# contador_modular

[src/rtl/contador_modular.sv]
// contador_modular: parametrised up/down counter with a runtime limit,
// synchronous clear/load, wrap/saturate/one-shot modes and an enable prescaler.
// Optional compare-match output is built when CONTADOR_MODULAR_MATCH_EN is defined.
module contador_modular #(
  parameter int               WIDTH       = 8,
  parameter int               PRESCALE    = 1,
  parameter logic [WIDTH-1:0] RESET_VALUE = '0
) (
  input  logic             iCLOCK,
  input  logic             iRESET,
  input  logic             iCLEAR,
  input  logic             iENABLE,
  input  logic             iUP_DOWN,
  input  logic [1:0]       iMODE,
  input  logic             iLOAD,
  input  logic [WIDTH-1:0] iLOAD_VALUE,
  input  logic [WIDTH-1:0] iLIMIT,
  output logic [WIDTH-1:0] oCOUNT,
  output logic             oTC,
  output logic             oWRAP,
  output logic             oDONE
`ifdef CONTADOR_MODULAR_MATCH_EN
  ,
  input  logic [WIDTH-1:0] iCOMPARE,
  output logic             oMATCH
`endif
);

  // The prescaler must hold values 0..PRESCALE-1; a single bit is kept even
  // when PRESCALE=1 so the logic stays uniform.
  localparam int              PS_W    = (PRESCALE > 1) ? $clog2(PRESCALE) : 1;
  localparam logic [PS_W-1:0] PS_LAST = PS_W'(PRESCALE - 1);

  // Encoding 11 is deliberately decoded as wrap.
  typedef enum logic [1:0] {
    MODE_WRAP     = 2'b00,
    MODE_SAT      = 2'b01,
    MODE_ONESHOT  = 2'b10,
    MODE_WRAP_ALT = 2'b11
  } mode_e;

  mode_e            mode;
  logic [WIDTH-1:0] count_q, count_d;
  logic [PS_W-1:0]  ps_q, ps_d, ps_step;
  logic             wrap_q, wrap_d;
  logic             done_q, done_d;
  logic             tick;
  logic             at_top;
  logic             above_top;
  logic             at_zero;

  assign mode      = mode_e'(iMODE);
  assign at_top    = (count_q >= iLIMIT);
  assign above_top = (count_q > iLIMIT);
  assign at_zero   = (count_q == '0);

  // Prescaler advance: frozen while a one-shot run is finished, ticks on its last phase.
  always_comb begin
    ps_step = ps_q;
    tick    = 1'b0;
    if (!done_q && iENABLE) begin
      if (ps_q == PS_LAST) begin
        tick    = 1'b1;
        ps_step = '0;
      end else begin
        ps_step = ps_q + 1'b1;
      end
    end
  end

  // Next-state selection: clear, then load, then a counting step, else hold.
  always_comb begin
    count_d = count_q;
    ps_d    = ps_step;
    wrap_d  = 1'b0;
    done_d  = done_q;
    if (iCLEAR) begin
      count_d = RESET_VALUE;
      ps_d    = '0;
      done_d  = 1'b0;
    end else if (iLOAD) begin
      count_d = (iLOAD_VALUE > iLIMIT) ? iLIMIT : iLOAD_VALUE;
      ps_d    = '0;
      done_d  = 1'b0;
    end else if (tick) begin
      if (iUP_DOWN) begin
        if (!at_top) begin
          count_d = count_q + 1'b1;
        end else begin
          case (mode)
            MODE_SAT: begin
              count_d = iLIMIT;
            end
            MODE_ONESHOT: begin
              count_d = iLIMIT;
              done_d  = 1'b1;
            end
            default: begin
              count_d = '0;
              wrap_d  = 1'b1;
            end
          endcase
        end
      end else begin
        if (above_top) begin
          count_d = iLIMIT;
        end else if (!at_zero) begin
          count_d = count_q - 1'b1;
        end else begin
          case (mode)
            MODE_SAT: begin
              count_d = count_q;
            end
            MODE_ONESHOT: begin
              count_d = count_q;
              done_d  = 1'b1;
            end
            default: begin
              count_d = iLIMIT;
              wrap_d  = 1'b1;
            end
          endcase
        end
      end
    end
  end

  // State registers with synchronous reset.
  always_ff @(posedge iCLOCK) begin
    if (iRESET) begin
      count_q <= RESET_VALUE;
      ps_q    <= '0;
      wrap_q  <= 1'b0;
      done_q  <= 1'b0;
    end else begin
      count_q <= count_d;
      ps_q    <= ps_d;
      wrap_q  <= wrap_d;
      done_q  <= done_d;
    end
  end

`ifdef CONTADOR_MODULAR_MATCH_EN
  logic match_q, match_d;

  // A match fires only when the count actually moves onto the compare value.
  always_comb begin
    match_d = 1'b0;
    if (!iCLEAR && (count_d != count_q) && (count_d == iCOMPARE)) begin
      match_d = 1'b1;
    end
  end

  // Match pulse register.
  always_ff @(posedge iCLOCK) begin
    if (iRESET) begin
      match_q <= 1'b0;
    end else begin
      match_q <= match_d;
    end
  end

  assign oMATCH = match_q;
`endif

  assign oCOUNT = count_q;
  assign oWRAP  = wrap_q;
  assign oDONE  = done_q;
  assign oTC    = iUP_DOWN ? at_top : at_zero;

endmodule

[config.mk]
export PLATFORM = sky130hd
export DESIGN_NAME = contador_modular
export DESIGN_NICKNAME = d
export VERILOG_FILES = /design/src/rtl/contador_modular.sv
export SDC_FILE = /design/constraint.sdc
export NUM_CORES = 1
export LEC_CHECK = 0
export ABC_AREA = 1
export CORE_MARGIN = 1
export CORE_UTILIZATION = 50
export CTS_CLUSTER_SIZE = 28
export DETAILED_ROUTE_END_ITERATION = 10
export PLACE_DENSITY = 0.77
export SETUP_SLACK_MARGIN = 0.05
export SYNTH_ARGS = -nofsm -noshare
export SYNTH_HDL_FRONTEND = slang
export SYNTH_SLANG_ARGS = --single-unit
export TNS_END_PERCENT = 50
[constraint.sdc]
create_clock -name iCLOCK -period 2.8 [get_ports iCLOCK]
set_input_delay 0.7 -clock iCLOCK [delete_from_list [all_inputs] [get_ports iCLOCK]]
set_output_delay 0.7 -clock iCLOCK [all_outputs]
set_load 0.1 [all_outputs]
# seq_detector_prog

## src/rtl/seq_det_pkg.sv

```systemverilog
// Shared constants and helpers for the programmable sequence detector.
//   MODE_MEALY / MODE_REG : values for the MEALY parameter of seq_detector_prog
//   len_w()               : bit width needed to hold a length 0..max_len
package seq_det_pkg;

  localparam int unsigned MODE_REG   = 0;
  localparam int unsigned MODE_MEALY = 1;

  // Width of a field that must represent every value 0..max_len inclusive.
  function automatic int unsigned len_w(input int unsigned max_len);
    return $clog2(max_len + 1);
  endfunction

endpackage

```

## src/rtl/sat_counter.sv

```systemverilog
// Saturating up-counter with synchronous clear.
//   clk   : clock
//   reset : synchronous active-high reset, counter -> 0
//   clr   : synchronous clear, wins over inc
//   inc   : add one unless already at all-ones
//   cnt   : registered count
module sat_counter #(
  parameter int unsigned W = 8
) (
  input  logic         clk,
  input  logic         reset,
  input  logic         clr,
  input  logic         inc,
  output logic [W-1:0] cnt
);

  logic [W-1:0] cnt_q;
  logic [W-1:0] cnt_d;

  // Next count: clear first, otherwise increment until saturated.
  always_comb begin
    cnt_d = cnt_q;
    if (clr) begin
      cnt_d = '0;
    end else if (inc && (cnt_q != {W{1'b1}})) begin
      cnt_d = cnt_q + W'(1);
    end
  end

  always_ff @(posedge clk) begin
    if (reset) begin
      cnt_q <= '0;
    end else begin
      cnt_q <= cnt_d;
    end
  end

  assign cnt = cnt_q;

endmodule

```

## src/rtl/seq_detector_prog.sv

```systemverilog
// Runtime-programmable serial bit-pattern detector.
//   clk, reset : clock and synchronous active-high reset
//   seq        : serial data bit, sampled when seq_valid is high
//   seq_valid  : qualifies seq
//   overlap    : 1 = overlapping matches, 0 = a match restarts the fill count
//   pat_load   : load pat_in / len_in (clamped to MAX_LEN); seq ignored that cycle
//   pat_in     : pattern, bit [len-1] oldest, bit [0] newest
//   len_in     : pattern length; 0 disables detection
//   cnt_clr    : clear the match counter (wins over a same-cycle match)
//   detected   : match pulse, same cycle (MEALY=1) or one cycle later (MEALY=0)
//   match_cnt  : saturating number of matches
//   busy_fill  : number of valid history bits, saturates at MAX_LEN
module seq_detector_prog
  import seq_det_pkg::*;
#(
  parameter int unsigned         MAX_LEN  = 8,
  parameter int unsigned         CNT_W    = 8,
  parameter int unsigned         MEALY    = MODE_MEALY,
  parameter logic [MAX_LEN-1:0]  PAT_INIT = MAX_LEN'(8'b0000_1011),
  parameter int unsigned         LEN_INIT = 4
) (
  input  logic                           clk,
  input  logic                           reset,
  input  logic                           seq,
  input  logic                           seq_valid,
  input  logic                           overlap,
  input  logic                           pat_load,
  input  logic [MAX_LEN-1:0]             pat_in,
  input  logic [$clog2(MAX_LEN+1)-1:0]   len_in,
  input  logic                           cnt_clr,
  output logic                           detected,
  output logic [CNT_W-1:0]               match_cnt,
  output logic [$clog2(MAX_LEN+1)-1:0]   busy_fill
);

  localparam int unsigned LW = len_w(MAX_LEN);

  logic [MAX_LEN-1:0] hist_q, hist_d;
  logic [MAX_LEN-1:0] pat_q,  pat_d;
  logic [LW-1:0]      fill_q, fill_d;
  logic [LW-1:0]      len_q,  len_d;
  logic               det_q;

  logic [MAX_LEN-1:0] hist_shift;
  logic [MAX_LEN-1:0] len_mask;
  logic [LW-1:0]      fill_inc;
  logic               match_c;

  // Post-shift view of the history, compare mask and next-state logic.
  always_comb begin
    hist_shift = {hist_q[MAX_LEN-2:0], seq};
    fill_inc   = (fill_q >= LW'(MAX_LEN)) ? LW'(MAX_LEN) : fill_q + LW'(1);

    // Only the newest len bits take part in the compare.
    len_mask = '0;
    for (int unsigned i = 0; i < MAX_LEN; i++) begin
      len_mask[i] = (i < 32'(len_q));
    end

    // A load cycle ignores seq entirely, so it can never produce a match.
    match_c = seq_valid && !pat_load && !reset && (len_q != '0) &&
              (fill_inc >= len_q) &&
              (((hist_shift ^ pat_q) & len_mask) == '0);

    hist_d = hist_q;
    fill_d = fill_q;
    pat_d  = pat_q;
    len_d  = len_q;
    if (pat_load) begin
      pat_d  = pat_in;
      len_d  = (len_in > LW'(MAX_LEN)) ? LW'(MAX_LEN) : len_in;
      fill_d = '0;
    end else if (seq_valid) begin
      hist_d = hist_shift;
      // Non-overlapping mode needs len fresh bits before the next match.
      fill_d = (match_c && !overlap) ? '0 : fill_inc;
    end
  end

  always_ff @(posedge clk) begin
    if (reset) begin
      hist_q <= '0;
      fill_q <= '0;
      pat_q  <= PAT_INIT;
      len_q  <= LW'(LEN_INIT);
      det_q  <= 1'b0;
    end else begin
      hist_q <= hist_d;
      fill_q <= fill_d;
      pat_q  <= pat_d;
      len_q  <= len_d;
      det_q  <= match_c;
    end
  end

  sat_counter #(
    .W (CNT_W)
  ) u_match_cnt (
    .clk   (clk),
    .reset (reset),
    .clr   (cnt_clr),
    .inc   (match_c),
    .cnt   (match_cnt)
  );

  assign detected  = (MEALY == MODE_MEALY) ? match_c : det_q;
  assign busy_fill = fill_q;

endmodule

```

## config.mk

```make
export PLATFORM = sky130hd
export DESIGN_NAME = seq_detector_prog
export DESIGN_NICKNAME = d
export VERILOG_FILES = /design/src/rtl/seq_det_pkg.sv /design/src/rtl/sat_counter.sv /design/src/rtl/seq_detector_prog.sv
export SDC_FILE = /design/constraint.sdc
export NUM_CORES = 1
export LEC_CHECK = 0
export ABC_AREA = 1
export CORE_MARGIN = 2
export CORE_UTILIZATION = 50
export DETAILED_ROUTE_END_ITERATION = 10
export PLACE_DENSITY = 0.86
export SETUP_SLACK_MARGIN = 0.15
export SLEW_MARGIN = 5
export SYNTH_ARGS = -nofsm -noshare
export SYNTH_HDL_FRONTEND = slang
export SYNTH_SLANG_ARGS = --single-unit
```

## constraint.sdc

```tcl
create_clock -name clk -period 4.05 [get_ports clk]
set_input_delay 0.405 -clock clk [delete_from_list [all_inputs] [get_ports clk]]
set_output_delay 0.405 -clock clk [all_outputs]
set_load 0.02 [all_outputs]
```

**seq_detector_prog: M1 wires**

(10 px per um) Supply wires on this layer in grey. Cells faint in the background.
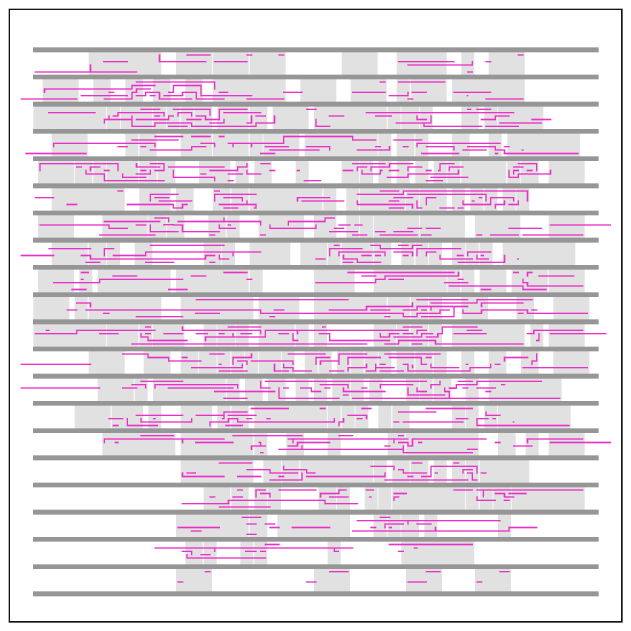
wire length on this layer: 1,670 um
share of all routed wire: 49%
number of vias in the routed layout: 1,518
WL final: 3380 um
GR Layer Usage met1: 0.266

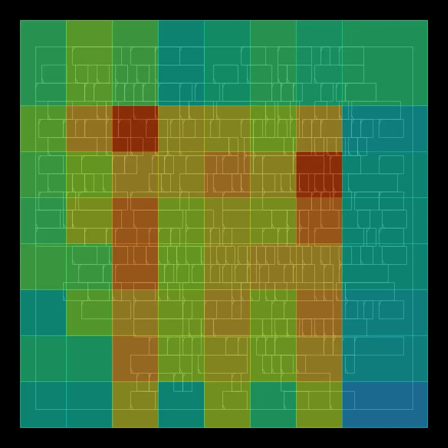
**Above:** seq_detector_prog (congestion heat map).
GR Util met2: 0.292
core utilization of the finished layout: 0.668
mean routed wirelength per cell: 10.9 um
Global Route Usage Sum: 0.194

==> summary.txt, seq_detector_prog <==
Item: results of the latest flow run.

- The total power per unit cell area is approximately 300 mW/mm^2.
- The number of antenna violations at the first check in global routing is 0.
- The flow ran to the end, and the final reports show no timing, DRC or antenna violations.
- Of the total standard cell area in the layout, the multi-input combinational portion is 0.425.
- The final timing summary puts the cycle share of the worst path at 0.764.
- The clock period minus worst slack is between 3000 and 4000 ps.
- The first routing iteration left a little under 50 violations.
- The worst hold slack across all endpoints is 487 ps.
- The final report lists the setup-violating endpoint count as 0.
- The worst setup path is launched from a flip-flop.
- After clock tree synthesis, the clock-pin slew on the worst setup and hold paths is 100 ps.
- The maximum fanout along the worst path is 9.
- The last weighted congestion value of the routability-driven placer is slightly above 0.8.
- Per the skew report, the later register of the worst-skew pair sees a clock latency of between 300 and 400 ps.
- The commonest register cell after synthesis is sky130_fd_sc_hd__dfxtp_1.
- The ratio of cells with drive above 1 in the final layout is 0.0827.
- In this run the critical path is formed by inv_1, ha_1, nand2_1, inv_1, ha_1, nand2_1, nand2_1, nand2_1, a21oi_2, inv_2, nor2_8, clkdlybuf4s50_1.
- The total number of yosys warnings is 0.
==> seq_detector_prog: power by group through the flow <==
stage,Clock [mW],Combinational [mW],Sequential [mW]
after global routing,0.223,0.0964,0.328
after detailed placement,0,0.0858,0.333
after floorplan,0,0.0541,0.332
after global placement,0,0.0842,0.333
after CTS,0.212,0.0861,0.326
final,0.207,0.0852,0.326
==> seq_detector_prog: sequential cells by signal, indices dropped and copies added, names as in the netlist <==
signal	flops
len_q	4
hist_q	7
pat_q	8
busy_fill	4
u_match_cnt.cnt	8
==> seq_detector_prog: path summary, 6_finish.rpt <==
check	startpoint	endpoint	slack (ps)	cells past startpoint
hold / removal	busy_fill[3]$_SDFFE_PP0P_	busy_fill[3]$_SDFFE_PP0P_	490	2
hold reg to reg	busy_fill[3]$_SDFFE_PP0P_	busy_fill[3]$_SDFFE_PP0P_	490	2
setup / recovery	busy_fill[0]$_SDFFE_PP0P_	detected	960	12
setup reg to reg	busy_fill[0]$_SDFFE_PP0P_	busy_fill[2]$_SDFFE_PP0P_	1990	12
==> seq_detector_prog: per-layer routing <==
metal	track usage	routed length (um)
met1	0.266	1670
met2	0.292	1510
met3	0.0504	146
met4	0.0745	48
met5	0	0
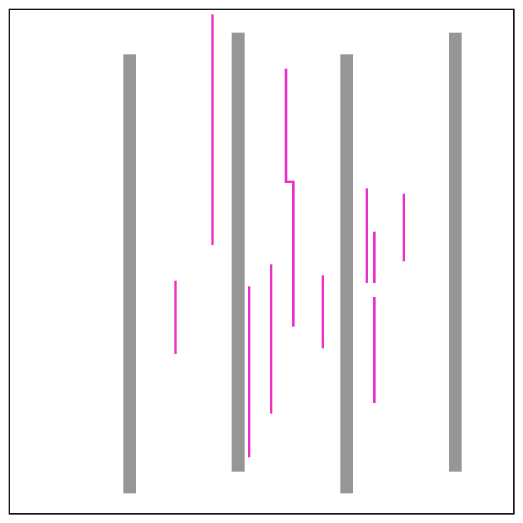
**Above:** contador_modular (met4 routing).
(8 px per um) Supply wires on this layer in grey.
wire length on this layer: 157 um
nets with wire on the layer: 10
share of all routed wire: 2.8%
WL final: 5630 um
number of vias in the routed layout: 2,263

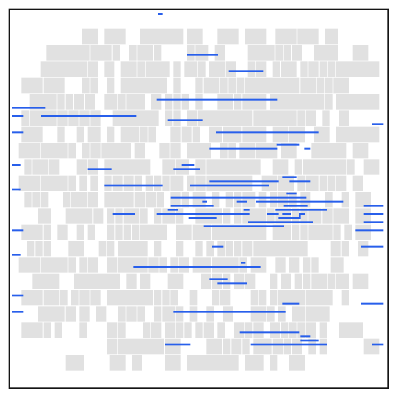
**Above:** contador_modular (M3 wires).
(6 px per um) Cells faint in the background.
wire length on this layer: 368 um
share of all routed wire: 6.5%
longest straight run: 22.3 um
met3 layer usage reported by global route: 0.0255

==> summary.txt, contador_modular <==
Item: results of the latest flow run.

- The switching portion of total power is 0.479.
- The total number of yosys warnings is 0.
- The depth of the CTS H-tree is 1.
- Dividing the synthesized area by the synthesized cell count gives 5.87 um^2.
- Once routing completed, OpenROAD measured the worst setup slack at roughly 110 ps.
- The heaviest power group is combinational cells.
- In the power breakdown, the internal column shows 0.515 mW.
- The part of the total power dissipated in combinational logic is 0.632.
- The number of hold-repair buffers added at the cts stage is 0.
- For reference, the critical path cell chain is dlygate4sd2_1, inv_2, ha_4, nand2_1, nand2_1, nand2_1, nand2_2, nand2_4, nand3_2, nand2_2, o21ai_4, buf_12.
- The sequential power reported by the tool is 0.183 mW.
- The end-of-flow timing check tallies setup violations at 0.
- The cell depth of the worst hold path is 2.
- The flow ran to the end, and the final reports show no timing, DRC or antenna violations.
- about 260 cells are multi-input combinational gates.
- The critical path start-end classification is in2out.
- The chip area is ~0.0040 mm^2.
- The critical path startpoint category is an input port.
==> contador_modular: worst max-delay path, delay by kind of cell <==
family,cells,cell delay [ps]
AOI/OAI and AO/OA,1,80
buffers and inverters,3,470
adders and majority gates,1,260
and+or+nand+nor,7,470
==> contador_modular: worst paths after layout <==
kind / startpoint / slack, ps / end
max: iLIMIT[1] / 110 / oTC
min: oDONE$_SDFFE_PP0P_ / 510 / oDONE$_SDFFE_PP0P_
max reg2reg: oCOUNT[0]$_SDFFE_PP0P_ / 680 / oCOUNT[0]$_SDFFE_PP0P_
min reg2reg: oDONE$_SDFFE_PP0P_ / 510 / oDONE$_SDFFE_PP0P_
==> contador_modular: per-stage QoR <==
| stage | utilization | cells |
|---|---|---|
| 2_1_floorplan | - | 316 |
| 3_3_place_gp | 0.707 | 417 |
| 3_5_place_dp | 0.707 | 417 |
| 4_1_cts | 0.736 | 421 |
| 5_1_grt | 0.746 | 423 |
| 6_report | 0.746 | 423 |
==> contador_modular: flip-flops by register name (all words and copies together) (netlist names) <==
signal	flops
oDONE	1
oWRAP	1
oCOUNT	8

# gray_frame_rx

**gray_frame_rx: metal layers overlaid**

(6 px per um) Only two layers are drawn.
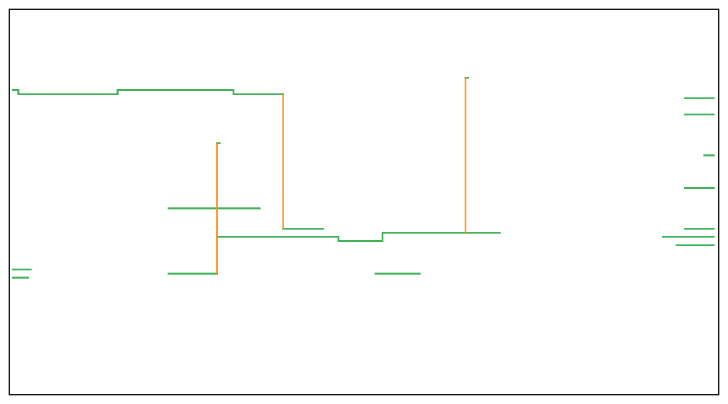

[src/rtl/gray_link_pkg.sv]
// rtl/gray_link_pkg.sv - shared types, defaults and gray decode for the gray-coded frame link
package gray_link_pkg;

    localparam int DEFAULT_DATA_W  = 8;
    localparam int DEFAULT_TIMEOUT = 16;

    typedef enum logic [2:0] {
        ST_IDLE,
        ST_REQ,
        ST_HUNT,
        ST_SHIFT,
        ST_DECODE,
        ST_DONE
    } rx_state_t;

    function automatic logic [DEFAULT_DATA_W-1:0] gray2bin(input logic [DEFAULT_DATA_W-1:0] gray);
        logic [DEFAULT_DATA_W-1:0] bin;
        logic                      run;
        bin = '0;
        run = 1'b0;
        for (int i = DEFAULT_DATA_W - 1; i >= 0; i--) begin
            run    = run ^ gray[i];
            bin[i] = run;
        end
        return bin;
    endfunction

endpackage

[src/rtl/gray2bin_dec.sv]
// rtl/gray2bin_dec.sv - parameterized combinational gray-to-binary decoder
module gray2bin_dec #(
    parameter int W = 8
) (
    input  logic [W-1:0] gray,
    output logic [W-1:0] bin
);

    logic run;

    // Each binary bit is the running XOR of all gray bits from the MSB down.
    always_comb begin
        bin = '0;
        run = 1'b0;
        for (int i = W - 1; i >= 0; i--) begin
            run    = run ^ gray[i];
            bin[i] = run;
        end
    end

endmodule

[src/rtl/gray_frame_rx.sv]
// rtl/gray_frame_rx.sv - serial gray-coded frame receiver with marker hunt and timeout
module gray_frame_rx
    import gray_link_pkg::*;
#(
    parameter int DATA_W  = DEFAULT_DATA_W,
    parameter int TIMEOUT = DEFAULT_TIMEOUT
) (
    input  logic              clk,
    input  logic              reset,
    input  logic              start,
    input  logic              a_clk_en,
    input  logic              a_gray_data,
    output logic              en_handshake,
    output logic              b_done,
    output logic [DATA_W-1:0] rx_data,
    output logic              rx_valid,
    output logic              rx_err,
    output logic              busy
);

    localparam int BCNT_W = $clog2(DATA_W + 1);
    localparam int TCNT_W = $clog2(TIMEOUT + 1);

    rx_state_t         state;
    rx_state_t         state_nxt;
    logic [DATA_W-1:0] sr;
    logic [DATA_W-1:0] dec;
    logic [BCNT_W-1:0] bcnt;
    logic [TCNT_W-1:0] tcnt;
    logic              timeout_hit;

    gray2bin_dec #(.W(DATA_W)) u_dec (
        .gray (sr),
        .bin  (dec)
    );

    always_ff @(posedge clk) begin
        if (reset) begin
            state <= ST_IDLE;
        end else begin
            state <= state_nxt;
        end
    end

    // Marker is tested before the timeout so a marker on the last hunt cycle wins.
    always_comb begin
        state_nxt   = state;
        timeout_hit = 1'b0;
        unique case (state)
            ST_IDLE:   if (start) state_nxt = ST_REQ;
            ST_REQ:    if (!a_clk_en) state_nxt = ST_HUNT;
            ST_HUNT: begin
                if (a_gray_data) begin
                    state_nxt = ST_SHIFT;
                end else if (tcnt == TCNT_W'(TIMEOUT - 1)) begin
                    timeout_hit = 1'b1;
                    state_nxt   = ST_DONE;
                end
            end
            ST_SHIFT:  if (bcnt == BCNT_W'(DATA_W - 1)) state_nxt = ST_DECODE;
            ST_DECODE: state_nxt = ST_DONE;
            ST_DONE:   if (a_clk_en) state_nxt = ST_IDLE;
            default:   state_nxt = ST_IDLE;
        endcase
    end

    always_ff @(posedge clk) begin
        if (reset) begin
            sr       <= '0;
            bcnt     <= '0;
            tcnt     <= '0;
            rx_data  <= '0;
            rx_valid <= 1'b0;
            rx_err   <= 1'b0;
            b_done   <= 1'b0;
        end else begin
            rx_valid <= 1'b0;
            rx_err   <= 1'b0;
            b_done   <= 1'b0;
            unique case (state)
                ST_REQ: tcnt <= '0;
                ST_HUNT: begin
                    if (a_gray_data) begin
                        bcnt <= '0;
                    end else if (timeout_hit) begin
                        rx_err <= 1'b1;
                        b_done <= 1'b1;
                    end else begin
                        tcnt <= tcnt + 1'b1;
                    end
                end
                ST_SHIFT: begin
                    sr <= {sr[DATA_W-2:0], a_gray_data};
                    if (bcnt != BCNT_W'(DATA_W)) bcnt <= bcnt + 1'b1;
                end
                ST_DECODE: begin
                    rx_data  <= dec;
                    rx_valid <= 1'b1;
                    b_done   <= 1'b1;
                end
                default: ;
            endcase
        end
    end

    assign en_handshake = (state == ST_REQ);
    assign busy         = (state != ST_IDLE);

endmodule

[config.mk]
export PLATFORM = sky130hd
export DESIGN_NAME = gray_frame_rx
export DESIGN_NICKNAME = d
export VERILOG_FILES = /design/src/rtl/gray_link_pkg.sv /design/src/rtl/gray2bin_dec.sv /design/src/rtl/gray_frame_rx.sv
export SDC_FILE = /design/constraint.sdc
export NUM_CORES = 1
export LEC_CHECK = 0
export CAP_MARGIN = 20
export CORE_AREA = 2 2 116 62
export DETAILED_ROUTE_END_ITERATION = 12
export DIE_AREA = 0 0 118 64
export GPL_TIMING_DRIVEN = 0
export PLACE_DENSITY = 0.46
export SKIP_CTS_REPAIR_TIMING = 1
export SYNTH_ARGS = -nofsm -noshare
export SYNTH_HDL_FRONTEND = slang
export SYNTH_HIERARCHICAL = 1
export SYNTH_SLANG_ARGS = --single-unit
[constraint.sdc]
create_clock -name clk -period 2.66 [get_ports clk]
set_input_delay 0.266 -clock clk [delete_from_list [all_inputs] [get_ports clk]]
set_output_delay 0.266 -clock clk [all_outputs]
set_load 0.01 [all_outputs]
# regfile_writeback

File: config.mk
export PLATFORM = sky130hd
export DESIGN_NAME = regfile_writeback
export DESIGN_NICKNAME = d
export VERILOG_FILES = /design/src/rtl/regfile_writeback.sv
export SDC_FILE = /design/constraint.sdc
export NUM_CORES = 1
export LEC_CHECK = 0
export ABC_AREA = 1
export CELL_PAD_IN_SITES_DETAIL_PLACEMENT = 0
export CELL_PAD_IN_SITES_GLOBAL_PLACEMENT = 1
export CORE_MARGIN = 3
export CORE_UTILIZATION = 30
export DETAILED_ROUTE_END_ITERATION = 12
export PLACE_DENSITY_LB_ADDON = 0.2
export SYNTH_ARGS = -nofsm -noshare
export SYNTH_HDL_FRONTEND = slang
export SYNTH_HIERARCHICAL = 1
export SYNTH_SLANG_ARGS = --single-unit
File: constraint.sdc
create_clock -name clock -period 3.54 [get_ports clock]
set_input_delay 0.708 -clock clock [delete_from_list [all_inputs] [get_ports clock]]
set_output_delay 0.708 -clock clock [all_outputs]
set_load 0.05 [all_outputs]
File: src/rtl/regfile_writeback.sv
// Writeback arbiter and busy scoreboard; `define FWD_EN adds forwarding ports.
// Latency: ALU result 1 cycle to wb_*, load result >=2 cycles through the FIFO.
// Backpressure: ALU never stalls (wins arbitration); loads held off by mem_ready when FIFO full.

module rwb_fifo #(
  parameter int WIDTH = 37,
  parameter int DEPTH = 4
) (
  input  logic             clock,
  input  logic             reset,
  input  logic             push_vld,
  output logic             push_rdy,
  input  logic [WIDTH-1:0] push_dat,
  output logic             pop_vld,
  input  logic             pop_rdy,
  output logic [WIDTH-1:0] pop_dat
);
  localparam int AW = $clog2(DEPTH);

  logic [AW-1:0]    wr_ptr;
  logic [AW-1:0]    rd_ptr;
  logic [AW:0]      count;
  logic [WIDTH-1:0] mem [DEPTH];
  logic             push;
  logic             pop;

  assign push_rdy = (count != (AW+1)'(DEPTH));
  assign pop_vld  = (count != '0);
  assign push     = push_vld & push_rdy;
  assign pop      = pop_vld & pop_rdy;
  assign pop_dat  = mem[rd_ptr];

  always_ff @(posedge clock or posedge reset) begin
    if (reset) begin
      wr_ptr <= '0;
      rd_ptr <= '0;
      count  <= '0;
    end else begin
      if (push) wr_ptr <= wr_ptr + AW'(1);
      if (pop)  rd_ptr <= rd_ptr + AW'(1);
      case ({push, pop})
        2'b10:   count <= count + (AW+1)'(1);
        2'b01:   count <= count - (AW+1)'(1);
        default: count <= count;
      endcase
    end
  end

  // Storage needs no reset; validity is tracked by count.
  always_ff @(posedge clock) begin
    if (push) mem[wr_ptr] <= push_dat;
  end
endmodule

module regfile_writeback #(
  parameter int FIFO_DEPTH = 4
) (
  input  logic        clock,
  input  logic        reset,
  input  logic        issue_valid,
  input  logic [4:0]  issue_rd,
  input  logic [4:0]  query_rs1,
  input  logic [4:0]  query_rs2,
  output logic        hazard,
  input  logic        alu_valid,
  input  logic [4:0]  alu_rd,
  input  logic [31:0] alu_data,
  input  logic        mem_valid,
  output logic        mem_ready,
  input  logic [4:0]  mem_rd,
  input  logic [31:0] mem_data,
  output logic        wb_we,
  output logic [4:0]  wb_addr,
  output logic [31:0] wb_data,
`ifdef FWD_EN
  output logic        fwd1_hit,
  output logic        fwd2_hit,
  output logic [31:0] fwd_data,
`endif
  output logic        pending
);
  typedef struct packed {
    logic [4:0]  rd;
    logic [31:0] data;
  } wb_ent_t;

  logic [31:0] busy;
  logic [31:0] busy_nxt;
  wb_ent_t     mem_ent;
  wb_ent_t     fifo_head;
  wb_ent_t     sel_ent;
  logic        fifo_vld;
  logic        sel_vld;
  logic        issue_set;
  logic        byp1;
  logic        byp2;

  assign mem_ent = '{rd: mem_rd, data: mem_data};

  rwb_fifo #(.WIDTH($bits(wb_ent_t)), .DEPTH(FIFO_DEPTH)) u_mem_fifo (
    .clock    (clock),
    .reset    (reset),
    .push_vld (mem_valid),
    .push_rdy (mem_ready),
    .push_dat (mem_ent),
    .pop_vld  (fifo_vld),
    .pop_rdy  (!alu_valid),
    .pop_dat  (fifo_head)
  );

  assign sel_vld = alu_valid | fifo_vld;
  assign sel_ent = alu_valid ? wb_ent_t'{rd: alu_rd, data: alu_data} : fifo_head;

`ifdef FWD_EN
  assign byp1     = wb_we & (wb_addr == query_rs1) & (query_rs1 != 5'd0);
  assign byp2     = wb_we & (wb_addr == query_rs2) & (query_rs2 != 5'd0);
  assign fwd1_hit = byp1;
  assign fwd2_hit = byp2;
  assign fwd_data = wb_data;
`else
  assign byp1 = 1'b0;
  assign byp2 = 1'b0;
`endif

  // r0 is never busy, so source/destination zero can never stall decode.
  assign hazard = ((query_rs1 != 5'd0) & busy[query_rs1] & !byp1)
                | ((query_rs2 != 5'd0) & busy[query_rs2] & !byp2)
                | (issue_valid & (issue_rd != 5'd0) & busy[issue_rd]);

  assign issue_set = issue_valid & !hazard & (issue_rd != 5'd0);
  assign pending   = |busy;

  always_comb begin
    busy_nxt = busy;
    if (wb_we)     busy_nxt[wb_addr]  = 1'b0;
    if (issue_set) busy_nxt[issue_rd] = 1'b1;
  end

  always_ff @(posedge clock or posedge reset) begin
    if (reset) begin
      busy    <= '0;
      wb_we   <= 1'b0;
      wb_addr <= '0;
      wb_data <= '0;
    end else begin
      busy <= busy_nxt;
      if (sel_vld) begin
        wb_we   <= (sel_ent.rd != 5'd0);
        wb_addr <= sel_ent.rd;
        wb_data <= sel_ent.data;
      end else begin
        wb_we   <= 1'b0;
      end
    end
  end
endmodule

**gray_frame_rx: M1 wires**

(6 px per um) Supply wires on this layer in grey. Cells faint in the background.
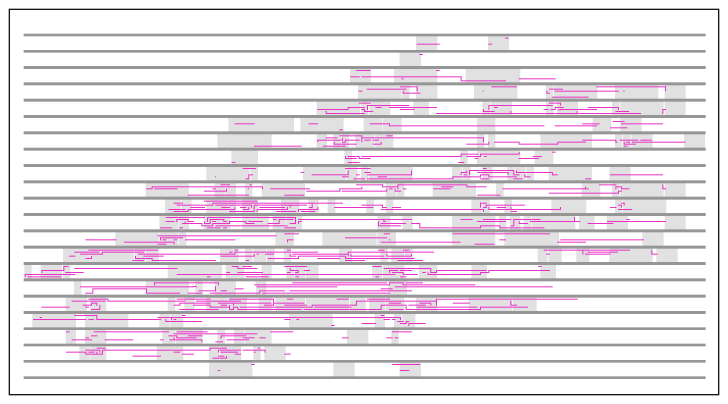
longest straight run: 40.5 um
nets with wire on the layer: 190
share of all routed wire: 59%
number of vias in the routed layout: 1,262
WL final: 3500 um
GR Layer Usage met1: 0.160

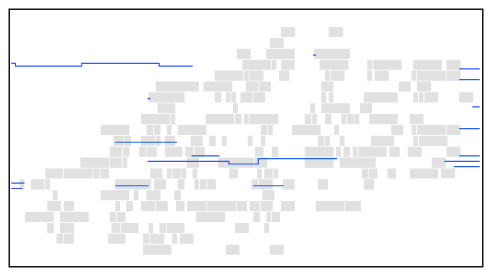
**Above:** gray_frame_rx (M3 wires).
(4 px per um) Cells faint in the background.
wire length on this layer: 175 um
main direction: horizontal
longest straight run: 20.2 um
share of all routed wire: 5.0%
nets with wire on the layer: 13
met3 layer usage reported by global route: 0.0411

## Picture notes: 'metal layers overlaid' of gray_frame_rx
[metal 4] orange | wire length: 70.0 um
[metal 3] green | wire length: 175 um
Global Route Usage Sum: 0.107
mean routed wirelength per cell: 12.0 um

==> summary.txt, gray_frame_rx <==
Item: results of the latest flow run.

- The total power per unit cell area is 637 mW/mm^2.
- The min-delay analysis places its worst path in the category in2reg.
- The summed standard-cell area reported by yosys is roughly 0.0016 mm^2.
- The non-clock inverter instance count of the final layout is 8.
- The number of pins with negative max-slew slack in the final report is 0.
- The residual antenna-violating net count after detailed routing is 0.
- The fraction of the yosys area taken by sequential cells is 0.394.
- The maximum fanout along the worst path is 10.
- Counting both buffers and inverters, the worst setup path holds a total of 4.
- The run reported a max-capacitance violation count of 0.
- The synthesized design spends more area on one cell type than any other, namely sky130_fd_sc_hd__dfxtp_1.
- Looking at the max-slew report, the worst-margin pin has a slew of 476 ps.
- After detailed placement, the design holds a cell count of ~280.
- The worst-skew pair later-pin latency is 280 ps.
- The commonest register cell after synthesis is sky130_fd_sc_hd__dfxtp_1.
- For this run, the script counts the antenna cells in the layout as 0.
- Per the OpenROAD floorplan log, the width of the die is around 120 um.
- The first-pass GRT wire length is 6130 um.
- The post-synth count of flops with an enable pin is 0.
- The multi-input logic cell count is about 120.
- The endpoint type of the worst setup path is a primary output.
- The share of synthesized area in the top cell type comes to 0.394.
- The run finished with clean final reports.
- From the final report, the count of setup violators was given as 0.
- The post-synthesis register bit count is 31.
- The post-synth net total is around 190.
==> gray_frame_rx: layout by cell type, fill, tap and decap left out, drive strengths merged, types with 2 or more instances in the layout <==
master,synthesis,routed
clkdlybuf4s50,0,16
buf,6,6
o31ai,2,2
dfxtp,31,31
and3b,2,2
or4b,2,2
mux2i,12,12
a211oi,3,3
inv,7,7
xnor2,7,7
nor2b,3,3
nand2,20,20
or3b,2,2
nor3,3,3
or3,3,3
nor2,12,12
nand3,7,7
clkbuf,7,13
o22ai,2,2
nand2b,3,3
ha,4,4
xor2,3,3
nand3b,5,5
a21oi,15,15
==> gray_frame_rx: cell families (layout without fill, tap and decap cells) <==
| group | after synthesis | after routing | synth area share |
|---|---|---|---|
| XOR/XNOR | 11 | 11 | 0.0755 |
| buffers and inverters | 21 | 44 | 0.0620 |
| multiplexers | 12 | 12 | 0.0763 |
| flip-flops | 31 | 31 | 0.394 |
| AND-OR/OR-AND | 29 | 29 | 0.125 |
| AND/OR/NAND/NOR | 68 | 68 | 0.236 |
| adder cells (fa/ha/maj) | 4 | 4 | 0.0318 |
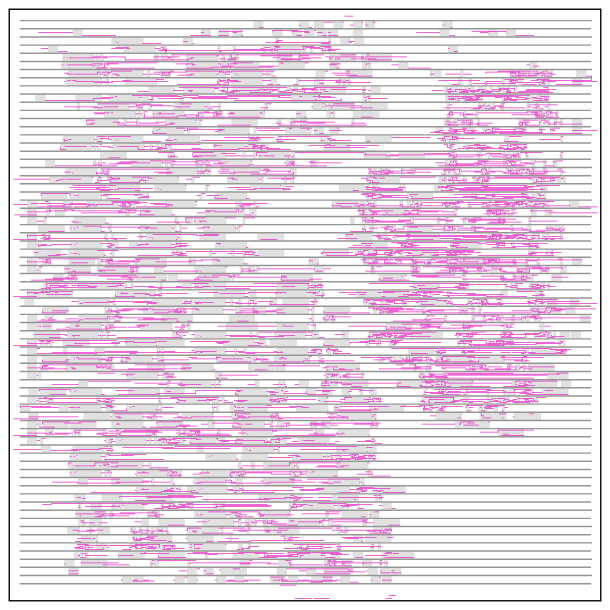
**Above:** regfile_writeback (M1 wires).
(3 px per um) Supply wires on this layer in grey. Cells faint in the background.
wire length on this layer: 13,400 um
share of all routed wire: 43%
GR Layer Usage met1: 0.209
number of vias in the routed layout: 8,574
WL final: 31,100 um

==> summary.txt, regfile_writeback <==
Item: results of the latest flow run.

- The flow ran to the end, and the final reports show no timing, DRC or antenna violations.
- The CTS tree is built.
- The library cell contributing the largest single delay on the critical path is sky130_fd_sc_hd__clkdlybuf4s50_1.
- Of the cells placed in the final design, the portion with a size suffix greater than 1 is 0.0683.
- The combinational family with the most area after synthesis is simple AND/OR/NAND/NOR gates.
- RePlAce ended its routability-driven mode at a weighted congestion of 0.880.
- The peak supply drop is 0.000381 V.
- For the worst setup path, the data required time is roughly 2800 ps.
- In the global route stage, overall resource usage came out at 0.160.
- The chip area is ~0.039 mm^2.
- The worst-case clock buffer depth is 3.
- The peak per-stage delay on the critical path is 650 ps.
- sky130_fd_sc_hd__nand2_1 is the most common cell in the netlist.
- Averaged over all synthesized cells, the footprint is 9.15 um^2.
- The destination of the worst hold path is u_mem_fifo/count[0]$_DFFE_PP0P_.
- The script extracted a total leakage power of 5.80 nW.
- Tracing the worst setup path back leads to its startpoint at query_rs2[0].
- The number of global-route vias before repair was approximately 8,500.
- Once layout is complete, the utilization of the core stands at 0.380.
- The sequential power is roughly 4.0 mW.
- For this run, the top clock speed supported by timing is just over 300 MHz.
[regfile_writeback: registers in the layout, indices dropped and copies added (netlist names)]
name	flops
u_mem_fifo/count	3
u_mem_fifo/mem	148
wb_data	32
wb_addr	5
wb_we	1
u_mem_fifo/wr_ptr	2
u_mem_fifo/rd_ptr	2
busy	32
[regfile_writeback: cells by family (layout without fill, tap and decap cells)]
group | Yosys count | count (layout)
simple gates | 611 | 611
flops | 225 | 225
mux | 5 | 5
buf+inv | 216 | 371
xor+xnor | 1 | 1
fa+ha+maj | 6 | 6
compound gates | 128 | 128
[regfile_writeback: area by class of cell]
| type | count | area, um^2 |
|---|---|---|
| inverters | 156 | 589 |
| clock buffers | 34 | 712 |
| repair buffers | 167 | 1620 |
| flip-flops and latches | 225 | 6370 |
| fillers | 3644 | 22100 |
| multi-input cells | 751 | 3600 |
| well taps | 461 | 577 |
| clock inverters | 14 | 124 |
[regfile_writeback: per-layer routing]
metal	vias to the layer above	wire length, um	GRT usage
met1	4003	13400	0.209
met5	-	37	0
met3	62	1860	0.0294
met2	246	15000	0.275
li1	4257	-	-
met4	6	822	0.0465

==> notes/layouts.md <==
Pictures saved along the way, in no particular order.

Sequential cells grouped by signal name.
image #1
(2 px per um)
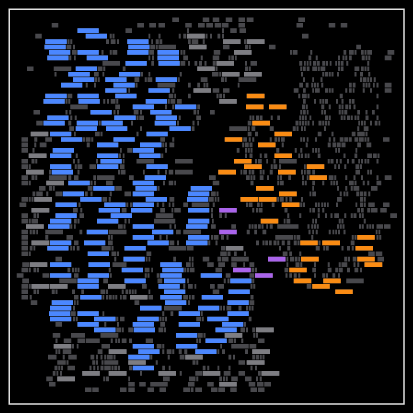
image #2
(6 px per um)
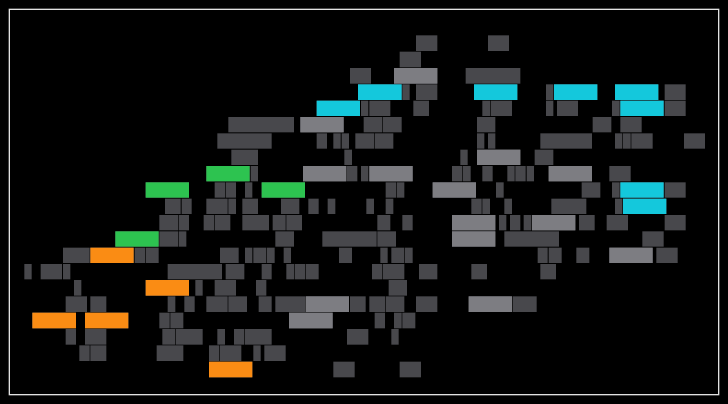
Image #1 is regfile_writeback.
Image #2 is gray_frame_rx.


# apb_master_mslave

**apb_master_mslave: sequential cells grouped by signal name**

(6 px per um)
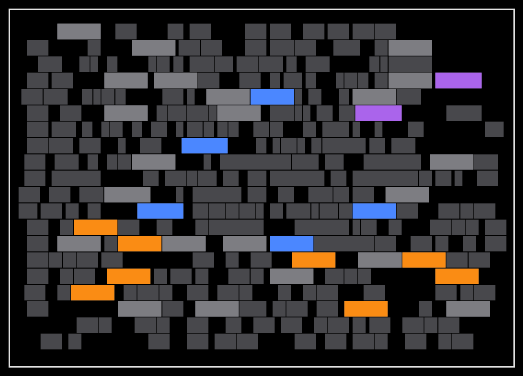

**src/rtl/apb_master_mslave.sv**
```systemverilog
// APB requester: accepts valid/ready commands and runs them as APB transfers on one of
// 2**SEL_BITS slaves, with byte strobes, back-to-back issue and a wait-state timeout.
module apb_master_mslave #(
  parameter int ADDR_WIDTH = 9,
  parameter int DATA_WIDTH = 8,
  parameter int SEL_BITS   = 1,
  parameter int TIMEOUT    = 16
) (
  input  logic                               pclk,
  input  logic                               preset,
  input  logic                               cmd_valid,
  output logic                               cmd_ready,
  input  logic                               cmd_write,
  input  logic [ADDR_WIDTH-1:0]              cmd_addr,
  input  logic [DATA_WIDTH-1:0]              cmd_wdata,
  input  logic [DATA_WIDTH/8-1:0]            cmd_strb,
  output logic                               rsp_valid,
  output logic [DATA_WIDTH-1:0]              rsp_rdata,
  output logic                               rsp_err,
  output logic                               rsp_timeout,
  output logic [(2**SEL_BITS)-1:0]           psel,
  output logic                               penable,
  output logic                               pwrite,
  output logic [ADDR_WIDTH-1:0]              paddr,
  output logic [DATA_WIDTH-1:0]              pwdata,
  output logic [DATA_WIDTH/8-1:0]            pstrb,
  input  logic [(2**SEL_BITS)-1:0]           pready,
  input  logic [(2**SEL_BITS)-1:0]           pslverr,
  input  logic [(2**SEL_BITS)*DATA_WIDTH-1:0] prdata,
  output logic [1:0]                         dbg_state_o
);

  localparam int NS = 2**SEL_BITS;
  localparam int SW = DATA_WIDTH/8;
  localparam int CW = (TIMEOUT < 2) ? 1 : $clog2(TIMEOUT + 1);

  typedef enum logic [1:0] {
    IDLE   = 2'd0,
    SETUP  = 2'd1,
    ACCESS = 2'd2
  } state_e;

  state_e                state_q, state_d;
  logic [SEL_BITS-1:0]   sel_q, sel_d;
  logic [ADDR_WIDTH-1:0] paddr_q, paddr_d;
  logic                  pwrite_q, pwrite_d;
  logic [DATA_WIDTH-1:0] pwdata_q, pwdata_d;
  logic [SW-1:0]         pstrb_q, pstrb_d;
  logic [CW-1:0]         wait_q, wait_d;
  logic                  rsp_valid_q, rsp_valid_d;
  logic [DATA_WIDTH-1:0] rsp_rdata_q, rsp_rdata_d;
  logic                  rsp_err_q, rsp_err_d;
  logic                  rsp_timeout_q, rsp_timeout_d;

  logic                  pready_sel;
  logic                  pslverr_sel;
  logic [DATA_WIDTH-1:0] prdata_sel;
  logic                  to_fire;
  logic                  done;
  logic                  accept;

  // Only the selected slave's response signals are ever looked at.
  always_comb begin
    pready_sel  = pready[sel_q];
    pslverr_sel = pslverr[sel_q];
    prdata_sel  = '0;
    for (int k = 0; k < NS; k++) begin
      if (sel_q == SEL_BITS'(k)) prdata_sel = prdata[k*DATA_WIDTH +: DATA_WIDTH];
    end
  end

  // Fires on the TIMEOUT-th consecutive wait cycle of one ACCESS phase.
  assign to_fire = (TIMEOUT != 0) && (state_q == ACCESS) && !pready_sel &&
                   (wait_q == CW'(TIMEOUT - 1));
  assign done      = (state_q == ACCESS) && (pready_sel || to_fire);
  assign cmd_ready = !preset && ((state_q == IDLE) || done);
  assign accept    = cmd_valid && cmd_ready;

  always_comb begin
    state_d       = state_q;
    sel_d         = sel_q;
    paddr_d       = paddr_q;
    pwrite_d      = pwrite_q;
    pwdata_d      = pwdata_q;
    pstrb_d       = pstrb_q;
    wait_d        = wait_q;
    rsp_valid_d   = 1'b0;
    rsp_rdata_d   = rsp_rdata_q;
    rsp_err_d     = rsp_err_q;
    rsp_timeout_d = rsp_timeout_q;

    case (state_q)
      IDLE:    if (accept) state_d = SETUP;
      SETUP:   state_d = ACCESS;
      ACCESS:  if (done) state_d = accept ? SETUP : IDLE;
      default: state_d = IDLE;
    endcase

    if (accept) begin
      sel_d    = cmd_addr[ADDR_WIDTH-1 -: SEL_BITS];
      paddr_d  = cmd_addr;
      pwrite_d = cmd_write;
      pwdata_d = cmd_wdata;
      pstrb_d  = cmd_strb & {SW{cmd_write}};
    end

    if ((TIMEOUT != 0) && (state_q == ACCESS) && !pready_sel && !to_fire) begin
      wait_d = wait_q + CW'(1);
    end
    if (state_d != ACCESS) wait_d = '0;

    if (done) begin
      rsp_valid_d   = 1'b1;
      rsp_timeout_d = !pready_sel;
      rsp_err_d     = pready_sel ? pslverr_sel : 1'b1;
      rsp_rdata_d   = (pready_sel && !pwrite_q) ? prdata_sel : '0;
    end
  end

  always_ff @(posedge pclk) begin
    if (preset) begin
      state_q       <= IDLE;
      sel_q         <= '0;
      paddr_q       <= '0;
      pwrite_q      <= 1'b0;
      pwdata_q      <= '0;
      pstrb_q       <= '0;
      wait_q        <= '0;
      rsp_valid_q   <= 1'b0;
      rsp_rdata_q   <= '0;
      rsp_err_q     <= 1'b0;
      rsp_timeout_q <= 1'b0;
    end else begin
      state_q       <= state_d;
      sel_q         <= sel_d;
      paddr_q       <= paddr_d;
      pwrite_q      <= pwrite_d;
      pwdata_q      <= pwdata_d;
      pstrb_q       <= pstrb_d;
      wait_q        <= wait_d;
      rsp_valid_q   <= rsp_valid_d;
      rsp_rdata_q   <= rsp_rdata_d;
      rsp_err_q     <= rsp_err_d;
      rsp_timeout_q <= rsp_timeout_d;
    end
  end

  always_comb begin
    psel = '0;
    for (int k = 0; k < NS; k++) begin
      psel[k] = (state_q != IDLE) && (sel_q == SEL_BITS'(k));
    end
  end

  assign penable     = (state_q == ACCESS);
  assign pwrite      = pwrite_q;
  assign paddr       = paddr_q;
  assign pwdata      = pwdata_q;
  assign pstrb       = pstrb_q;
  assign rsp_valid   = rsp_valid_q;
  assign rsp_rdata   = rsp_rdata_q;
  assign rsp_err     = rsp_err_q;
  assign rsp_timeout = rsp_timeout_q;
  assign dbg_state_o = state_q;

endmodule

```
**config.mk**
```make
export PLATFORM = sky130hd
export DESIGN_NAME = apb_master_mslave
export DESIGN_NICKNAME = d
export VERILOG_FILES = /design/src/rtl/apb_master_mslave.sv
export SDC_FILE = /design/constraint.sdc
export NUM_CORES = 1
export LEC_CHECK = 0
export CORE_ASPECT_RATIO = 0.7
export CORE_UTILIZATION = 39
export CTS_BUF_LIST = sky130_fd_sc_hd__clkbuf_4
export DETAILED_ROUTE_END_ITERATION = 8
export PLACE_DENSITY_LB_ADDON = 0.15
export SETUP_SLACK_MARGIN = 0.2
export SLEW_MARGIN = 20
export SYNTH_ARGS = -nofsm -noshare
export SYNTH_HDL_FRONTEND = slang
export SYNTH_SLANG_ARGS = --single-unit
```
**constraint.sdc**
```tcl
create_clock -name pclk -period 2.01 [get_ports pclk]
set_input_delay 0.402 -clock pclk [delete_from_list [all_inputs] [get_ports pclk]]
set_output_delay 0.402 -clock pclk [all_outputs]
set_load 0.02 [all_outputs]
```
# spi_pin_arbiter

--- config.mk ---
export PLATFORM = sky130hd
export DESIGN_NAME = spi_pin_arbiter
export DESIGN_NICKNAME = d
export VERILOG_FILES = /design/src/rtl/spi_pin_arbiter.sv
export SDC_FILE = /design/constraint.sdc
export NUM_CORES = 1
export LEC_CHECK = 0
export CORE_UTILIZATION = 53
export CTS_CLUSTER_DIAMETER = 120
export DETAILED_ROUTE_END_ITERATION = 8
export HOLD_SLACK_MARGIN = 0.03
export PLACE_DENSITY = 0.79
export RECOVER_POWER = 50
export SLEW_MARGIN = 5
export SYNTH_ARGS = -nofsm -noshare
export SYNTH_HDL_FRONTEND = slang
export SYNTH_SLANG_ARGS = --single-unit
--- constraint.sdc ---
create_clock -name pll_clk -period 2.5 [get_ports pll_clk]
set_input_delay 0.75 -clock pll_clk [delete_from_list [all_inputs] [get_ports pll_clk]]
set_output_delay 0.75 -clock pll_clk [all_outputs]
set_load 0.005 [all_outputs]
--- src/rtl/spi_pin_arbiter.sv ---
// Round-robin arbiter sharing one SPI pad bank between NREQ fabric masters and an
// external MCU; pad drive is registered and the bank always ends a tenure tristated.
module spi_pin_arbiter #(
  parameter int NREQ     = 4,
  parameter int CS_HOLD  = 1,
  parameter int TURN_CYC = 2,
  parameter int MAX_HOLD = 4096,
  parameter int SYNC_STG = 2
) (
  input  logic            pll_clk,
  input  logic            rst,
  input  logic [NREQ-1:0] req,
  output logic [NREQ-1:0] gnt,
  input  logic [NREQ-1:0] m_sck,
  input  logic [NREQ-1:0] m_mosi,
  input  logic [NREQ-1:0] m_cs_n,
  output logic            m_miso,
  input  logic            ext_busy,
  output logic            pad_sck_o,
  output logic            pad_mosi_o,
  output logic            pad_cs_n_o,
  output logic            pad_oe,
  input  logic            pad_miso_i,
  output logic            timeout_err
);

  localparam int IDXW  = (NREQ > 1) ? $clog2(NREQ) : 1;
  localparam int HCW   = (MAX_HOLD > 0) ? $clog2(MAX_HOLD + 1) : 1;
  localparam int PMAX  = (CS_HOLD > TURN_CYC) ? CS_HOLD : TURN_CYC;
  localparam int PHW   = $clog2(PMAX + 1);
  localparam logic [HCW-1:0] HOLD_LAST = HCW'((MAX_HOLD > 0) ? MAX_HOLD - 1 : 0);
  localparam logic [PHW-1:0] CS_LAST   = PHW'(CS_HOLD - 1);
  localparam logic [PHW-1:0] TURN_LAST = PHW'(TURN_CYC - 1);

  typedef enum logic [1:0] {IDLE, GRANT, RELEASE, TURN} state_t;

  state_t                state_reg;
  logic [IDXW-1:0]       owner_reg;
  logic [IDXW-1:0]       rr_ptr_reg;
  logic [NREQ-1:0]       lockout_reg;
  logic [HCW-1:0]        hold_cnt_reg;
  logic [PHW-1:0]        phase_cnt_reg;
  logic [SYNC_STG-1:0]   busy_sync_reg;

  logic                  ext_busy_s;
  logic [NREQ-1:0]       avail;
  logic [NREQ-1:0]       lockout_next;
  logic                  pick_valid;
  logic [IDXW-1:0]       pick_idx;

  function automatic logic [IDXW-1:0] wrap_idx(input int base, input int k);
    int j;
    j = base + k;
    if (j >= NREQ) j = j - NREQ;
    return IDXW'(j);
  endfunction

  assign ext_busy_s   = busy_sync_reg[SYNC_STG-1];
  assign m_miso       = pad_miso_i;
  assign avail        = req & ~lockout_reg;
  // A lockout bit survives only while its requester keeps req high.
  assign lockout_next = lockout_reg & req;

  // Scan downward so the last hit is the first requester at or above rr_ptr.
  always_comb begin
    pick_valid = 1'b0;
    pick_idx   = '0;
    for (int k = NREQ - 1; k >= 0; k--) begin
      if (avail[wrap_idx(int'(rr_ptr_reg), k)]) begin
        pick_valid = 1'b1;
        pick_idx   = wrap_idx(int'(rr_ptr_reg), k);
      end
    end
  end

  always_ff @(posedge pll_clk) begin
    if (rst) begin
      state_reg     <= IDLE;
      owner_reg     <= '0;
      rr_ptr_reg    <= '0;
      lockout_reg   <= '0;
      hold_cnt_reg  <= '0;
      phase_cnt_reg <= '0;
      busy_sync_reg <= '0;
      gnt           <= '0;
      pad_oe        <= 1'b0;
      pad_cs_n_o    <= 1'b1;
      pad_sck_o     <= 1'b0;
      pad_mosi_o    <= 1'b0;
      timeout_err   <= 1'b0;
    end else begin
      busy_sync_reg <= {busy_sync_reg[SYNC_STG-2:0], ext_busy};
      timeout_err   <= 1'b0;
      lockout_reg   <= lockout_next;
      case (state_reg)
        IDLE: begin
          pad_cs_n_o <= 1'b1;
          pad_sck_o  <= 1'b0;
          pad_mosi_o <= 1'b0;
          if (!ext_busy_s && pick_valid) begin
            state_reg    <= GRANT;
            gnt          <= NREQ'(1) << pick_idx;
            owner_reg    <= pick_idx;
            rr_ptr_reg   <= wrap_idx(int'(pick_idx), 1);
            hold_cnt_reg <= '0;
            pad_oe       <= 1'b1;
          end else begin
            gnt    <= '0;
            pad_oe <= 1'b0;
          end
        end
        GRANT: begin
          hold_cnt_reg <= hold_cnt_reg + 1'b1;
          // A req drop wins over a coincident timeout: plain release, no penalty.
          if (!req[owner_reg] || (MAX_HOLD != 0 && hold_cnt_reg == HOLD_LAST)) begin
            state_reg     <= RELEASE;
            gnt           <= '0;
            phase_cnt_reg <= '0;
            pad_cs_n_o    <= 1'b1;
            pad_sck_o     <= 1'b0;
            pad_mosi_o    <= 1'b0;
            if (req[owner_reg]) begin
              timeout_err <= 1'b1;
              lockout_reg <= lockout_next | (NREQ'(1) << owner_reg);
            end
          end else begin
            pad_sck_o  <= m_sck[owner_reg];
            pad_mosi_o <= m_mosi[owner_reg];
            pad_cs_n_o <= m_cs_n[owner_reg];
          end
        end
        RELEASE: begin
          if (phase_cnt_reg == CS_LAST) begin
            state_reg     <= TURN;
            phase_cnt_reg <= '0;
            pad_oe        <= 1'b0;
          end else begin
            phase_cnt_reg <= phase_cnt_reg + 1'b1;
          end
        end
        default: begin
          pad_oe <= 1'b0;
          if (phase_cnt_reg == TURN_LAST) begin
            state_reg     <= IDLE;
            phase_cnt_reg <= '0;
          end else begin
            phase_cnt_reg <= phase_cnt_reg + 1'b1;
          end
        end
      endcase
    end
  end

endmodule

**spi_pin_arbiter: metal layers overlaid**

(8 px per um) Only two layers are drawn.
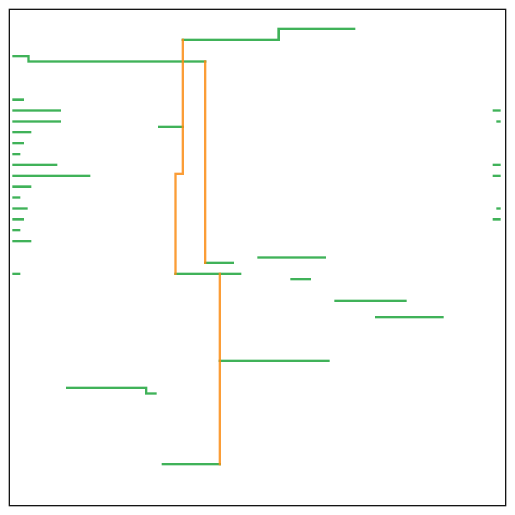
[metal 4] orange | wire length: 79.1 um
[metal 3] green | wire length: 165 um
number of vias in the routed layout: 1,688
mean routed wirelength per cell: 13.2 um
WL final: 3960 um
Global Route Usage Sum: 0.230

==> summary.txt, spi_pin_arbiter <==
Item: results of the latest flow run.

- The flow ran to the end, and the final reports show no timing, DRC or antenna violations.
- The worst hold path belongs to the class reg2reg.
- For this design, the CTS-stage hold fixing added 0 buffers.
- Of the total synthesized cell area, the portion taken by XOR and XNOR cells is 0.0277.
- In this run, the synthesized area fraction spent on adder and majority cells is recorded as 0.0593.
- The final-layout non-clock buffer area share is 0.174.
- The final instance area is 0.00238 mm^2.
- The number of tap cells inserted is between 40 and 50.
- Summing internal, switching and leakage power gives between 1.5 and 2 mW.
- The endpoint of the most critical setup path is state_reg[0]$_SDFFE_PP0P_.
- The depth of the CTS H-tree is 2.
- Per the gpl log, the routability congestion estimate is just over 0.8.
- The power report attributes to the sequential group a share of 0.396.
- The final core utilization is 0.702.
- After detailed routing, the met2 layer carries about 1800 um of wire.
- The final report lists the setup-violating endpoint count as 0.
- The instance tally after logic synthesis is 208.
- For this design, Yosys synthesis ends with a cell count of between 200 and 250.
- The number of sinks on the clock net is 36.
- The non-clock inverter instance count of the final layout is 11.
- The number of buffers inserted to repair setup after CTS is 0.
- The worst register-to-register path has a depth of 6.
- Counting instances in the post-synthesis netlist gives the leading cell types as sky130_fd_sc_hd__dfxtp_1, sky130_fd_sc_hd__a21oi_1, sky130_fd_sc_hd__nor2_1, sky130_fd_sc_hd__nand2_1, sky130_fd_sc_hd__nand3_1.
- The layout report gives the register share of total cell area as 0.303.
- The area added between synthesis and finish is 25.2%.
- The tally of non-filler cells in the final layout is 300.
- The fraction of the core area occupied by cells at floorplan is 0.560.
- Setup repair after global routing left no endpoint under its margin.
==> spi_pin_arbiter: how the worst min path moves through the flow <==
stage / startpoint / end / slack, ps / depth (start not counted)
after floorplan: busy_sync_reg[0]$_SDFF_PP0_ / busy_sync_reg[1]$_SDFF_PP0_ / 410 / 1
after detailed placement: gnt[1]$_SDFFE_PP0P_ / gnt[1]$_SDFFE_PP0P_ / 450 / 1
after CTS: gnt[1]$_SDFFE_PP0P_ / gnt[1]$_SDFFE_PP0P_ / 470 / 1
after global placement: busy_sync_reg[0]$_SDFF_PP0_ / busy_sync_reg[1]$_SDFF_PP0_ / 420 / 1
final: gnt[1]$_SDFFE_PP0P_ / gnt[1]$_SDFFE_PP0P_ / 460 / 1
after global routing: busy_sync_reg[0]$_SDFF_PP0_ / busy_sync_reg[1]$_SDFF_PP0_ / 480 / 1
==> spi_pin_arbiter: critical path: stages <==
cell and delay [ps]:
sky130_fd_sc_hd__dlygate4sd3_1 580, sky130_fd_sc_hd__mux4_2 500, sky130_fd_sc_hd__nand2_1 150, sky130_fd_sc_hd__o221ai_2 130, sky130_fd_sc_hd__or3_1 370, sky130_fd_sc_hd__a21oi_2 130
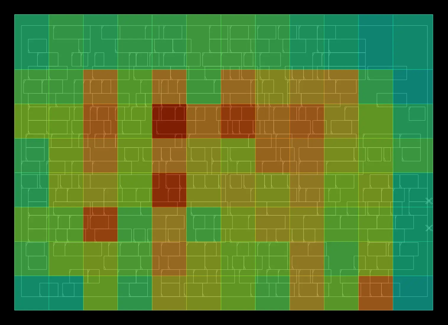
**Above:** apb_master_mslave (congestion heat map).
GR Util met2: 0.310
GR Layer Usage met1: 0.265
met3 layer usage reported by global route: 0.0432
core utilization of the finished layout: 0.676

## Picture notes: 'sequential cells grouped by signal name' of apb_master_mslave
[`pwdata`] orange | sequential cells: 8
[`dbg_state_o`] purple | sequential cells: 2
[`wait_q`] blue | sequential cells: 5 | where: centre
not coloured: 22
share of the final layout cell area in sequential cells: 0.249
area taken by flip-flops and latches: 747 um^2
Seq power: 0.800 mW

==> summary.txt, apb_master_mslave <==
Item: results of the latest flow run.

- The routed design shows a via density per instance of 4.94.
- The max-cap violation count is 0.
- The number of pins with negative max-slew slack in the final report is 0.
- Across the VDD grid, the largest voltage drop is just under 0.0004 V.
- The number of global-route vias before repair is roughly 1,600.
- The final reports fail on design-rule violations, negative setup slack.
- In the synthesis report, Yosys lists the chip area as 0.00183 mm^2.
- The timing report shows that the slowest cell on the worst path is sky130_fd_sc_hd__dfxtp_2.
- Counting distinct cell types in the post-synthesis netlist gives 29.
- The floorplan has 20 rows.
- The clock-pin slew on the worst setup and hold paths is between 100 and 150 ps.
- The flow ran to the end, but the final reports show violations.
- The total of endpoints with negative setup slack in the final report is 1.
- Per the detail_route report, the via count comes to ~1,700.
- The sum of met2 wire segment lengths after detailed routing is 2130 um.
- The uppermost layer routed is met4.
- On the final layout, the worst hold slack is approximately 480 ps.
- Leaving out fill and tap cells, the most frequent cells in the layout are sky130_fd_sc_hd__clkdlybuf4s50_1, sky130_fd_sc_hd__nand2b_1, sky130_fd_sc_hd__dfxtp_1.
- For this run, design rule violations remaining after detail routing come to 4.
- In this run the worst hold path is classified as reg2reg.
- The main area contributors are sky130_fd_sc_hd__dfxtp_1, sky130_fd_sc_hd__nand2b_1, sky130_fd_sc_hd__mux2i_1.
- According to the floorplan report, the die height is roughly 60 um.
- The worst setup slack after layout is -26.5 ps.
- The cell class contributing the biggest share of worst-path delay is simple AND/OR/NAND/NOR gates.
- The placement-stage cell area is 0.00275 mm^2.
- The worst-skew pair later-pin latency is approximately 330 ps.
==> apb_master_mslave: where the power goes <==
group          internal (mW)  total, mW  leakage [nW]  switching (mW)
registers              0.772      0.800         0.304          0.0275
clock network          0.273      0.505        0.0433           0.233
logic                  0.271      0.466         0.804           0.195
total                   1.32       1.77          1.15           0.455
==> apb_master_mslave: worst min-delay path: cells and delay by family, from the launching register on <==
kind / cells / cell delay [ps]
AND/OR/NAND/NOR: 1 / 60
flip-flops: 1 / 320
multiplexers: 1 / 60
==> apb_master_mslave: state kept, by name, summed over array words and instances (netlist names) <==
| name | flops |
|---|---|
| wait_q | 5 |
| sel_q | 1 |
| paddr | 8 |
| pwrite | 1 |
| dbg_state_o | 2 |
| rsp_timeout | 1 |
| pstrb | 1 |
| rsp_err | 1 |
| rsp_valid | 1 |
| rsp_rdata | 8 |
| pwdata | 8 |
==> apb_master_mslave: final cells by class <==
cell class                      instances  share of cell area
Multi-Input combinational cell        139               0.352
Timing Repair Buffer                   97               0.341
Sequential cell                        37               0.249
Tap cell                               55              0.0230
Clock buffer                            6              0.0150
Clock inverter                          2              0.0113
Inverter                                5             0.00794

# laser_ctrl

[src/rtl/laser_ctrl.sv]
// Player laser controller: launches a vertical segment above the ship, then erase/move/redraw once per frame.
// Optional macro LASER_AUTOFIRE_EN: fire on the fire level instead of its rising edge.
module laser_ctrl #(
  parameter int          LASER_LEN    = 5,
  parameter int          STEP         = 2,
  parameter int          X_W          = 8,
  parameter int          Y_W          = 7,
  parameter logic [2:0]  LASER_COLOUR = 3'b100,
  parameter logic [2:0]  BG_COLOUR    = 3'b000
) (
  input  logic           clk,
  input  logic           reset_n,
  input  logic           fire,
  input  logic [X_W-1:0] ship_x,
  input  logic [Y_W-1:0] ship_y,
  input  logic           frame_tick,
  input  logic           hit,
  output logic [X_W-1:0] x,
  output logic [Y_W-1:0] y,
  output logic [2:0]     colour,
  output logic           write_en,
  output logic           active,
  output logic [Y_W-1:0] laser_y
);

  typedef enum logic [2:0] {IDLE, DRAW, HOLD, ERASE, MOVE} state_t;

  state_t         state_q, state_d;
  logic [3:0]     idx_q, idx_d;
  logic [X_W-1:0] laser_x_q, laser_x_d;
  logic [Y_W-1:0] laser_y_q, laser_y_d;
  logic           kill_q, kill_d;
  logic           fire_go, launch_ok, seg_last;

`ifdef LASER_AUTOFIRE_EN
  assign fire_go = fire;
`else
  logic fire_q;
  always_ff @(posedge clk or negedge reset_n) begin
    if (!reset_n) fire_q <= 1'b0;
    else          fire_q <= fire;
  end
  assign fire_go = fire & ~fire_q;
`endif

  // A segment that would start above row 0 would wrap, so those launches are refused.
  assign launch_ok = fire_go && (ship_y >= Y_W'(LASER_LEN));
  assign seg_last  = (idx_q == 4'(LASER_LEN - 1));

  always_comb begin
    state_d   = state_q;
    idx_d     = idx_q;
    laser_x_d = laser_x_q;
    laser_y_d = laser_y_q;
    kill_d    = kill_q;
    write_en  = 1'b0;
    x         = '0;
    y         = '0;
    colour    = BG_COLOUR;

    if (state_q != IDLE && hit) kill_d = 1'b1;

    case (state_q)
      IDLE: begin
        if (launch_ok) begin
          laser_x_d = ship_x;
          laser_y_d = ship_y - Y_W'(LASER_LEN);
          idx_d     = '0;
          kill_d    = 1'b0;
          state_d   = DRAW;
        end
      end
      DRAW, ERASE: begin
        write_en = 1'b1;
        x        = laser_x_q;
        y        = laser_y_q + Y_W'(idx_q);
        colour   = (state_q == DRAW) ? LASER_COLOUR : BG_COLOUR;
        if (seg_last) begin
          idx_d = '0;
          if (state_q == DRAW) state_d = HOLD;
          else                 state_d = kill_q ? IDLE : MOVE;
        end else begin
          idx_d = idx_q + 4'd1;
        end
      end
      HOLD: begin
        if (kill_q || frame_tick) state_d = ERASE;
      end
      MOVE: begin
        if (laser_y_q < Y_W'(STEP)) begin
          state_d = IDLE;
        end else begin
          laser_y_d = laser_y_q - Y_W'(STEP);
          state_d   = DRAW;
        end
      end
      default: state_d = IDLE;
    endcase
  end

  always_ff @(posedge clk or negedge reset_n) begin
    if (!reset_n) begin
      state_q   <= IDLE;
      idx_q     <= '0;
      laser_x_q <= '0;
      laser_y_q <= '0;
      kill_q    <= 1'b0;
    end else begin
      state_q   <= state_d;
      idx_q     <= idx_d;
      laser_x_q <= laser_x_d;
      laser_y_q <= laser_y_d;
      kill_q    <= kill_d;
    end
  end

  assign active  = (state_q != IDLE);
  assign laser_y = laser_y_q;

endmodule
[config.mk]
export PLATFORM = sky130hd
export DESIGN_NAME = laser_ctrl
export DESIGN_NICKNAME = d
export VERILOG_FILES = /design/src/rtl/laser_ctrl.sv
export SDC_FILE = /design/constraint.sdc
export NUM_CORES = 1
export LEC_CHECK = 0
export CORE_MARGIN = 1.5
export CORE_UTILIZATION = 39
export CTS_CLUSTER_DIAMETER = 60
export DETAILED_ROUTE_END_ITERATION = 8
export GPL_TIMING_DRIVEN = 0
export PLACE_DENSITY = 0.73
export SLEW_MARGIN = 20
export SYNTH_ARGS = -nofsm -noshare
export SYNTH_HDL_FRONTEND = slang
export SYNTH_SLANG_ARGS = --single-unit
[constraint.sdc]
create_clock -name clk -period 2.65 [get_ports clk]
set_clock_uncertainty 0.2 [all_clocks]
set_input_delay 0.795 -clock clk [delete_from_list [all_inputs] [get_ports clk]]
set_output_delay 0.795 -clock clk [all_outputs]
set_load 0.1 [all_outputs]
# bus_timer

==> config.mk <==
export PLATFORM = sky130hd
export DESIGN_NAME = bus_timer
export DESIGN_NICKNAME = d
export VERILOG_FILES = /design/src/rtl/bus_timer_pkg.sv /design/src/rtl/timer_prescaler.sv /design/src/rtl/bus_timer.sv
export SDC_FILE = /design/constraint.sdc
export NUM_CORES = 1
export LEC_CHECK = 0
export CAP_MARGIN = 20
export CORE_ASPECT_RATIO = 0.7
export CORE_MARGIN = 2
export CORE_UTILIZATION = 35
export CTS_BUF_LIST = sky130_fd_sc_hd__clkbuf_4
export DETAILED_ROUTE_END_ITERATION = 7
export SYNTH_ARGS = -nofsm -noshare
export SYNTH_HDL_FRONTEND = slang
export SYNTH_SLANG_ARGS = --single-unit
==> constraint.sdc <==
create_clock -name clk_i -period 9.37 [get_ports clk_i]
set_input_delay 1.874 -clock clk_i [delete_from_list [all_inputs] [get_ports clk_i]]
set_output_delay 1.874 -clock clk_i [all_outputs]
set_load 0.03 [all_outputs]
==> src/rtl/bus_timer_pkg.sv <==
// Shared constants, register decode and bus payload types for the memory-mapped machine timer.
package bus_timer_pkg;

    localparam int unsigned DATA_W     = 32;
    localparam int unsigned BE_W       = 4;
    localparam int unsigned ADDR_W     = 32;
    localparam int unsigned PRESCALE_W = 16;
    localparam int unsigned MTIME_W    = 64;
    localparam int unsigned OFFSET_W   = 12;
    localparam int unsigned WORD_IDX_W = 10;

    localparam logic [OFFSET_W-1:0] CTRL_OFFSET        = 12'h000;
    localparam logic [OFFSET_W-1:0] PRESCALE_OFFSET    = 12'h004;
    localparam logic [OFFSET_W-1:0] MTIME_LO_OFFSET    = 12'h008;
    localparam logic [OFFSET_W-1:0] MTIME_HI_OFFSET    = 12'h00C;
    localparam logic [OFFSET_W-1:0] MTIMECMP_LO_OFFSET = 12'h010;
    localparam logic [OFFSET_W-1:0] MTIMECMP_HI_OFFSET = 12'h014;

    localparam int unsigned CTRL_EN_BIT = 0;

    typedef enum logic [2:0] {
        REG_CTRL,
        REG_PRESCALE,
        REG_MTIME_LO,
        REG_MTIME_HI,
        REG_MTIMECMP_LO,
        REG_MTIMECMP_HI,
        REG_NONE
    } reg_idx_e;

    typedef struct packed {
        logic              valid;
        logic              err;
        logic [DATA_W-1:0] data;
    } bus_rsp_t;

    // Map a word address (addr[11:2]) onto a register index; unmapped offsets give REG_NONE.
    function automatic reg_idx_e decode_reg(input logic [WORD_IDX_W-1:0] word_addr);
        logic [OFFSET_W-1:0] off;
        reg_idx_e            idx;
        off = {word_addr, 2'b00};
        case (off)
            CTRL_OFFSET:        idx = REG_CTRL;
            PRESCALE_OFFSET:    idx = REG_PRESCALE;
            MTIME_LO_OFFSET:    idx = REG_MTIME_LO;
            MTIME_HI_OFFSET:    idx = REG_MTIME_HI;
            MTIMECMP_LO_OFFSET: idx = REG_MTIMECMP_LO;
            MTIMECMP_HI_OFFSET: idx = REG_MTIMECMP_HI;
            default:            idx = REG_NONE;
        endcase
        return idx;
    endfunction

    // Byte-lane merge of a write into an existing 32-bit word.
    function automatic logic [DATA_W-1:0] merge_bytes(
        input logic [DATA_W-1:0] old_word,
        input logic [DATA_W-1:0] new_word,
        input logic [BE_W-1:0]   be
    );
        logic [DATA_W-1:0] res;
        res = old_word;
        for (int i = 0; i < int'(BE_W); i++) begin
            if (be[i]) begin
                res[8*i +: 8] = new_word[8*i +: 8];
            end
        end
        return res;
    endfunction

endpackage

==> src/rtl/timer_prescaler.sv <==
// Divides the system clock by PRESCALE+1 and emits a one-cycle tick while enabled.
module timer_prescaler
    import bus_timer_pkg::*;
(
    input  logic                  clk_i,
    input  logic                  rst_i,
    input  logic                  en_i,
    input  logic                  clr_i,
    input  logic [PRESCALE_W-1:0] prescale_i,
    output logic                  tick_o
);

    logic [PRESCALE_W-1:0] pcnt;

    assign tick_o = en_i && (pcnt == prescale_i);

    // Counter parks at zero while disabled so enabling starts a full period.
    always_ff @(posedge clk_i or posedge rst_i) begin
        if (rst_i) begin
            pcnt <= '0;
        end else if (!en_i || clr_i || tick_o) begin
            pcnt <= '0;
        end else begin
            pcnt <= pcnt + PRESCALE_W'(1);
        end
    end

endmodule

==> src/rtl/bus_timer.sv <==
// Machine timer responder on the data-side req/gnt/rvalid bus: mtime, mtimecmp, prescaler and level irq.
module bus_timer
    import bus_timer_pkg::*;
#(
    parameter logic [PRESCALE_W-1:0] PrescaleReset = 16'd0
) (
    input  logic              clk_i,
    input  logic              rst_i,
    input  logic              req_i,
    input  logic              we_i,
    input  logic [BE_W-1:0]   be_i,
    input  logic [ADDR_W-1:0] addr_i,
    input  logic [DATA_W-1:0] wdata_i,
    output logic              gnt_o,
    output logic              rvalid_o,
    output logic [DATA_W-1:0] rdata_o,
    output logic              err_o,
    output logic              irq_timer_o
);

    reg_idx_e              req_idx_c;
    logic                  hit_c;
    logic                  wr_c;
    logic                  tick;
    logic [DATA_W-1:0]     rd_mux_c;
    logic [MTIME_W-1:0]    mtime_nxt_c;
    logic [MTIME_W-1:0]    mtimecmp_nxt_c;

    logic                  ctrl_en;
    logic [PRESCALE_W-1:0] prescale;
    logic [MTIME_W-1:0]    mtime;
    logic [MTIME_W-1:0]    mtimecmp;
    logic                  irq_q;
    bus_rsp_t              rsp_q;

    logic                  unused_addr;
    assign unused_addr = ^{addr_i[ADDR_W-1:OFFSET_W], addr_i[1:0]};

    assign gnt_o       = req_i;
    assign rvalid_o    = rsp_q.valid;
    assign err_o       = rsp_q.err;
    assign rdata_o     = rsp_q.data;
    assign irq_timer_o = irq_q;

    assign req_idx_c = decode_reg(addr_i[OFFSET_W-1:2]);
    assign hit_c     = req_i && (req_idx_c != REG_NONE);
    assign wr_c      = hit_c && we_i;

    timer_prescaler u_prescaler (
        .clk_i      (clk_i),
        .rst_i      (rst_i),
        .en_i       (ctrl_en),
        .clr_i      (wr_c && (req_idx_c == REG_PRESCALE)),
        .prescale_i (prescale),
        .tick_o     (tick)
    );

    // Read mux sees register state before any same-cycle write or tick.
    always_comb begin
        rd_mux_c = '0;
        case (req_idx_c)
            REG_CTRL:        rd_mux_c[CTRL_EN_BIT] = ctrl_en;
            REG_PRESCALE:    rd_mux_c[PRESCALE_W-1:0] = prescale;
            REG_MTIME_LO:    rd_mux_c = mtime[31:0];
            REG_MTIME_HI:    rd_mux_c = mtime[63:32];
            REG_MTIMECMP_LO: rd_mux_c = mtimecmp[31:0];
            REG_MTIMECMP_HI: rd_mux_c = mtimecmp[63:32];
            default:         rd_mux_c = '0;
        endcase
    end

    // A bus write to either mtime half wins over the tick for that cycle.
    always_comb begin
        mtime_nxt_c = mtime;
        if (wr_c && (req_idx_c == REG_MTIME_LO)) begin
            mtime_nxt_c[31:0] = merge_bytes(mtime[31:0], wdata_i, be_i);
        end else if (wr_c && (req_idx_c == REG_MTIME_HI)) begin
            mtime_nxt_c[63:32] = merge_bytes(mtime[63:32], wdata_i, be_i);
        end else if (tick) begin
            mtime_nxt_c = mtime + MTIME_W'(1);
        end
    end

    always_comb begin
        mtimecmp_nxt_c = mtimecmp;
        if (wr_c && (req_idx_c == REG_MTIMECMP_LO)) begin
            mtimecmp_nxt_c[31:0] = merge_bytes(mtimecmp[31:0], wdata_i, be_i);
        end else if (wr_c && (req_idx_c == REG_MTIMECMP_HI)) begin
            mtimecmp_nxt_c[63:32] = merge_bytes(mtimecmp[63:32], wdata_i, be_i);
        end
    end

    always_ff @(posedge clk_i or posedge rst_i) begin
        if (rst_i) begin
            ctrl_en  <= 1'b0;
            prescale <= PrescaleReset;
            mtime    <= '0;
            mtimecmp <= '1;
        end else begin
            if (wr_c && (req_idx_c == REG_CTRL) && be_i[CTRL_EN_BIT / 8]) begin
                ctrl_en <= wdata_i[CTRL_EN_BIT];
            end
            if (wr_c && (req_idx_c == REG_PRESCALE)) begin
                if (be_i[0]) prescale[7:0]  <= wdata_i[7:0];
                if (be_i[1]) prescale[15:8] <= wdata_i[15:8];
            end
            mtime    <= mtime_nxt_c;
            mtimecmp <= mtimecmp_nxt_c;
        end
    end

    // Interrupt level and single-cycle bus response.
    always_ff @(posedge clk_i or posedge rst_i) begin
        if (rst_i) begin
            irq_q <= 1'b0;
            rsp_q <= '0;
        end else begin
            irq_q      <= ctrl_en && (mtime >= mtimecmp);
            rsp_q.valid <= req_i;
            rsp_q.err   <= req_i && (req_idx_c == REG_NONE);
            rsp_q.data  <= (hit_c && !we_i) ? rd_mux_c : '0;
        end
    end

endmodule

# ram_burst_ctrl_flat

## src/rtl/ram_burst_ctrl_if.sv

```systemverilog
// Stream-side bundle of the RAM burst controller: command, write-data and
// read-data valid/ready channels.
interface ram_burst_ctrl_if #(
    parameter int ADDR_W = 10,
    parameter int DATA_W = 8,
    parameter int LEN_W  = 8
);
    logic              cmd_valid;
    logic              cmd_ready;
    logic              cmd_wr;
    logic [ADDR_W-1:0] cmd_addr;
    logic [LEN_W-1:0]  cmd_len;

    logic              wdata_valid;
    logic [DATA_W-1:0] wdata;
    logic              wdata_ready;

    logic              rdata_valid;
    logic [DATA_W-1:0] rdata;
    logic              rdata_ready;

    modport master (
        output cmd_valid, cmd_wr, cmd_addr, cmd_len,
        output wdata_valid, wdata,
        output rdata_ready,
        input  cmd_ready, wdata_ready, rdata_valid, rdata
    );

    modport slave (
        input  cmd_valid, cmd_wr, cmd_addr, cmd_len,
        input  wdata_valid, wdata,
        input  rdata_ready,
        output cmd_ready, wdata_ready, rdata_valid, rdata
    );
endinterface

```

## src/rtl/ram_burst_ctrl.sv

```systemverilog
// Burst sequencer for a 1K x 8 single-port RAM; every RAM pin is registered so
// address and data stay put for the whole chip-select window.
//
//   state    | meaning
//   ---------+---------------------------------------------------------------
//   IDLE     | waiting for a command, cmd_ready high
//   W_WAIT   | write burst, waiting for the next write beat (cs/wr low)
//   W_STROBE | single cycle with cs = wr = 1 for the captured beat
//   R_ADDR   | cs high, wr low, address stable; RAM output captured at the end
//   R_HOLD   | read beat presented until the consumer takes it
//   DONE     | done pulse, back to IDLE next cycle
module ram_burst_ctrl #(
    parameter int ADDR_W = 10,
    parameter int DATA_W = 8,
    parameter int LEN_W  = 8
) (
    input  logic               clk,
    input  logic               rst,
    ram_burst_ctrl_if.slave    bus,
    output logic [ADDR_W-1:0]  ram_addr,
    output logic [DATA_W-1:0]  ram_din,
    input  logic [DATA_W-1:0]  ram_dout,
    output logic               ram_wr,
    output logic               ram_cs,
    output logic               busy,
    output logic               done
);
    typedef enum logic [2:0] {
        IDLE     = 3'd0,
        W_WAIT   = 3'd1,
        W_STROBE = 3'd2,
        R_ADDR   = 3'd3,
        R_HOLD   = 3'd4,
        DONE     = 3'd5
    } state_t;

    state_t            state;
    state_t            state_nxt;
    logic [LEN_W-1:0]  remaining;
    logic [LEN_W-1:0]  remaining_nxt;
    logic [ADDR_W-1:0] addr_nxt;
    logic [DATA_W-1:0] din_nxt;
    logic [DATA_W-1:0] rdata_q;
    logic [DATA_W-1:0] rdata_nxt;
    logic              rvalid_q;
    logic              rvalid_nxt;
    logic              cs_nxt;
    logic              wr_nxt;
    logic              done_nxt;
    logic              last_beat;

    assign last_beat = (remaining == '0);

    always_ff @(posedge clk or posedge rst) begin
        if (rst) begin
            state     <= IDLE;
            remaining <= '0;
            ram_addr  <= '0;
            ram_din   <= '0;
            ram_cs    <= 1'b0;
            ram_wr    <= 1'b0;
            rdata_q   <= '0;
            rvalid_q  <= 1'b0;
            done      <= 1'b0;
        end else begin
            state     <= state_nxt;
            remaining <= remaining_nxt;
            ram_addr  <= addr_nxt;
            ram_din   <= din_nxt;
            ram_cs    <= cs_nxt;
            ram_wr    <= wr_nxt;
            rdata_q   <= rdata_nxt;
            rvalid_q  <= rvalid_nxt;
            done      <= done_nxt;
        end
    end

    always_comb begin
        state_nxt = state;
        case (state)
            IDLE:     if (bus.cmd_valid) state_nxt = bus.cmd_wr ? W_WAIT : R_ADDR;
            W_WAIT:   if (bus.wdata_valid) state_nxt = W_STROBE;
            W_STROBE: state_nxt = last_beat ? DONE : W_WAIT;
            R_ADDR:   state_nxt = R_HOLD;
            R_HOLD:   if (bus.rdata_ready) state_nxt = last_beat ? DONE : R_ADDR;
            DONE:     state_nxt = IDLE;
            default:  state_nxt = IDLE;
        endcase
    end

    // Next values of the registered RAM pins and read channel; default is hold.
    always_comb begin
        addr_nxt      = ram_addr;
        din_nxt       = ram_din;
        cs_nxt        = ram_cs;
        wr_nxt        = ram_wr;
        remaining_nxt = remaining;
        rdata_nxt     = rdata_q;
        rvalid_nxt    = rvalid_q;
        done_nxt      = 1'b0;
        case (state)
            IDLE: begin
                cs_nxt = 1'b0;
                wr_nxt = 1'b0;
                if (bus.cmd_valid) begin
                    addr_nxt      = bus.cmd_addr;
                    remaining_nxt = bus.cmd_len;
                    cs_nxt        = ~bus.cmd_wr;
                end
            end
            W_WAIT: begin
                cs_nxt = bus.wdata_valid;
                wr_nxt = bus.wdata_valid;
                if (bus.wdata_valid) din_nxt = bus.wdata;
            end
            W_STROBE: begin
                cs_nxt = 1'b0;
                wr_nxt = 1'b0;
                if (last_beat) begin
                    done_nxt = 1'b1;
                end else begin
                    addr_nxt      = ram_addr + 1'b1;
                    remaining_nxt = remaining - 1'b1;
                end
            end
            R_ADDR: begin
                rdata_nxt  = ram_dout;
                rvalid_nxt = 1'b1;
            end
            R_HOLD: begin
                // cs stays high between beats of one read burst
                if (bus.rdata_ready) begin
                    rvalid_nxt = 1'b0;
                    if (last_beat) begin
                        cs_nxt   = 1'b0;
                        done_nxt = 1'b1;
                    end else begin
                        addr_nxt      = ram_addr + 1'b1;
                        remaining_nxt = remaining - 1'b1;
                    end
                end
            end
            DONE: begin
                cs_nxt = 1'b0;
                wr_nxt = 1'b0;
            end
            default: begin
                cs_nxt     = 1'b0;
                wr_nxt     = 1'b0;
                rvalid_nxt = 1'b0;
            end
        endcase
    end

    assign bus.cmd_ready   = (state == IDLE);
    assign bus.wdata_ready = (state == W_WAIT);
    assign bus.rdata_valid = rvalid_q;
    assign bus.rdata       = rdata_q;
    assign busy            = (state != IDLE);
endmodule

```

## src/flat_wrapper.sv

```systemverilog
// flat-port wrapper written by rule: the top's interface ports become plain ports
module ram_burst_ctrl_flat 
#(
    parameter int ADDR_W = 10,
    parameter int DATA_W = 8,
    parameter int LEN_W  = 8
)
  (clk, rst, ram_addr, ram_din, ram_dout, ram_wr, ram_cs, busy, done, bus_cmd_valid, bus_cmd_wr, bus_cmd_addr, bus_cmd_len, bus_wdata_valid, bus_wdata, bus_rdata_ready, bus_cmd_ready, bus_wdata_ready, bus_rdata_valid, bus_rdata);
  ram_burst_ctrl_if #(.ADDR_W(ADDR_W), .DATA_W(DATA_W), .LEN_W(LEN_W)) bus_i ();
  input  logic clk;
  input  logic rst;
  output logic [ADDR_W-1:0] ram_addr;
  output logic [DATA_W-1:0] ram_din;
  input  logic [DATA_W-1:0] ram_dout;
  output logic ram_wr;
  output logic ram_cs;
  output logic busy;
  output logic done;
  input wire logic [$bits(bus_i.cmd_valid)-1:0] bus_cmd_valid;
  input wire logic [$bits(bus_i.cmd_wr)-1:0] bus_cmd_wr;
  input wire logic [$bits(bus_i.cmd_addr)-1:0] bus_cmd_addr;
  input wire logic [$bits(bus_i.cmd_len)-1:0] bus_cmd_len;
  input wire logic [$bits(bus_i.wdata_valid)-1:0] bus_wdata_valid;
  input wire logic [$bits(bus_i.wdata)-1:0] bus_wdata;
  input wire logic [$bits(bus_i.rdata_ready)-1:0] bus_rdata_ready;
  output wire logic [$bits(bus_i.cmd_ready)-1:0] bus_cmd_ready;
  output wire logic [$bits(bus_i.wdata_ready)-1:0] bus_wdata_ready;
  output wire logic [$bits(bus_i.rdata_valid)-1:0] bus_rdata_valid;
  output wire logic [$bits(bus_i.rdata)-1:0] bus_rdata;
  assign bus_i.cmd_valid = bus_cmd_valid;
  assign bus_i.cmd_wr = bus_cmd_wr;
  assign bus_i.cmd_addr = bus_cmd_addr;
  assign bus_i.cmd_len = bus_cmd_len;
  assign bus_i.wdata_valid = bus_wdata_valid;
  assign bus_i.wdata = bus_wdata;
  assign bus_i.rdata_ready = bus_rdata_ready;
  assign bus_cmd_ready = bus_i.cmd_ready;
  assign bus_wdata_ready = bus_i.wdata_ready;
  assign bus_rdata_valid = bus_i.rdata_valid;
  assign bus_rdata = bus_i.rdata;
  ram_burst_ctrl #(.ADDR_W(ADDR_W), .DATA_W(DATA_W), .LEN_W(LEN_W)) u_core (.clk(clk), .rst(rst), .bus(bus_i), .ram_addr(ram_addr), .ram_din(ram_din), .ram_dout(ram_dout), .ram_wr(ram_wr), .ram_cs(ram_cs), .busy(busy), .done(done));
endmodule
```

## config.mk

```make
export PLATFORM = sky130hd
export DESIGN_NAME = ram_burst_ctrl_flat
export DESIGN_NICKNAME = d
export VERILOG_FILES = /design/src/rtl/ram_burst_ctrl_if.sv /design/src/rtl/ram_burst_ctrl.sv /design/src/flat_wrapper.sv
export SDC_FILE = /design/constraint.sdc
export NUM_CORES = 1
export LEC_CHECK = 0
export CAP_MARGIN = 20
export CORE_MARGIN = 2
export CORE_UTILIZATION = 50
export CTS_CLUSTER_DIAMETER = 100
export CTS_CLUSTER_SIZE = 25
export DETAILED_ROUTE_END_ITERATION = 12
export GPL_ROUTABILITY_DRIVEN = 0
export PLACE_DENSITY = 0.86
export SYNTH_ARGS = -nofsm -noshare
export SYNTH_HDL_FRONTEND = slang
export SYNTH_SLANG_ARGS = --single-unit
```

## constraint.sdc

```tcl
create_clock -name clk -period 4.2 [get_ports clk]
set_clock_uncertainty 0.2 [all_clocks]
set_input_delay 0.42 -clock clk [delete_from_list [all_inputs] [get_ports clk]]
set_output_delay 0.42 -clock clk [all_outputs]
set_load 0.05 [all_outputs]
```

# instruction_fetch

$ cat config.mk
export PLATFORM = sky130hd
export DESIGN_NAME = instruction_fetch
export DESIGN_NICKNAME = d
export VERILOG_FILES = /design/src/rtl/instruction_fetch_pkg.sv /design/src/rtl/instruction_fetch_predecode.sv /design/src/rtl/instruction_fetch.sv
export SDC_FILE = /design/constraint.sdc
export NUM_CORES = 1
export LEC_CHECK = 0
export ABC_AREA = 1
export CAP_MARGIN = 20
export CORE_ASPECT_RATIO = 0.5
export CORE_UTILIZATION = 38
export CTS_CLUSTER_SIZE = 20
export DETAILED_ROUTE_END_ITERATION = 6
export PLACE_DENSITY_LB_ADDON = 0.3
export SETUP_SLACK_MARGIN = 0.2
export SLEW_MARGIN = 20
export SYNTH_ARGS = -nofsm -noshare
export SYNTH_HDL_FRONTEND = slang
export SYNTH_SLANG_ARGS = --single-unit
$ cat constraint.sdc
create_clock -name clk -period 1.5 [get_ports clk]
set_input_delay 0.45 -clock clk [delete_from_list [all_inputs] [get_ports clk]]
set_output_delay 0.45 -clock clk [all_outputs]
set_load 0.02 [all_outputs]
$ cat src/rtl/instruction_fetch_pkg.sv
// Shared definitions for the fetch stage: FSM state encoding, opcode constants
// and opcode classification helpers reused by the pre-decoder.
package instruction_fetch_pkg;

  typedef enum logic [1:0] {
    ST_IDLE = 2'd0,
    ST_REQ  = 2'd1,
    ST_WAIT = 2'd2,
    ST_HOLD = 2'd3
  } fetch_state_e;

  localparam logic [5:0] OP_J   = 6'h02;
  localparam logic [5:0] OP_JAL = 6'h03;
  localparam logic [5:0] OP_BEQ = 6'h04;
  localparam logic [5:0] OP_BNE = 6'h05;

  localparam int CNT_W = 8;

  function automatic logic is_jump_op(input logic [5:0] op);
    return (op == OP_J) || (op == OP_JAL);
  endfunction

  function automatic logic is_branch_op(input logic [5:0] op);
    return (op == OP_BEQ) || (op == OP_BNE);
  endfunction

endpackage

$ cat src/rtl/instruction_fetch_predecode.sv
// Combinational pre-decode of a 32-bit MIPS instruction word into the
// jump/branch controls and address fields used by the program counter.
module instruction_fetch_predecode
  import instruction_fetch_pkg::*;
(
  input  logic [31:0] ir,
  output logic        jump,
  output logic        branch,
  output logic [25:0] jump_addr,
  output logic [31:0] branch_addr
);

  // opcode classification and field extraction
  always_comb begin
    jump        = is_jump_op(ir[31:26]);
    branch      = is_branch_op(ir[31:26]);
    jump_addr   = ir[25:0];
    branch_addr = {{16{ir[15]}}, ir[15:0]};
  end

endmodule

$ cat src/rtl/instruction_fetch.sv
// Instruction fetch stage: issues one memory read per PC, captures the word in
// the IR, pre-decodes it and pulses pc_step once downstream has consumed it.
module instruction_fetch
  import instruction_fetch_pkg::*;
#(
  parameter int ADDR_W  = 32,
  parameter int DATA_W  = 32,
  parameter int TIMEOUT = 255
) (
  input  logic              clk,
  input  logic              rst_n,
  input  logic [ADDR_W-1:0] pc_addr,
  input  logic              fetch_en,
  input  logic              flush,
  output logic              mem_req_valid,
  output logic [ADDR_W-1:0] mem_req_addr,
  input  logic              mem_req_ready,
  input  logic              mem_rsp_valid,
  input  logic [DATA_W-1:0] mem_rsp_data,
  output logic [DATA_W-1:0] instr,
  output logic              instr_valid,
  input  logic              instr_ack,
  output logic              jump,
  output logic              branch,
  output logic [25:0]       jump_addr,
  output logic [31:0]       branch_addr,
  output logic              pc_step,
  output logic              fetch_err
);

  localparam logic [CNT_W-1:0] TIMEOUT_C = CNT_W'(TIMEOUT);

  fetch_state_e      state_r, next_state_s;
  logic              drop_r;
  logic [CNT_W-1:0]  cnt_r;
  logic              start_s, misalign_s, req_fire_s, capture_s, timeout_s, ack_fire_s;
  logic              drop_set_s;
  logic              mem_req_valid_r, instr_valid_r, pc_step_r, fetch_err_r;
  logic [ADDR_W-1:0] mem_req_addr_r;
  logic [DATA_W-1:0] instr_r;
  logic              jump_r, branch_r;
  logic [25:0]       jump_addr_r;
  logic [31:0]       branch_addr_r;
  logic              pd_jump_s, pd_branch_s;
  logic [25:0]       pd_jump_addr_s;
  logic [31:0]       pd_branch_addr_s;

  // Decode straight from the response so the decode registers load with the IR.
  instruction_fetch_predecode u_predecode (
    .ir          (mem_rsp_data[31:0]),
    .jump        (pd_jump_s),
    .branch      (pd_branch_s),
    .jump_addr   (pd_jump_addr_s),
    .branch_addr (pd_branch_addr_s)
  );

  // next-state logic and transition events; flush overrides everything
  always_comb begin
    next_state_s = state_r;
    start_s      = 1'b0;
    misalign_s   = 1'b0;
    req_fire_s   = 1'b0;
    capture_s    = 1'b0;
    timeout_s    = 1'b0;
    ack_fire_s   = 1'b0;
    case (state_r)
      ST_IDLE: begin
        if (fetch_en && (pc_addr[1:0] != 2'b00)) begin
          misalign_s = 1'b1;
        end else if (fetch_en && !drop_r) begin
          start_s      = 1'b1;
          next_state_s = ST_REQ;
        end else begin
          next_state_s = ST_IDLE;
        end
      end
      ST_REQ: begin
        if (mem_req_valid_r && mem_req_ready) begin
          req_fire_s   = 1'b1;
          next_state_s = ST_WAIT;
        end else begin
          next_state_s = ST_REQ;
        end
      end
      ST_WAIT: begin
        if (mem_rsp_valid) begin
          capture_s    = 1'b1;
          next_state_s = ST_HOLD;
        end else if (cnt_r == TIMEOUT_C) begin
          timeout_s    = 1'b1;
          next_state_s = ST_IDLE;
        end else begin
          next_state_s = ST_WAIT;
        end
      end
      ST_HOLD: begin
        if (instr_ack) begin
          ack_fire_s   = 1'b1;
          next_state_s = ST_IDLE;
        end else begin
          next_state_s = ST_HOLD;
        end
      end
      default: next_state_s = ST_IDLE;
    endcase
    if (flush) begin
      next_state_s = ST_IDLE;
      start_s      = 1'b0;
      misalign_s   = 1'b0;
      capture_s    = 1'b0;
      timeout_s    = 1'b0;
      ack_fire_s   = 1'b0;
    end else begin
      next_state_s = next_state_s;
    end
  end

  // An outstanding request abandoned by flush leaves one response to discard;
  // a response arriving in the flush cycle itself is already being dropped.
  always_comb begin
    drop_set_s = 1'b0;
    if (flush) begin
      drop_set_s = ((state_r == ST_WAIT) && !mem_rsp_valid) ||
                   ((state_r == ST_REQ) && mem_req_valid_r && mem_req_ready);
    end else begin
      drop_set_s = 1'b0;
    end
  end

  // FSM state register
  always_ff @(posedge clk or negedge rst_n) begin
    if (!rst_n) state_r <= ST_IDLE;
    else        state_r <= next_state_s;
  end

  // request channel, timeout counter and drop flag
  always_ff @(posedge clk or negedge rst_n) begin
    if (!rst_n) begin
      mem_req_valid_r <= 1'b0;
      mem_req_addr_r  <= '0;
      cnt_r           <= '0;
      drop_r          <= 1'b0;
    end else begin
      mem_req_valid_r <= (next_state_s == ST_REQ);
      if (start_s) mem_req_addr_r <= pc_addr;
      if (req_fire_s)                 cnt_r <= '0;
      else if (state_r == ST_WAIT)    cnt_r <= cnt_r + 8'd1;
      if (drop_set_s)                 drop_r <= 1'b1;
      else if (drop_r && mem_rsp_valid) drop_r <= 1'b0;
    end
  end

  // IR, decode outputs, pc_step pulse and sticky error
  always_ff @(posedge clk or negedge rst_n) begin
    if (!rst_n) begin
      instr_r       <= '0;
      instr_valid_r <= 1'b0;
      jump_r        <= 1'b0;
      branch_r      <= 1'b0;
      jump_addr_r   <= 26'd0;
      branch_addr_r <= 32'd0;
      pc_step_r     <= 1'b0;
      fetch_err_r   <= 1'b0;
    end else begin
      instr_valid_r <= (next_state_s == ST_HOLD);
      if (capture_s) begin
        instr_r       <= mem_rsp_data;
        jump_r        <= pd_jump_s;
        branch_r      <= pd_branch_s;
        jump_addr_r   <= pd_jump_addr_s;
        branch_addr_r <= pd_branch_addr_s;
      end else if (next_state_s != ST_HOLD) begin
        jump_r        <= 1'b0;
        branch_r      <= 1'b0;
        jump_addr_r   <= 26'd0;
        branch_addr_r <= 32'd0;
      end
      pc_step_r <= ack_fire_s;
      if (timeout_s || misalign_s) fetch_err_r <= 1'b1;
    end
  end

  assign mem_req_valid = mem_req_valid_r;
  assign mem_req_addr  = mem_req_addr_r;
  assign instr         = instr_r;
  assign instr_valid   = instr_valid_r;
  assign jump          = jump_r;
  assign branch        = branch_r;
  assign jump_addr     = jump_addr_r;
  assign branch_addr   = branch_addr_r;
  assign pc_step       = pc_step_r;
  assign fetch_err     = fetch_err_r;

endmodule


==> notes/layouts.md <==
Pictures saved along the way, in no particular order.

Met4 routing.
shot_01.png
(4 px per um) Supply wires on this layer in grey.
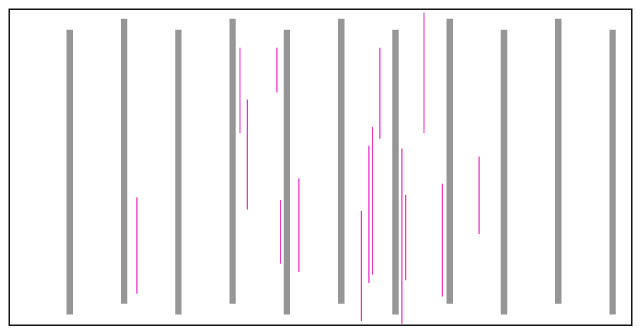
shot_02.png
(2 px per um) Supply wires on this layer in grey.
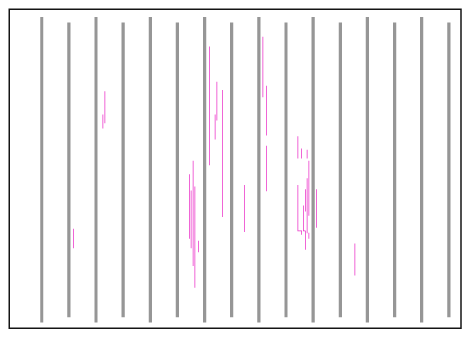
shot_03.png
(6 px per um) Supply wires on this layer in grey.
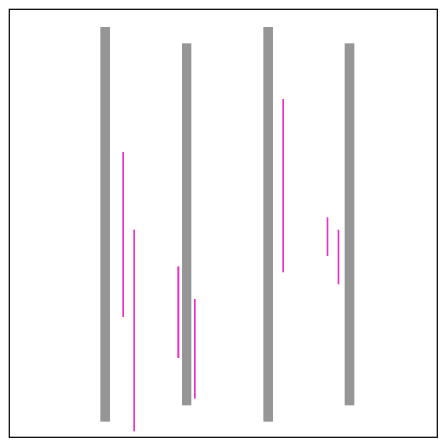
The one with the largest die is shot_02.png.
- shot_03.png = ram_burst_ctrl_flat
- shot_02.png = bus_timer
- shot_01.png = instruction_fetch

**bus_timer: sequential cells grouped by signal name**

(2 px per um)
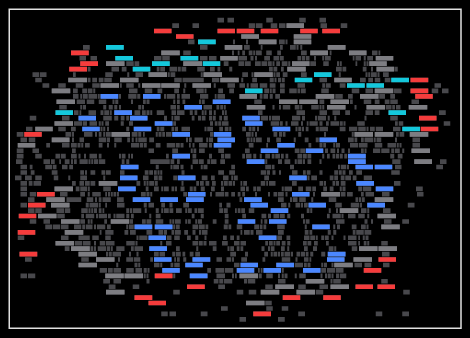
[`mtime`] blue | sequential cells: 64
[`rdata_o`] red | sequential cells: 32 | where: widely spread
[`prescale`] cyan | sequential cells: 16
area taken by flip-flops and latches: 0.00498 mm^2
core utilization of the finished layout: 0.405

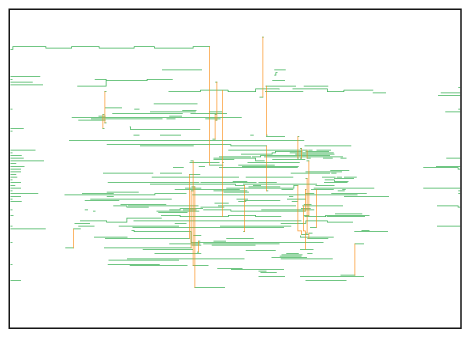
**Above:** bus_timer (metal layers overlaid).
(2 px per um) Only two layers are drawn.
[metal 3] green | wire length: 4,110 um
[metal 4] orange | wire length: 626 um
mean routed wirelength per cell: 22.3 um
number of vias in the routed layout: 10,700
Global Route Usage Sum: 0.223

==> summary.txt, bus_timer <==
Item: results of the latest flow run.

- The run finished with clean final reports.
- The number of buffers inserted to repair setup after CTS is 0.
- On the critical path the largest part of the delay comes from simple AND/OR/NAND/NOR gates.
- The root cell of the clock tree is sky130_fd_sc_hd__clkbuf_4.
- Once routing completed, OpenROAD measured the worst setup slack at 3800 ps.
- The total number of yosys warnings is 0.
- Of the post-synthesis cell area, the dominant cell type holds 0.276.
- The worst setup path is launched from an input port.
- The commonest register cell after synthesis is sky130_fd_sc_hd__dfrtp_1.
- Per the post-CTS timing run, clock transition at the registers of the reported paths is roughly 180 ps.
- The maximum clock frequency is 179 MHz.
- The most numerous cell in the Yosys netlist is sky130_fd_sc_hd__dfrtp_1.
- The average via count per standard cell is roughly 6.0.
- The critical path crosses 11 cells after its start point.
- The destination of the worst hold path is u_prescaler.pcnt[0]$_DFF_PP0_.
- The floorplan report gives the top-level pin count as 108.
[bus_timer: metrics by stage]
stage                     utilization
final                           0.405
after global routing            0.405
after CTS                       0.404
after detailed placement        0.396
after global placement          0.396
after floorplan                     -
[bus_timer: final cells by class]
cell class,instances,area (um^2),area share
well taps,435,544,0.0401
clock inverters,15,166,0.0123
clock buffers,17,128,0.00940
flip-flops and latches,196,4980,0.367
repair buffers,101,968,0.0713
diodes,2,5.00,0.000368
multi-input cells,929,6460,0.476
inverters,85,327,0.0240
[bus_timer: cell families after synthesis]
kind of cell	synth area share
simple gates	0.164
compound gates	0.191
flops	0.416
buf+inv	0.0463
mux	0.0903
fa+ha+maj	0.0700
xor+xnor	0.0219
[bus_timer: layer usage]
metal,track usage,routed length [um],up-vias
met1,0.343,19200,5326
met3,0.0755,4110,57
met4,0.0548,625,0
met2,0.293,15700,466
met5,0,0,-
li1,-,-,4861
[bus_timer: flip-flops by register name, indices dropped and copies added, names as in the netlist]
name and cells:
mtime 64, mtimecmp 64, rdata_o 32, prescale 16, u_prescaler.pcnt 16, ctrl_en 1
err_o 1, irq_timer_o 1, rvalid_o 1
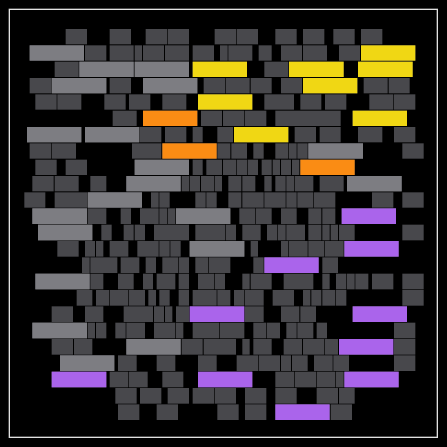
**Above:** ram_burst_ctrl_flat (sequential cells grouped by signal name).
(6 px per um)
[`u_core.ram_addr`] purple | sequential cells: 10
[`u_core.ram_din`] yellow | sequential cells: 8
[`u_core.state`] orange | sequential cells: 3
not coloured: 20
core utilization of the finished layout: 0.713
area taken by flip-flops and latches: 0.00103 mm^2
share of the final layout cell area in sequential cells: 0.331

==> summary.txt, ram_burst_ctrl_flat <==
Item: results of the latest flow run.

- The buffer_ports step reported a buffer count of slightly above 70.
- Of the available clock period, the critical path in the final layout requires 0.721.
- The timing startpoint of the critical path is u_core.state[1]$_DFFE_PP0P_.
- The number of antenna violations at the first check in global routing is 0.
- Of the synthesized area, sequential elements account for 0.456.
- The worst hold slack across all endpoints is 308 ps.
- Among all flip-flop cells after synthesis, the most frequent one is sky130_fd_sc_hd__dfrtp_1.
- The number of flip-flops in the largest register is 10.
- The flow ran to the end, and the final reports show no timing, DRC or antenna violations.
- The chip occupies 0.00505 mm^2.
- The endpoint identified for the worst register-to-register timing path is u_core.ram_addr[1]$_DFFE_PP0P_.
- For reference, the critical path cell chain is xnor2_1, or2_0, mux2_1, mux2_4.
- Using the TritonRoute via totals, the vias-per-cell ratio works out to slightly above 6.
- Once the clock tree was built, the setup fixing pass inserted 0 buffers.
==> ram_burst_ctrl_flat: cell families (layout without fill, tap and decap cells) <==
family                     Yosys count  after routing  synth area share
adders and majority gates            2              2            0.0111
xor gates and xnor gates             1              1           0.00389
DFF                                 41             41             0.456
and+or+nand+nor                     60             60             0.152
buffers and inverters               23             91            0.0411
muxes                               24             24             0.121
AOI/OAI and AO/OA                   70             70             0.215
==> ram_burst_ctrl_flat: routing by layer <==
layer  wire length [um]  GRT usage
met5                  0          0
met4                135      0.103
met3                372     0.0356
met2               2980      0.410
met1               2340      0.316
==> ram_burst_ctrl_flat: cell usage in the layout, fill, tap and decap left out, drive strengths merged, types with 5 or more instances in the layout <==
cell type	Yosys	final
a2bb2oi	5	5
nand2	12	12
inv	10	10
o211ai	5	5
nor2	9	9
nor3	9	9
clkdlybuf4s50	0	72
a21oi	13	13
dfrtp	41	41
mux2	19	19
mux2i	5	5
clkbuf	7	5
o21ai	18	18
==> ram_burst_ctrl_flat: final cells by class <==
class	instances	area, um^2
Clock buffer	5	68.8
Clock inverter	3	46.3
Fill cell	333	1250
Inverter	10	37.5
Tap cell	52	65.1
Sequential cell	41	1030
Timing Repair Buffer	73	728
Multi-Input combinational cell	157	1130
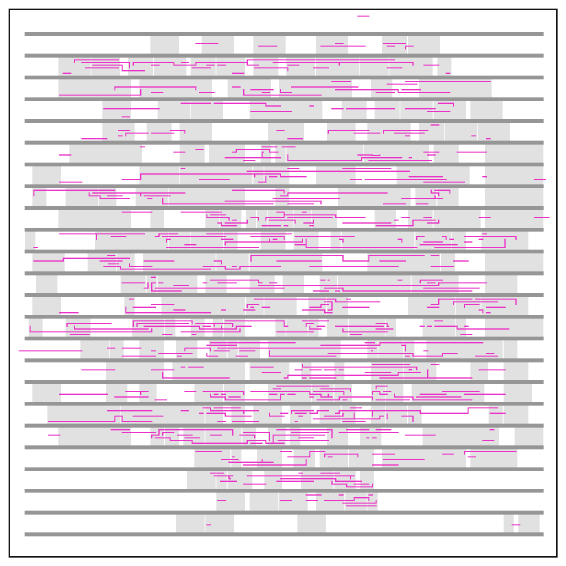
**Above:** laser_ctrl (M1 wires).
(8 px per um) Supply wires on this layer in grey. Cells faint in the background.
longest straight run: 22.5 um
share of all routed wire: 46%
main direction: horizontal
nets with wire on the layer: 213
number of vias in the routed layout: 1,418
WL final: 3820 um

==> summary.txt, laser_ctrl <==
Item: results of the latest flow run.

- The flow ran to the end, but the final reports show violations.
- The checks that failed: negative setup slack.
- The cell repeated most along the worst path is sky130_fd_sc_hd__a21oi_4.
- The total of endpoints with negative setup slack in the final report is 7.
- The number of buffers created by CTS is 3.
- Summing all non-filler instances in the final layout gives an area of between 0.002 and 0.003 mm^2.
- The commonest cells after synthesis are sky130_fd_sc_hd__dfrtp_1, sky130_fd_sc_hd__nor2_1, sky130_fd_sc_hd__and2_1, sky130_fd_sc_hd__a21oi_1, sky130_fd_sc_hd__ha_1.
- The adder-cell share of the synthesized area is 0.0798.
- The post-placement cell area is around 0.0023 mm^2.
- The final antenna diode tally reported by the flow is 0.
- CTS built an H-tree with a depth of 1.
- The combinational family with the most area after synthesis is simple AND/OR/NAND/NOR gates.
- The worst setup slack after layout is -472 ps.
- Static timing analysis puts the maximum clock frequency at between 300 and 400 MHz.
- Detailed-route iteration 0 reported a violation count of 38.
- The post-detailed-route DRC marker count is 0.
- The average via count per standard cell is ~5.2.
- STA puts the critical path data required time at 1660 ps.
- The area of the core is approximately 0.0041 mm^2.
- The post-synth count of flops with an enable pin is 0.
-- laser_ctrl: path summary, 6_finish.rpt --
path,from,endpoint,slack (ps),cells past startpoint
hold / removal,reset_n,laser_x_q[4]$_DFFE_PN0P_,290,1
setup reg to reg,laser_y[1]$_DFFE_PN0P_,laser_y[2]$_DFFE_PN0P_,340,7
min in group clk,laser_x_q[7]$_DFFE_PN0P_,laser_x_q[7]$_DFFE_PN0P_,300,1
hold reg to reg,laser_x_q[7]$_DFFE_PN0P_,laser_x_q[7]$_DFFE_PN0P_,300,1
setup / recovery,laser_y[0]$_DFFE_PN0P_,y[6],-470,7
max in group asynchronous,reset_n,laser_y[0]$_DFFE_PN0P_,1540,1
-- laser_ctrl: final cells by class --
| type | count | area, um^2 |
|---|---|---|
| buffer | 8 | 71.3 |
| clock buffer | 4 | 45.0 |
| fill | 340 | 1520 |
| inverter | 8 | 31.3 |
| multi-input combinational | 129 | 1160 |
| sequential | 24 | 617 |
| tap | 50 | 62.6 |
| timing repair buffer | 52 | 553 |
-- laser_ctrl: layer usage --
layer  global-route usage  share of wire
met3               0.0247          0.034
met2                0.316           0.49
met5                    0              0
met4               0.0625          0.016
met1                0.230           0.46
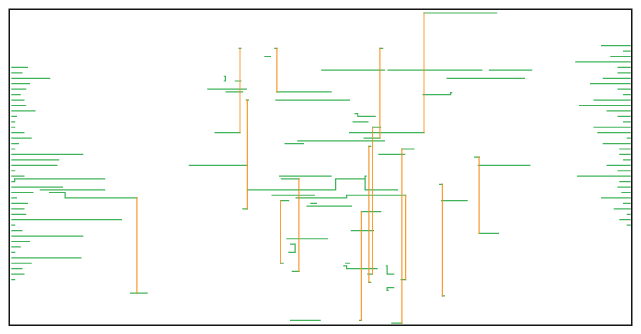
**Above:** instruction_fetch (metal layers overlaid).
(4 px per um) Only two layers are drawn.
[metal 3] green | wire length: 874 um
[metal 4] orange | wire length: 384 um
mean routed wirelength per cell: 17.7 um
WL final: 16,800 um
number of vias in the routed layout: 4,638

==> summary.txt, instruction_fetch <==
Item: results of the latest flow run.

- The post-synthesis cell count from yosys is between 400 and 500.
- Setup slack on the critical path of the routed design comes to -136 ps.
- The final reports fail on negative setup slack.
- The first global-routing pass estimated about 23,000 um of wire.
- The number of pins with negative max-slew slack in the final report is 0.
- The average via count per standard cell is a little under 5.
- In the CTS report, the clock slew at the register clock pins of the worst setup and hold paths is listed as approximately 80 ps.
- The flow ran to the end, but the final reports show violations.
- Before CTS, the worst setup slack after placement is -397 ps.
- Yosys shows that the main logic family after synthesis is simple AND/OR/NAND/NOR gates.
- In the final layout, the share of cells above drive strength 1 is 0.532.
- STA classifies the critical path startpoint as a flip-flop.
- The final core utilization is 0.797.
- Per the synthesis report, the simple-gate share of the synthesized area is 0.269.
- The endpoint type of the worst setup path is a flip-flop.
- For the worst flop-to-flop path, the logic depth is 9.
- The hold violation total from the final report is 0.
- The share of the core area taken by cells at floorplan is 0.398.
- The total of endpoints with negative setup slack in the final report is roughly 75.
- The worst-margin pin slew is ~350 ps.
- In the log, the iteration count for the first detailed-route pass is 4.
- The instance tally after logic synthesis is around 500.
## instruction_fetch: layout make-up
| cell class | count | area (um^2) |
|---|---|---|
| clock inverters | 6 | 93.8 |
| multi-input cells | 306 | 1840 |
| fillers | 636 | 2280 |
| flip-flops and latches | 107 | 2680 |
| well taps | 159 | 199 |
| repair buffers | 342 | 3770 |
| inverters | 22 | 110 |
| clock buffers | 10 | 239 |
## instruction_fetch: registers in the layout, indices dropped and copies added (netlist names)
name and flops:
instr 32, mem_req_addr 32, jump_addr 26, cnt_r 8, state_r 2, branch 1
drop_r 1, fetch_err 1, instr_valid 1, jump 1, mem_req_valid 1, pc_step 1
## instruction_fetch: critical path, delay by kind of cell (launching register included)
kind          cells  cell delay [ps]
buf+inv           3              430
flops             1              430
simple gates      6              700
## instruction_fetch: repair_timing
item,4_1_cts,5_1_grt
setup endpoints to repair,231,233
pin swaps,53,52
gates resized,891,113
gates cloned,14,3
setup buffers,41,50

# sobel_frame_ctrl

## config.mk

```make
export PLATFORM = sky130hd
export DESIGN_NAME = sobel_frame_ctrl
export DESIGN_NICKNAME = d
export VERILOG_FILES = /design/src/rtl/sobel_pkg.sv /design/src/rtl/sobel_pos_tracker.sv /design/src/rtl/sobel_frame_ctrl.sv
export SDC_FILE = /design/constraint.sdc
export NUM_CORES = 1
export LEC_CHECK = 0
export CELL_PAD_IN_SITES_DETAIL_PLACEMENT = 2
export CELL_PAD_IN_SITES_GLOBAL_PLACEMENT = 2
export CORE_MARGIN = 8
export CORE_UTILIZATION = 40
export DETAILED_ROUTE_END_ITERATION = 7
export HOLD_SLACK_MARGIN = 0.12
export PLACE_DENSITY = 0.92
export SKIP_LAST_GASP = 1
export SLEW_MARGIN = 10
export SYNTH_ARGS = -nofsm -noshare
export SYNTH_HDL_FRONTEND = slang
export SYNTH_HIERARCHICAL = 1
export SYNTH_SLANG_ARGS = --single-unit
```

## constraint.sdc

```tcl
create_clock -name clk -period 4.84 [get_ports clk]
set_input_delay 0.968 -clock clk [delete_from_list [all_inputs] [get_ports clk]]
set_output_delay 0.968 -clock clk [all_outputs]
set_load 0.03 [all_outputs]
```

## src/rtl/sobel_pkg.sv

```systemverilog
// Shared sizing, FSM encoding and 3x3 tap indices for the Sobel frame controller.
package sobel_pkg;

  localparam int MAX_DIM = 1023;
  localparam int COORD_W = $clog2(MAX_DIM + 1);
  localparam int CNT_W   = $clog2(MAX_DIM * MAX_DIM);
  localparam int LEAD_W  = $clog2(MAX_DIM + 2);

  typedef enum logic [1:0] {
    ST_IDLE,
    ST_RUN,
    ST_FLUSH,
    ST_DONE
  } state_e;

  // Row-major window taps, d0 top-left through d8 bottom-right.
  typedef enum logic [3:0] {
    TAP_D0, TAP_D1, TAP_D2,
    TAP_D3, TAP_D4, TAP_D5,
    TAP_D6, TAP_D7, TAP_D8
  } tap_e;

  function automatic logic [8:0] pad_mask(input logic [COORD_W-1:0] row,
                                          input logic [COORD_W-1:0] col,
                                          input logic [COORD_W-1:0] last_row,
                                          input logic [COORD_W-1:0] last_col);
    logic [8:0] m;
    m = '0;
    if (row == '0) begin
      m[TAP_D0] = 1'b1; m[TAP_D1] = 1'b1; m[TAP_D2] = 1'b1;
    end
    if (row == last_row) begin
      m[TAP_D6] = 1'b1; m[TAP_D7] = 1'b1; m[TAP_D8] = 1'b1;
    end
    if (col == '0) begin
      m[TAP_D0] = 1'b1; m[TAP_D3] = 1'b1; m[TAP_D6] = 1'b1;
    end
    if (col == last_col) begin
      m[TAP_D2] = 1'b1; m[TAP_D5] = 1'b1; m[TAP_D8] = 1'b1;
    end
    return m;
  endfunction

endpackage

```

## src/rtl/sobel_pos_tracker.sv

```systemverilog
// Centre coordinate and border pad mask of the window that just completed.
module sobel_pos_tracker
  import sobel_pkg::*;
#(
  parameter int ROWS = 240,
  parameter int COLS = 320
) (
  input  logic               clk,
  input  logic               rst,
  input  logic               step,
  input  logic               clear,
  output logic [COORD_W-1:0] row,
  output logic [COORD_W-1:0] col,
  output logic [8:0]         mask
);

  localparam logic [COORD_W-1:0] ROW_LAST = COORD_W'(ROWS - 1);
  localparam logic [COORD_W-1:0] COL_LAST = COORD_W'(COLS - 1);

  // nrow/ncol point at the next window to complete; row/col/mask present the last one.
  logic [COORD_W-1:0] nrow_q, nrow_d, ncol_q, ncol_d;
  logic [COORD_W-1:0] row_q, row_d, col_q, col_d;
  logic [8:0]         mask_q, mask_d;

  always_comb begin
    nrow_d = nrow_q;
    ncol_d = ncol_q;
    row_d  = row_q;
    col_d  = col_q;
    mask_d = mask_q;
    if (clear) begin
      nrow_d = '0;
      ncol_d = '0;
      row_d  = '0;
      col_d  = '0;
      mask_d = '0;
    end else if (step) begin
      row_d  = nrow_q;
      col_d  = ncol_q;
      mask_d = pad_mask(nrow_q, ncol_q, ROW_LAST, COL_LAST);
      if (ncol_q == COL_LAST) begin
        ncol_d = '0;
        nrow_d = (nrow_q == ROW_LAST) ? '0 : nrow_q + 1'b1;
      end else begin
        ncol_d = ncol_q + 1'b1;
      end
    end
  end

  always_ff @(posedge clk or negedge rst) begin
    if (!rst) begin
      nrow_q <= '0;
      ncol_q <= '0;
      row_q  <= '0;
      col_q  <= '0;
      mask_q <= '0;
    end else begin
      nrow_q <= nrow_d;
      ncol_q <= ncol_d;
      row_q  <= row_d;
      col_q  <= col_d;
      mask_q <= mask_d;
    end
  end

  assign row  = row_q;
  assign col  = col_q;
  assign mask = mask_q;

endmodule

```

## src/rtl/sobel_frame_ctrl.sv

```systemverilog
// Frame sequencer for a 3x3 Sobel datapath: pixel intake, line-buffer drain and window tagging.
// state    | meaning
// ST_IDLE  | waiting for start_i
// ST_RUN   | accepting ROWS*COLS pixels
// ST_FLUSH | COLS+1 zero-injecting drain shifts
// ST_DONE  | one-cycle end-of-frame pulse
module sobel_frame_ctrl
  import sobel_pkg::*;
#(
  parameter int ROWS = 240,
  parameter int COLS = 320
) (
  input  logic               clk,
  input  logic               rst,
  input  logic               start_i,
  input  logic               pix_valid_i,
  output logic               pix_ready_o,
  input  logic               out_ready_i,
  output logic               shift_en_o,
  output logic               flush_o,
  output logic               win_valid_o,
  output logic [8:0]         pad_mask_o,
  output logic [COORD_W-1:0] out_row_o,
  output logic [COORD_W-1:0] out_col_o,
  output logic               busy_o,
  output logic               done_o
);

  localparam logic [CNT_W-1:0]   LAST_PIX   = CNT_W'(ROWS * COLS - 1);
  localparam logic [LEAD_W-1:0]  LEAD_INIT  = LEAD_W'(COLS + 1);
  localparam logic [COORD_W-1:0] FLUSH_INIT = COORD_W'(COLS);

  state_e             state_q, state_d;
  logic [CNT_W-1:0]   in_cnt_q, in_cnt_d;
  logic [LEAD_W-1:0]  lead_q, lead_d;
  logic [COORD_W-1:0] flush_q, flush_d;
  logic               win_valid_q, win_valid_d;
  logic               shift, complete, clear;

  always_comb begin
    state_d  = state_q;
    in_cnt_d = in_cnt_q;
    lead_d   = lead_q;
    flush_d  = flush_q;
    clear    = 1'b0;
    shift    = out_ready_i && ((state_q == ST_RUN && pix_valid_i) || state_q == ST_FLUSH);
    // Windows start completing once the first COLS+1 shifts have primed the line buffers.
    complete = shift && (lead_q == '0);
    unique case (state_q)
      ST_IDLE: begin
        if (start_i) begin
          state_d  = ST_RUN;
          in_cnt_d = '0;
          lead_d   = LEAD_INIT;
          flush_d  = FLUSH_INIT;
          clear    = 1'b1;
        end
      end
      ST_RUN: begin
        if (shift) begin
          if (in_cnt_q == LAST_PIX) state_d = ST_FLUSH;
          else                      in_cnt_d = in_cnt_q + 1'b1;
        end
      end
      ST_FLUSH: begin
        if (shift) begin
          if (flush_q == '0) state_d = ST_DONE;
          else               flush_d = flush_q - 1'b1;
        end
      end
      ST_DONE: state_d = ST_IDLE;
      default: state_d = ST_IDLE;
    endcase
    if (shift && lead_q != '0) lead_d = lead_q - 1'b1;
    win_valid_d = complete;
  end

  always_ff @(posedge clk or negedge rst) begin
    if (!rst) begin
      state_q     <= ST_IDLE;
      in_cnt_q    <= '0;
      lead_q      <= '0;
      flush_q     <= '0;
      win_valid_q <= 1'b0;
    end else begin
      state_q     <= state_d;
      in_cnt_q    <= in_cnt_d;
      lead_q      <= lead_d;
      flush_q     <= flush_d;
      win_valid_q <= win_valid_d;
    end
  end

  sobel_pos_tracker #(
    .ROWS (ROWS),
    .COLS (COLS)
  ) u_pos (
    .clk   (clk),
    .rst   (rst),
    .step  (complete),
    .clear (clear),
    .row   (out_row_o),
    .col   (out_col_o),
    .mask  (pad_mask_o)
  );

  assign pix_ready_o = (state_q == ST_RUN) && out_ready_i;
  assign shift_en_o  = shift;
  assign flush_o     = shift && (state_q == ST_FLUSH);
  assign win_valid_o = win_valid_q;
  assign busy_o      = (state_q == ST_RUN) || (state_q == ST_FLUSH);
  assign done_o      = (state_q == ST_DONE);

endmodule

```

==> summary.txt <==
Item: results of the latest flow run.

- The combinational family with the most area after synthesis is simple AND/OR/NAND/NOR gates.
- The internal reg-to-reg setup slack is 1140 ps.
- The layout summary lists the proportion of cells stronger than drive strength 1 as 0.0560.
- The critical path start-end classification is in2out.
- The worst min-delay path category is reg2reg.
- The maximum clock frequency is approximately 270 MHz.
- Clock-pin slew was measured on the worst setup and hold paths at roughly 60 ps.
- The script logs the ratio of routed vias to standard cells as between 5 and 6.
- The launch point of the worst register-to-register path is recorded as lead_q[0]$_DFFE_PN0P_.
- According to the Yosys statistics, the synthesized design has a chip area of just under 0.005 mm^2.
- The worst setup slack after layout is 1090 ps.
- The final core utilization is 0.469.
- The number of iterations in the first detailed-routing pass is 4.
- The OpenROAD report gives the critical path a required time of between 3000 and 4000 ps.
- The cell resize tally after clock tree synthesis is 0.
- Between clock sinks in the finished design, the worst skew comes to 6.93 ps.
- Per the finish-stage timing summary, setup violations number 0.
- 0 antenna diodes ended up in the layout.
- The worst-skew pair later-pin latency is about 350 ps.
- The placed instances occupy a cell area of 0.00529 mm^2.
- The run finished with clean final reports.
-- cell type report --
| class | instances | area (um^2) |
|---|---|---|
| timing repair buffer | 42 | 408 |
| tap | 147 | 184 |
| clock buffer | 11 | 233 |
| multi-input combinational | 367 | 2320 |
| sequential | 92 | 2300 |
| inverter | 21 | 78.8 |
| clock inverter | 3 | 40.0 |
| fill | 1263 | 6300 |
-- worst reg2reg max path, delay by kind of cell (launching register included) --
family,cells,cell delay (ps)
AOI/OAI and AO/OA,1,260
adders and majority gates,1,200
buffers and inverters,1,80
DFF,1,410
and+or+nand+nor,7,2640
-- power by group --
part	internal, mW	total [mW]	switching [mW]
clock	0.394	0.689	0.295
combinational	0.0791	0.197	0.118
sequential	0.820	0.880	0.0601
-- layer usage --
layer / global-route usage / up-vias / wire [um]
li1: - / 1853 / -
met1: 0.244 / 2075 / 6680
met2: 0.344 / 67 / 7630
met3: 0.0338 / 31 / 450
met4: 0.0903 / 0 / 362
met5: 0 / - / 0
-- state kept, by name, indices dropped and copies added, names as in the netlist --
register      flops
u_pos/row        10
lead_q           11
u_pos/nrow_q     10
in_cnt_q         20
state_q           2
u_pos/ncol_q     10
flush_q          10
u_pos/mask        8
u_pos/col        10
win_valid_o       1
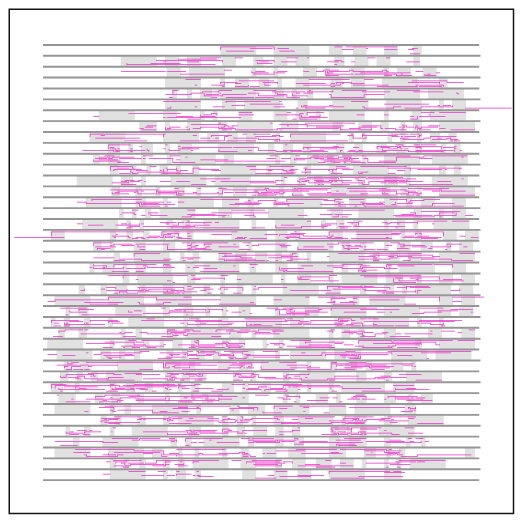
**Above:** sobel_frame_ctrl (M1 wires).
(4 px per um) Supply wires on this layer in grey. Cells faint in the background.
share of all routed wire: 44%
wire length on this layer: 6,680 um
number of vias in the routed layout: 4,026
WL final: 15,100 um
GR Layer Usage met1: 0.244

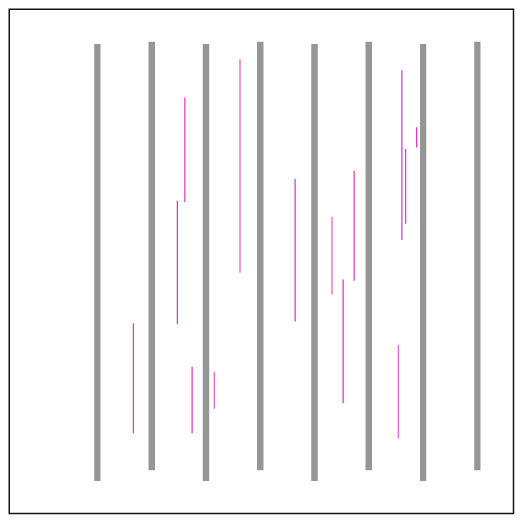
**Above:** sobel_frame_ctrl (met4 routing).
(4 px per um) Supply wires on this layer in grey.
nets with wire on the layer: 9
wire length on this layer: 362 um
main direction: vertical
longest straight run: 53.0 um
share of all routed wire: 2.4%



==> notes/layouts.md <==
Pictures saved along the way, in no particular order.

Congestion heat map.
picture 1
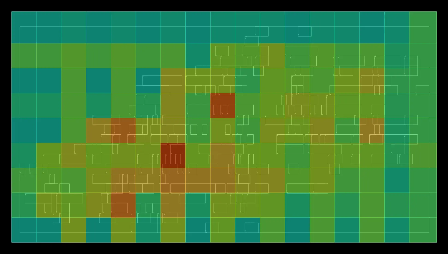
picture 2
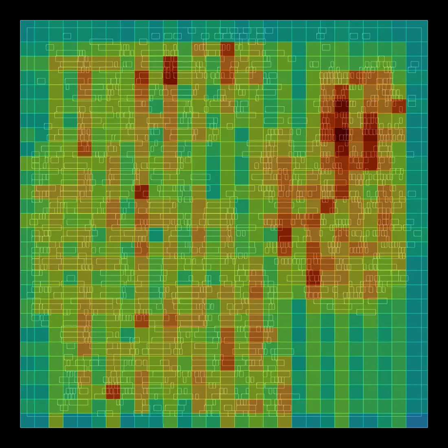
picture 3
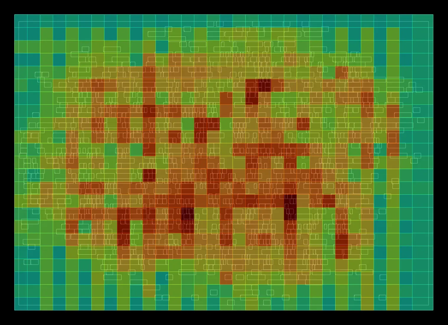
picture 4
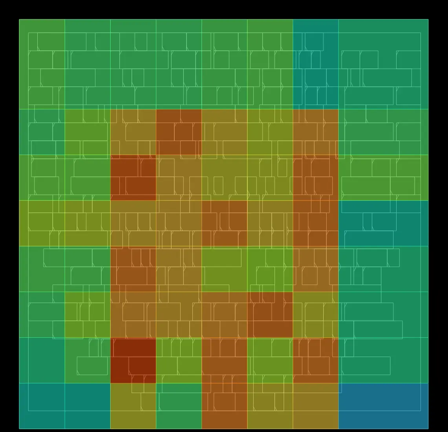
picture 5
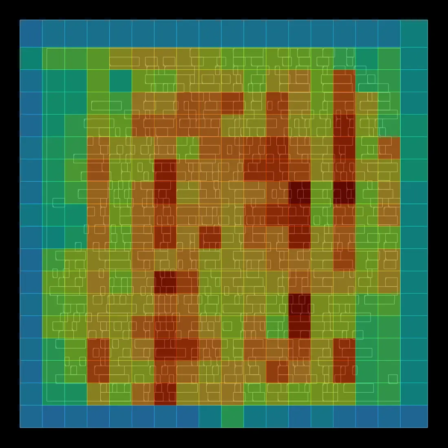
picture 6
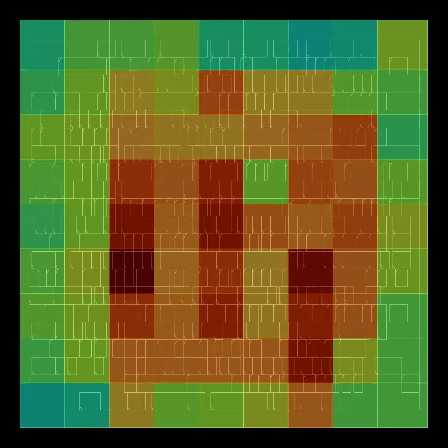
Of these, highest track usage: picture 6
Of these, lowest track usage: picture 1
Picture 3 comes from bus_timer.
Picture 5 comes from sobel_frame_ctrl.
Picture 6 comes from contador_modular.
Picture 4 comes from spi_pin_arbiter.
Picture 1 comes from gray_frame_rx.
Picture 2 comes from regfile_writeback.


==> screenshots <==
M3 wires.
Plate I
(6 px per um) Cells faint in the background.
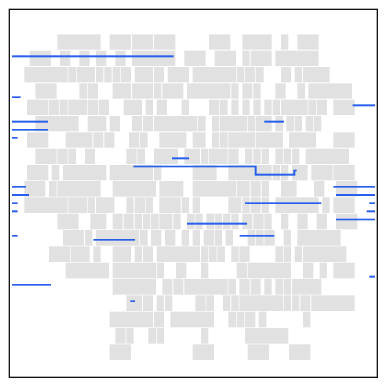
Plate II
(6 px per um) Cells faint in the background.
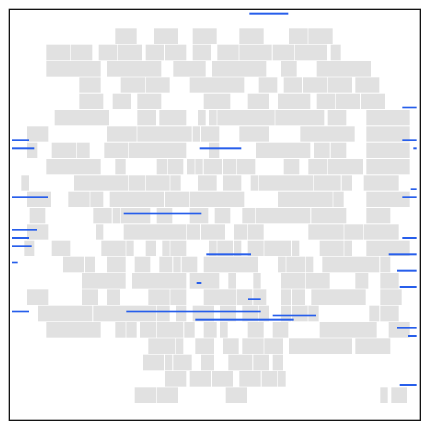
Plate III
(6 px per um) Cells faint in the background.
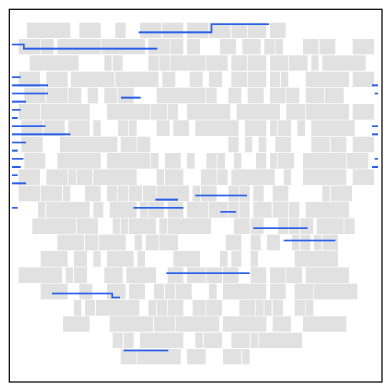
Plate IV
(4 px per um) Cells faint in the background.
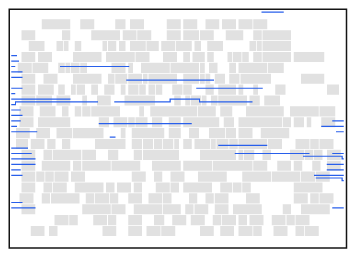
- Plate II = laser_ctrl
- Plate III = spi_pin_arbiter
- Plate IV = apb_master_mslave
- Plate I = seq_detector_prog

Key to Plate II:
wire length on this layer: 130 um
share of all routed wire: 3.4%

Power and IR drop assume default switching activity.
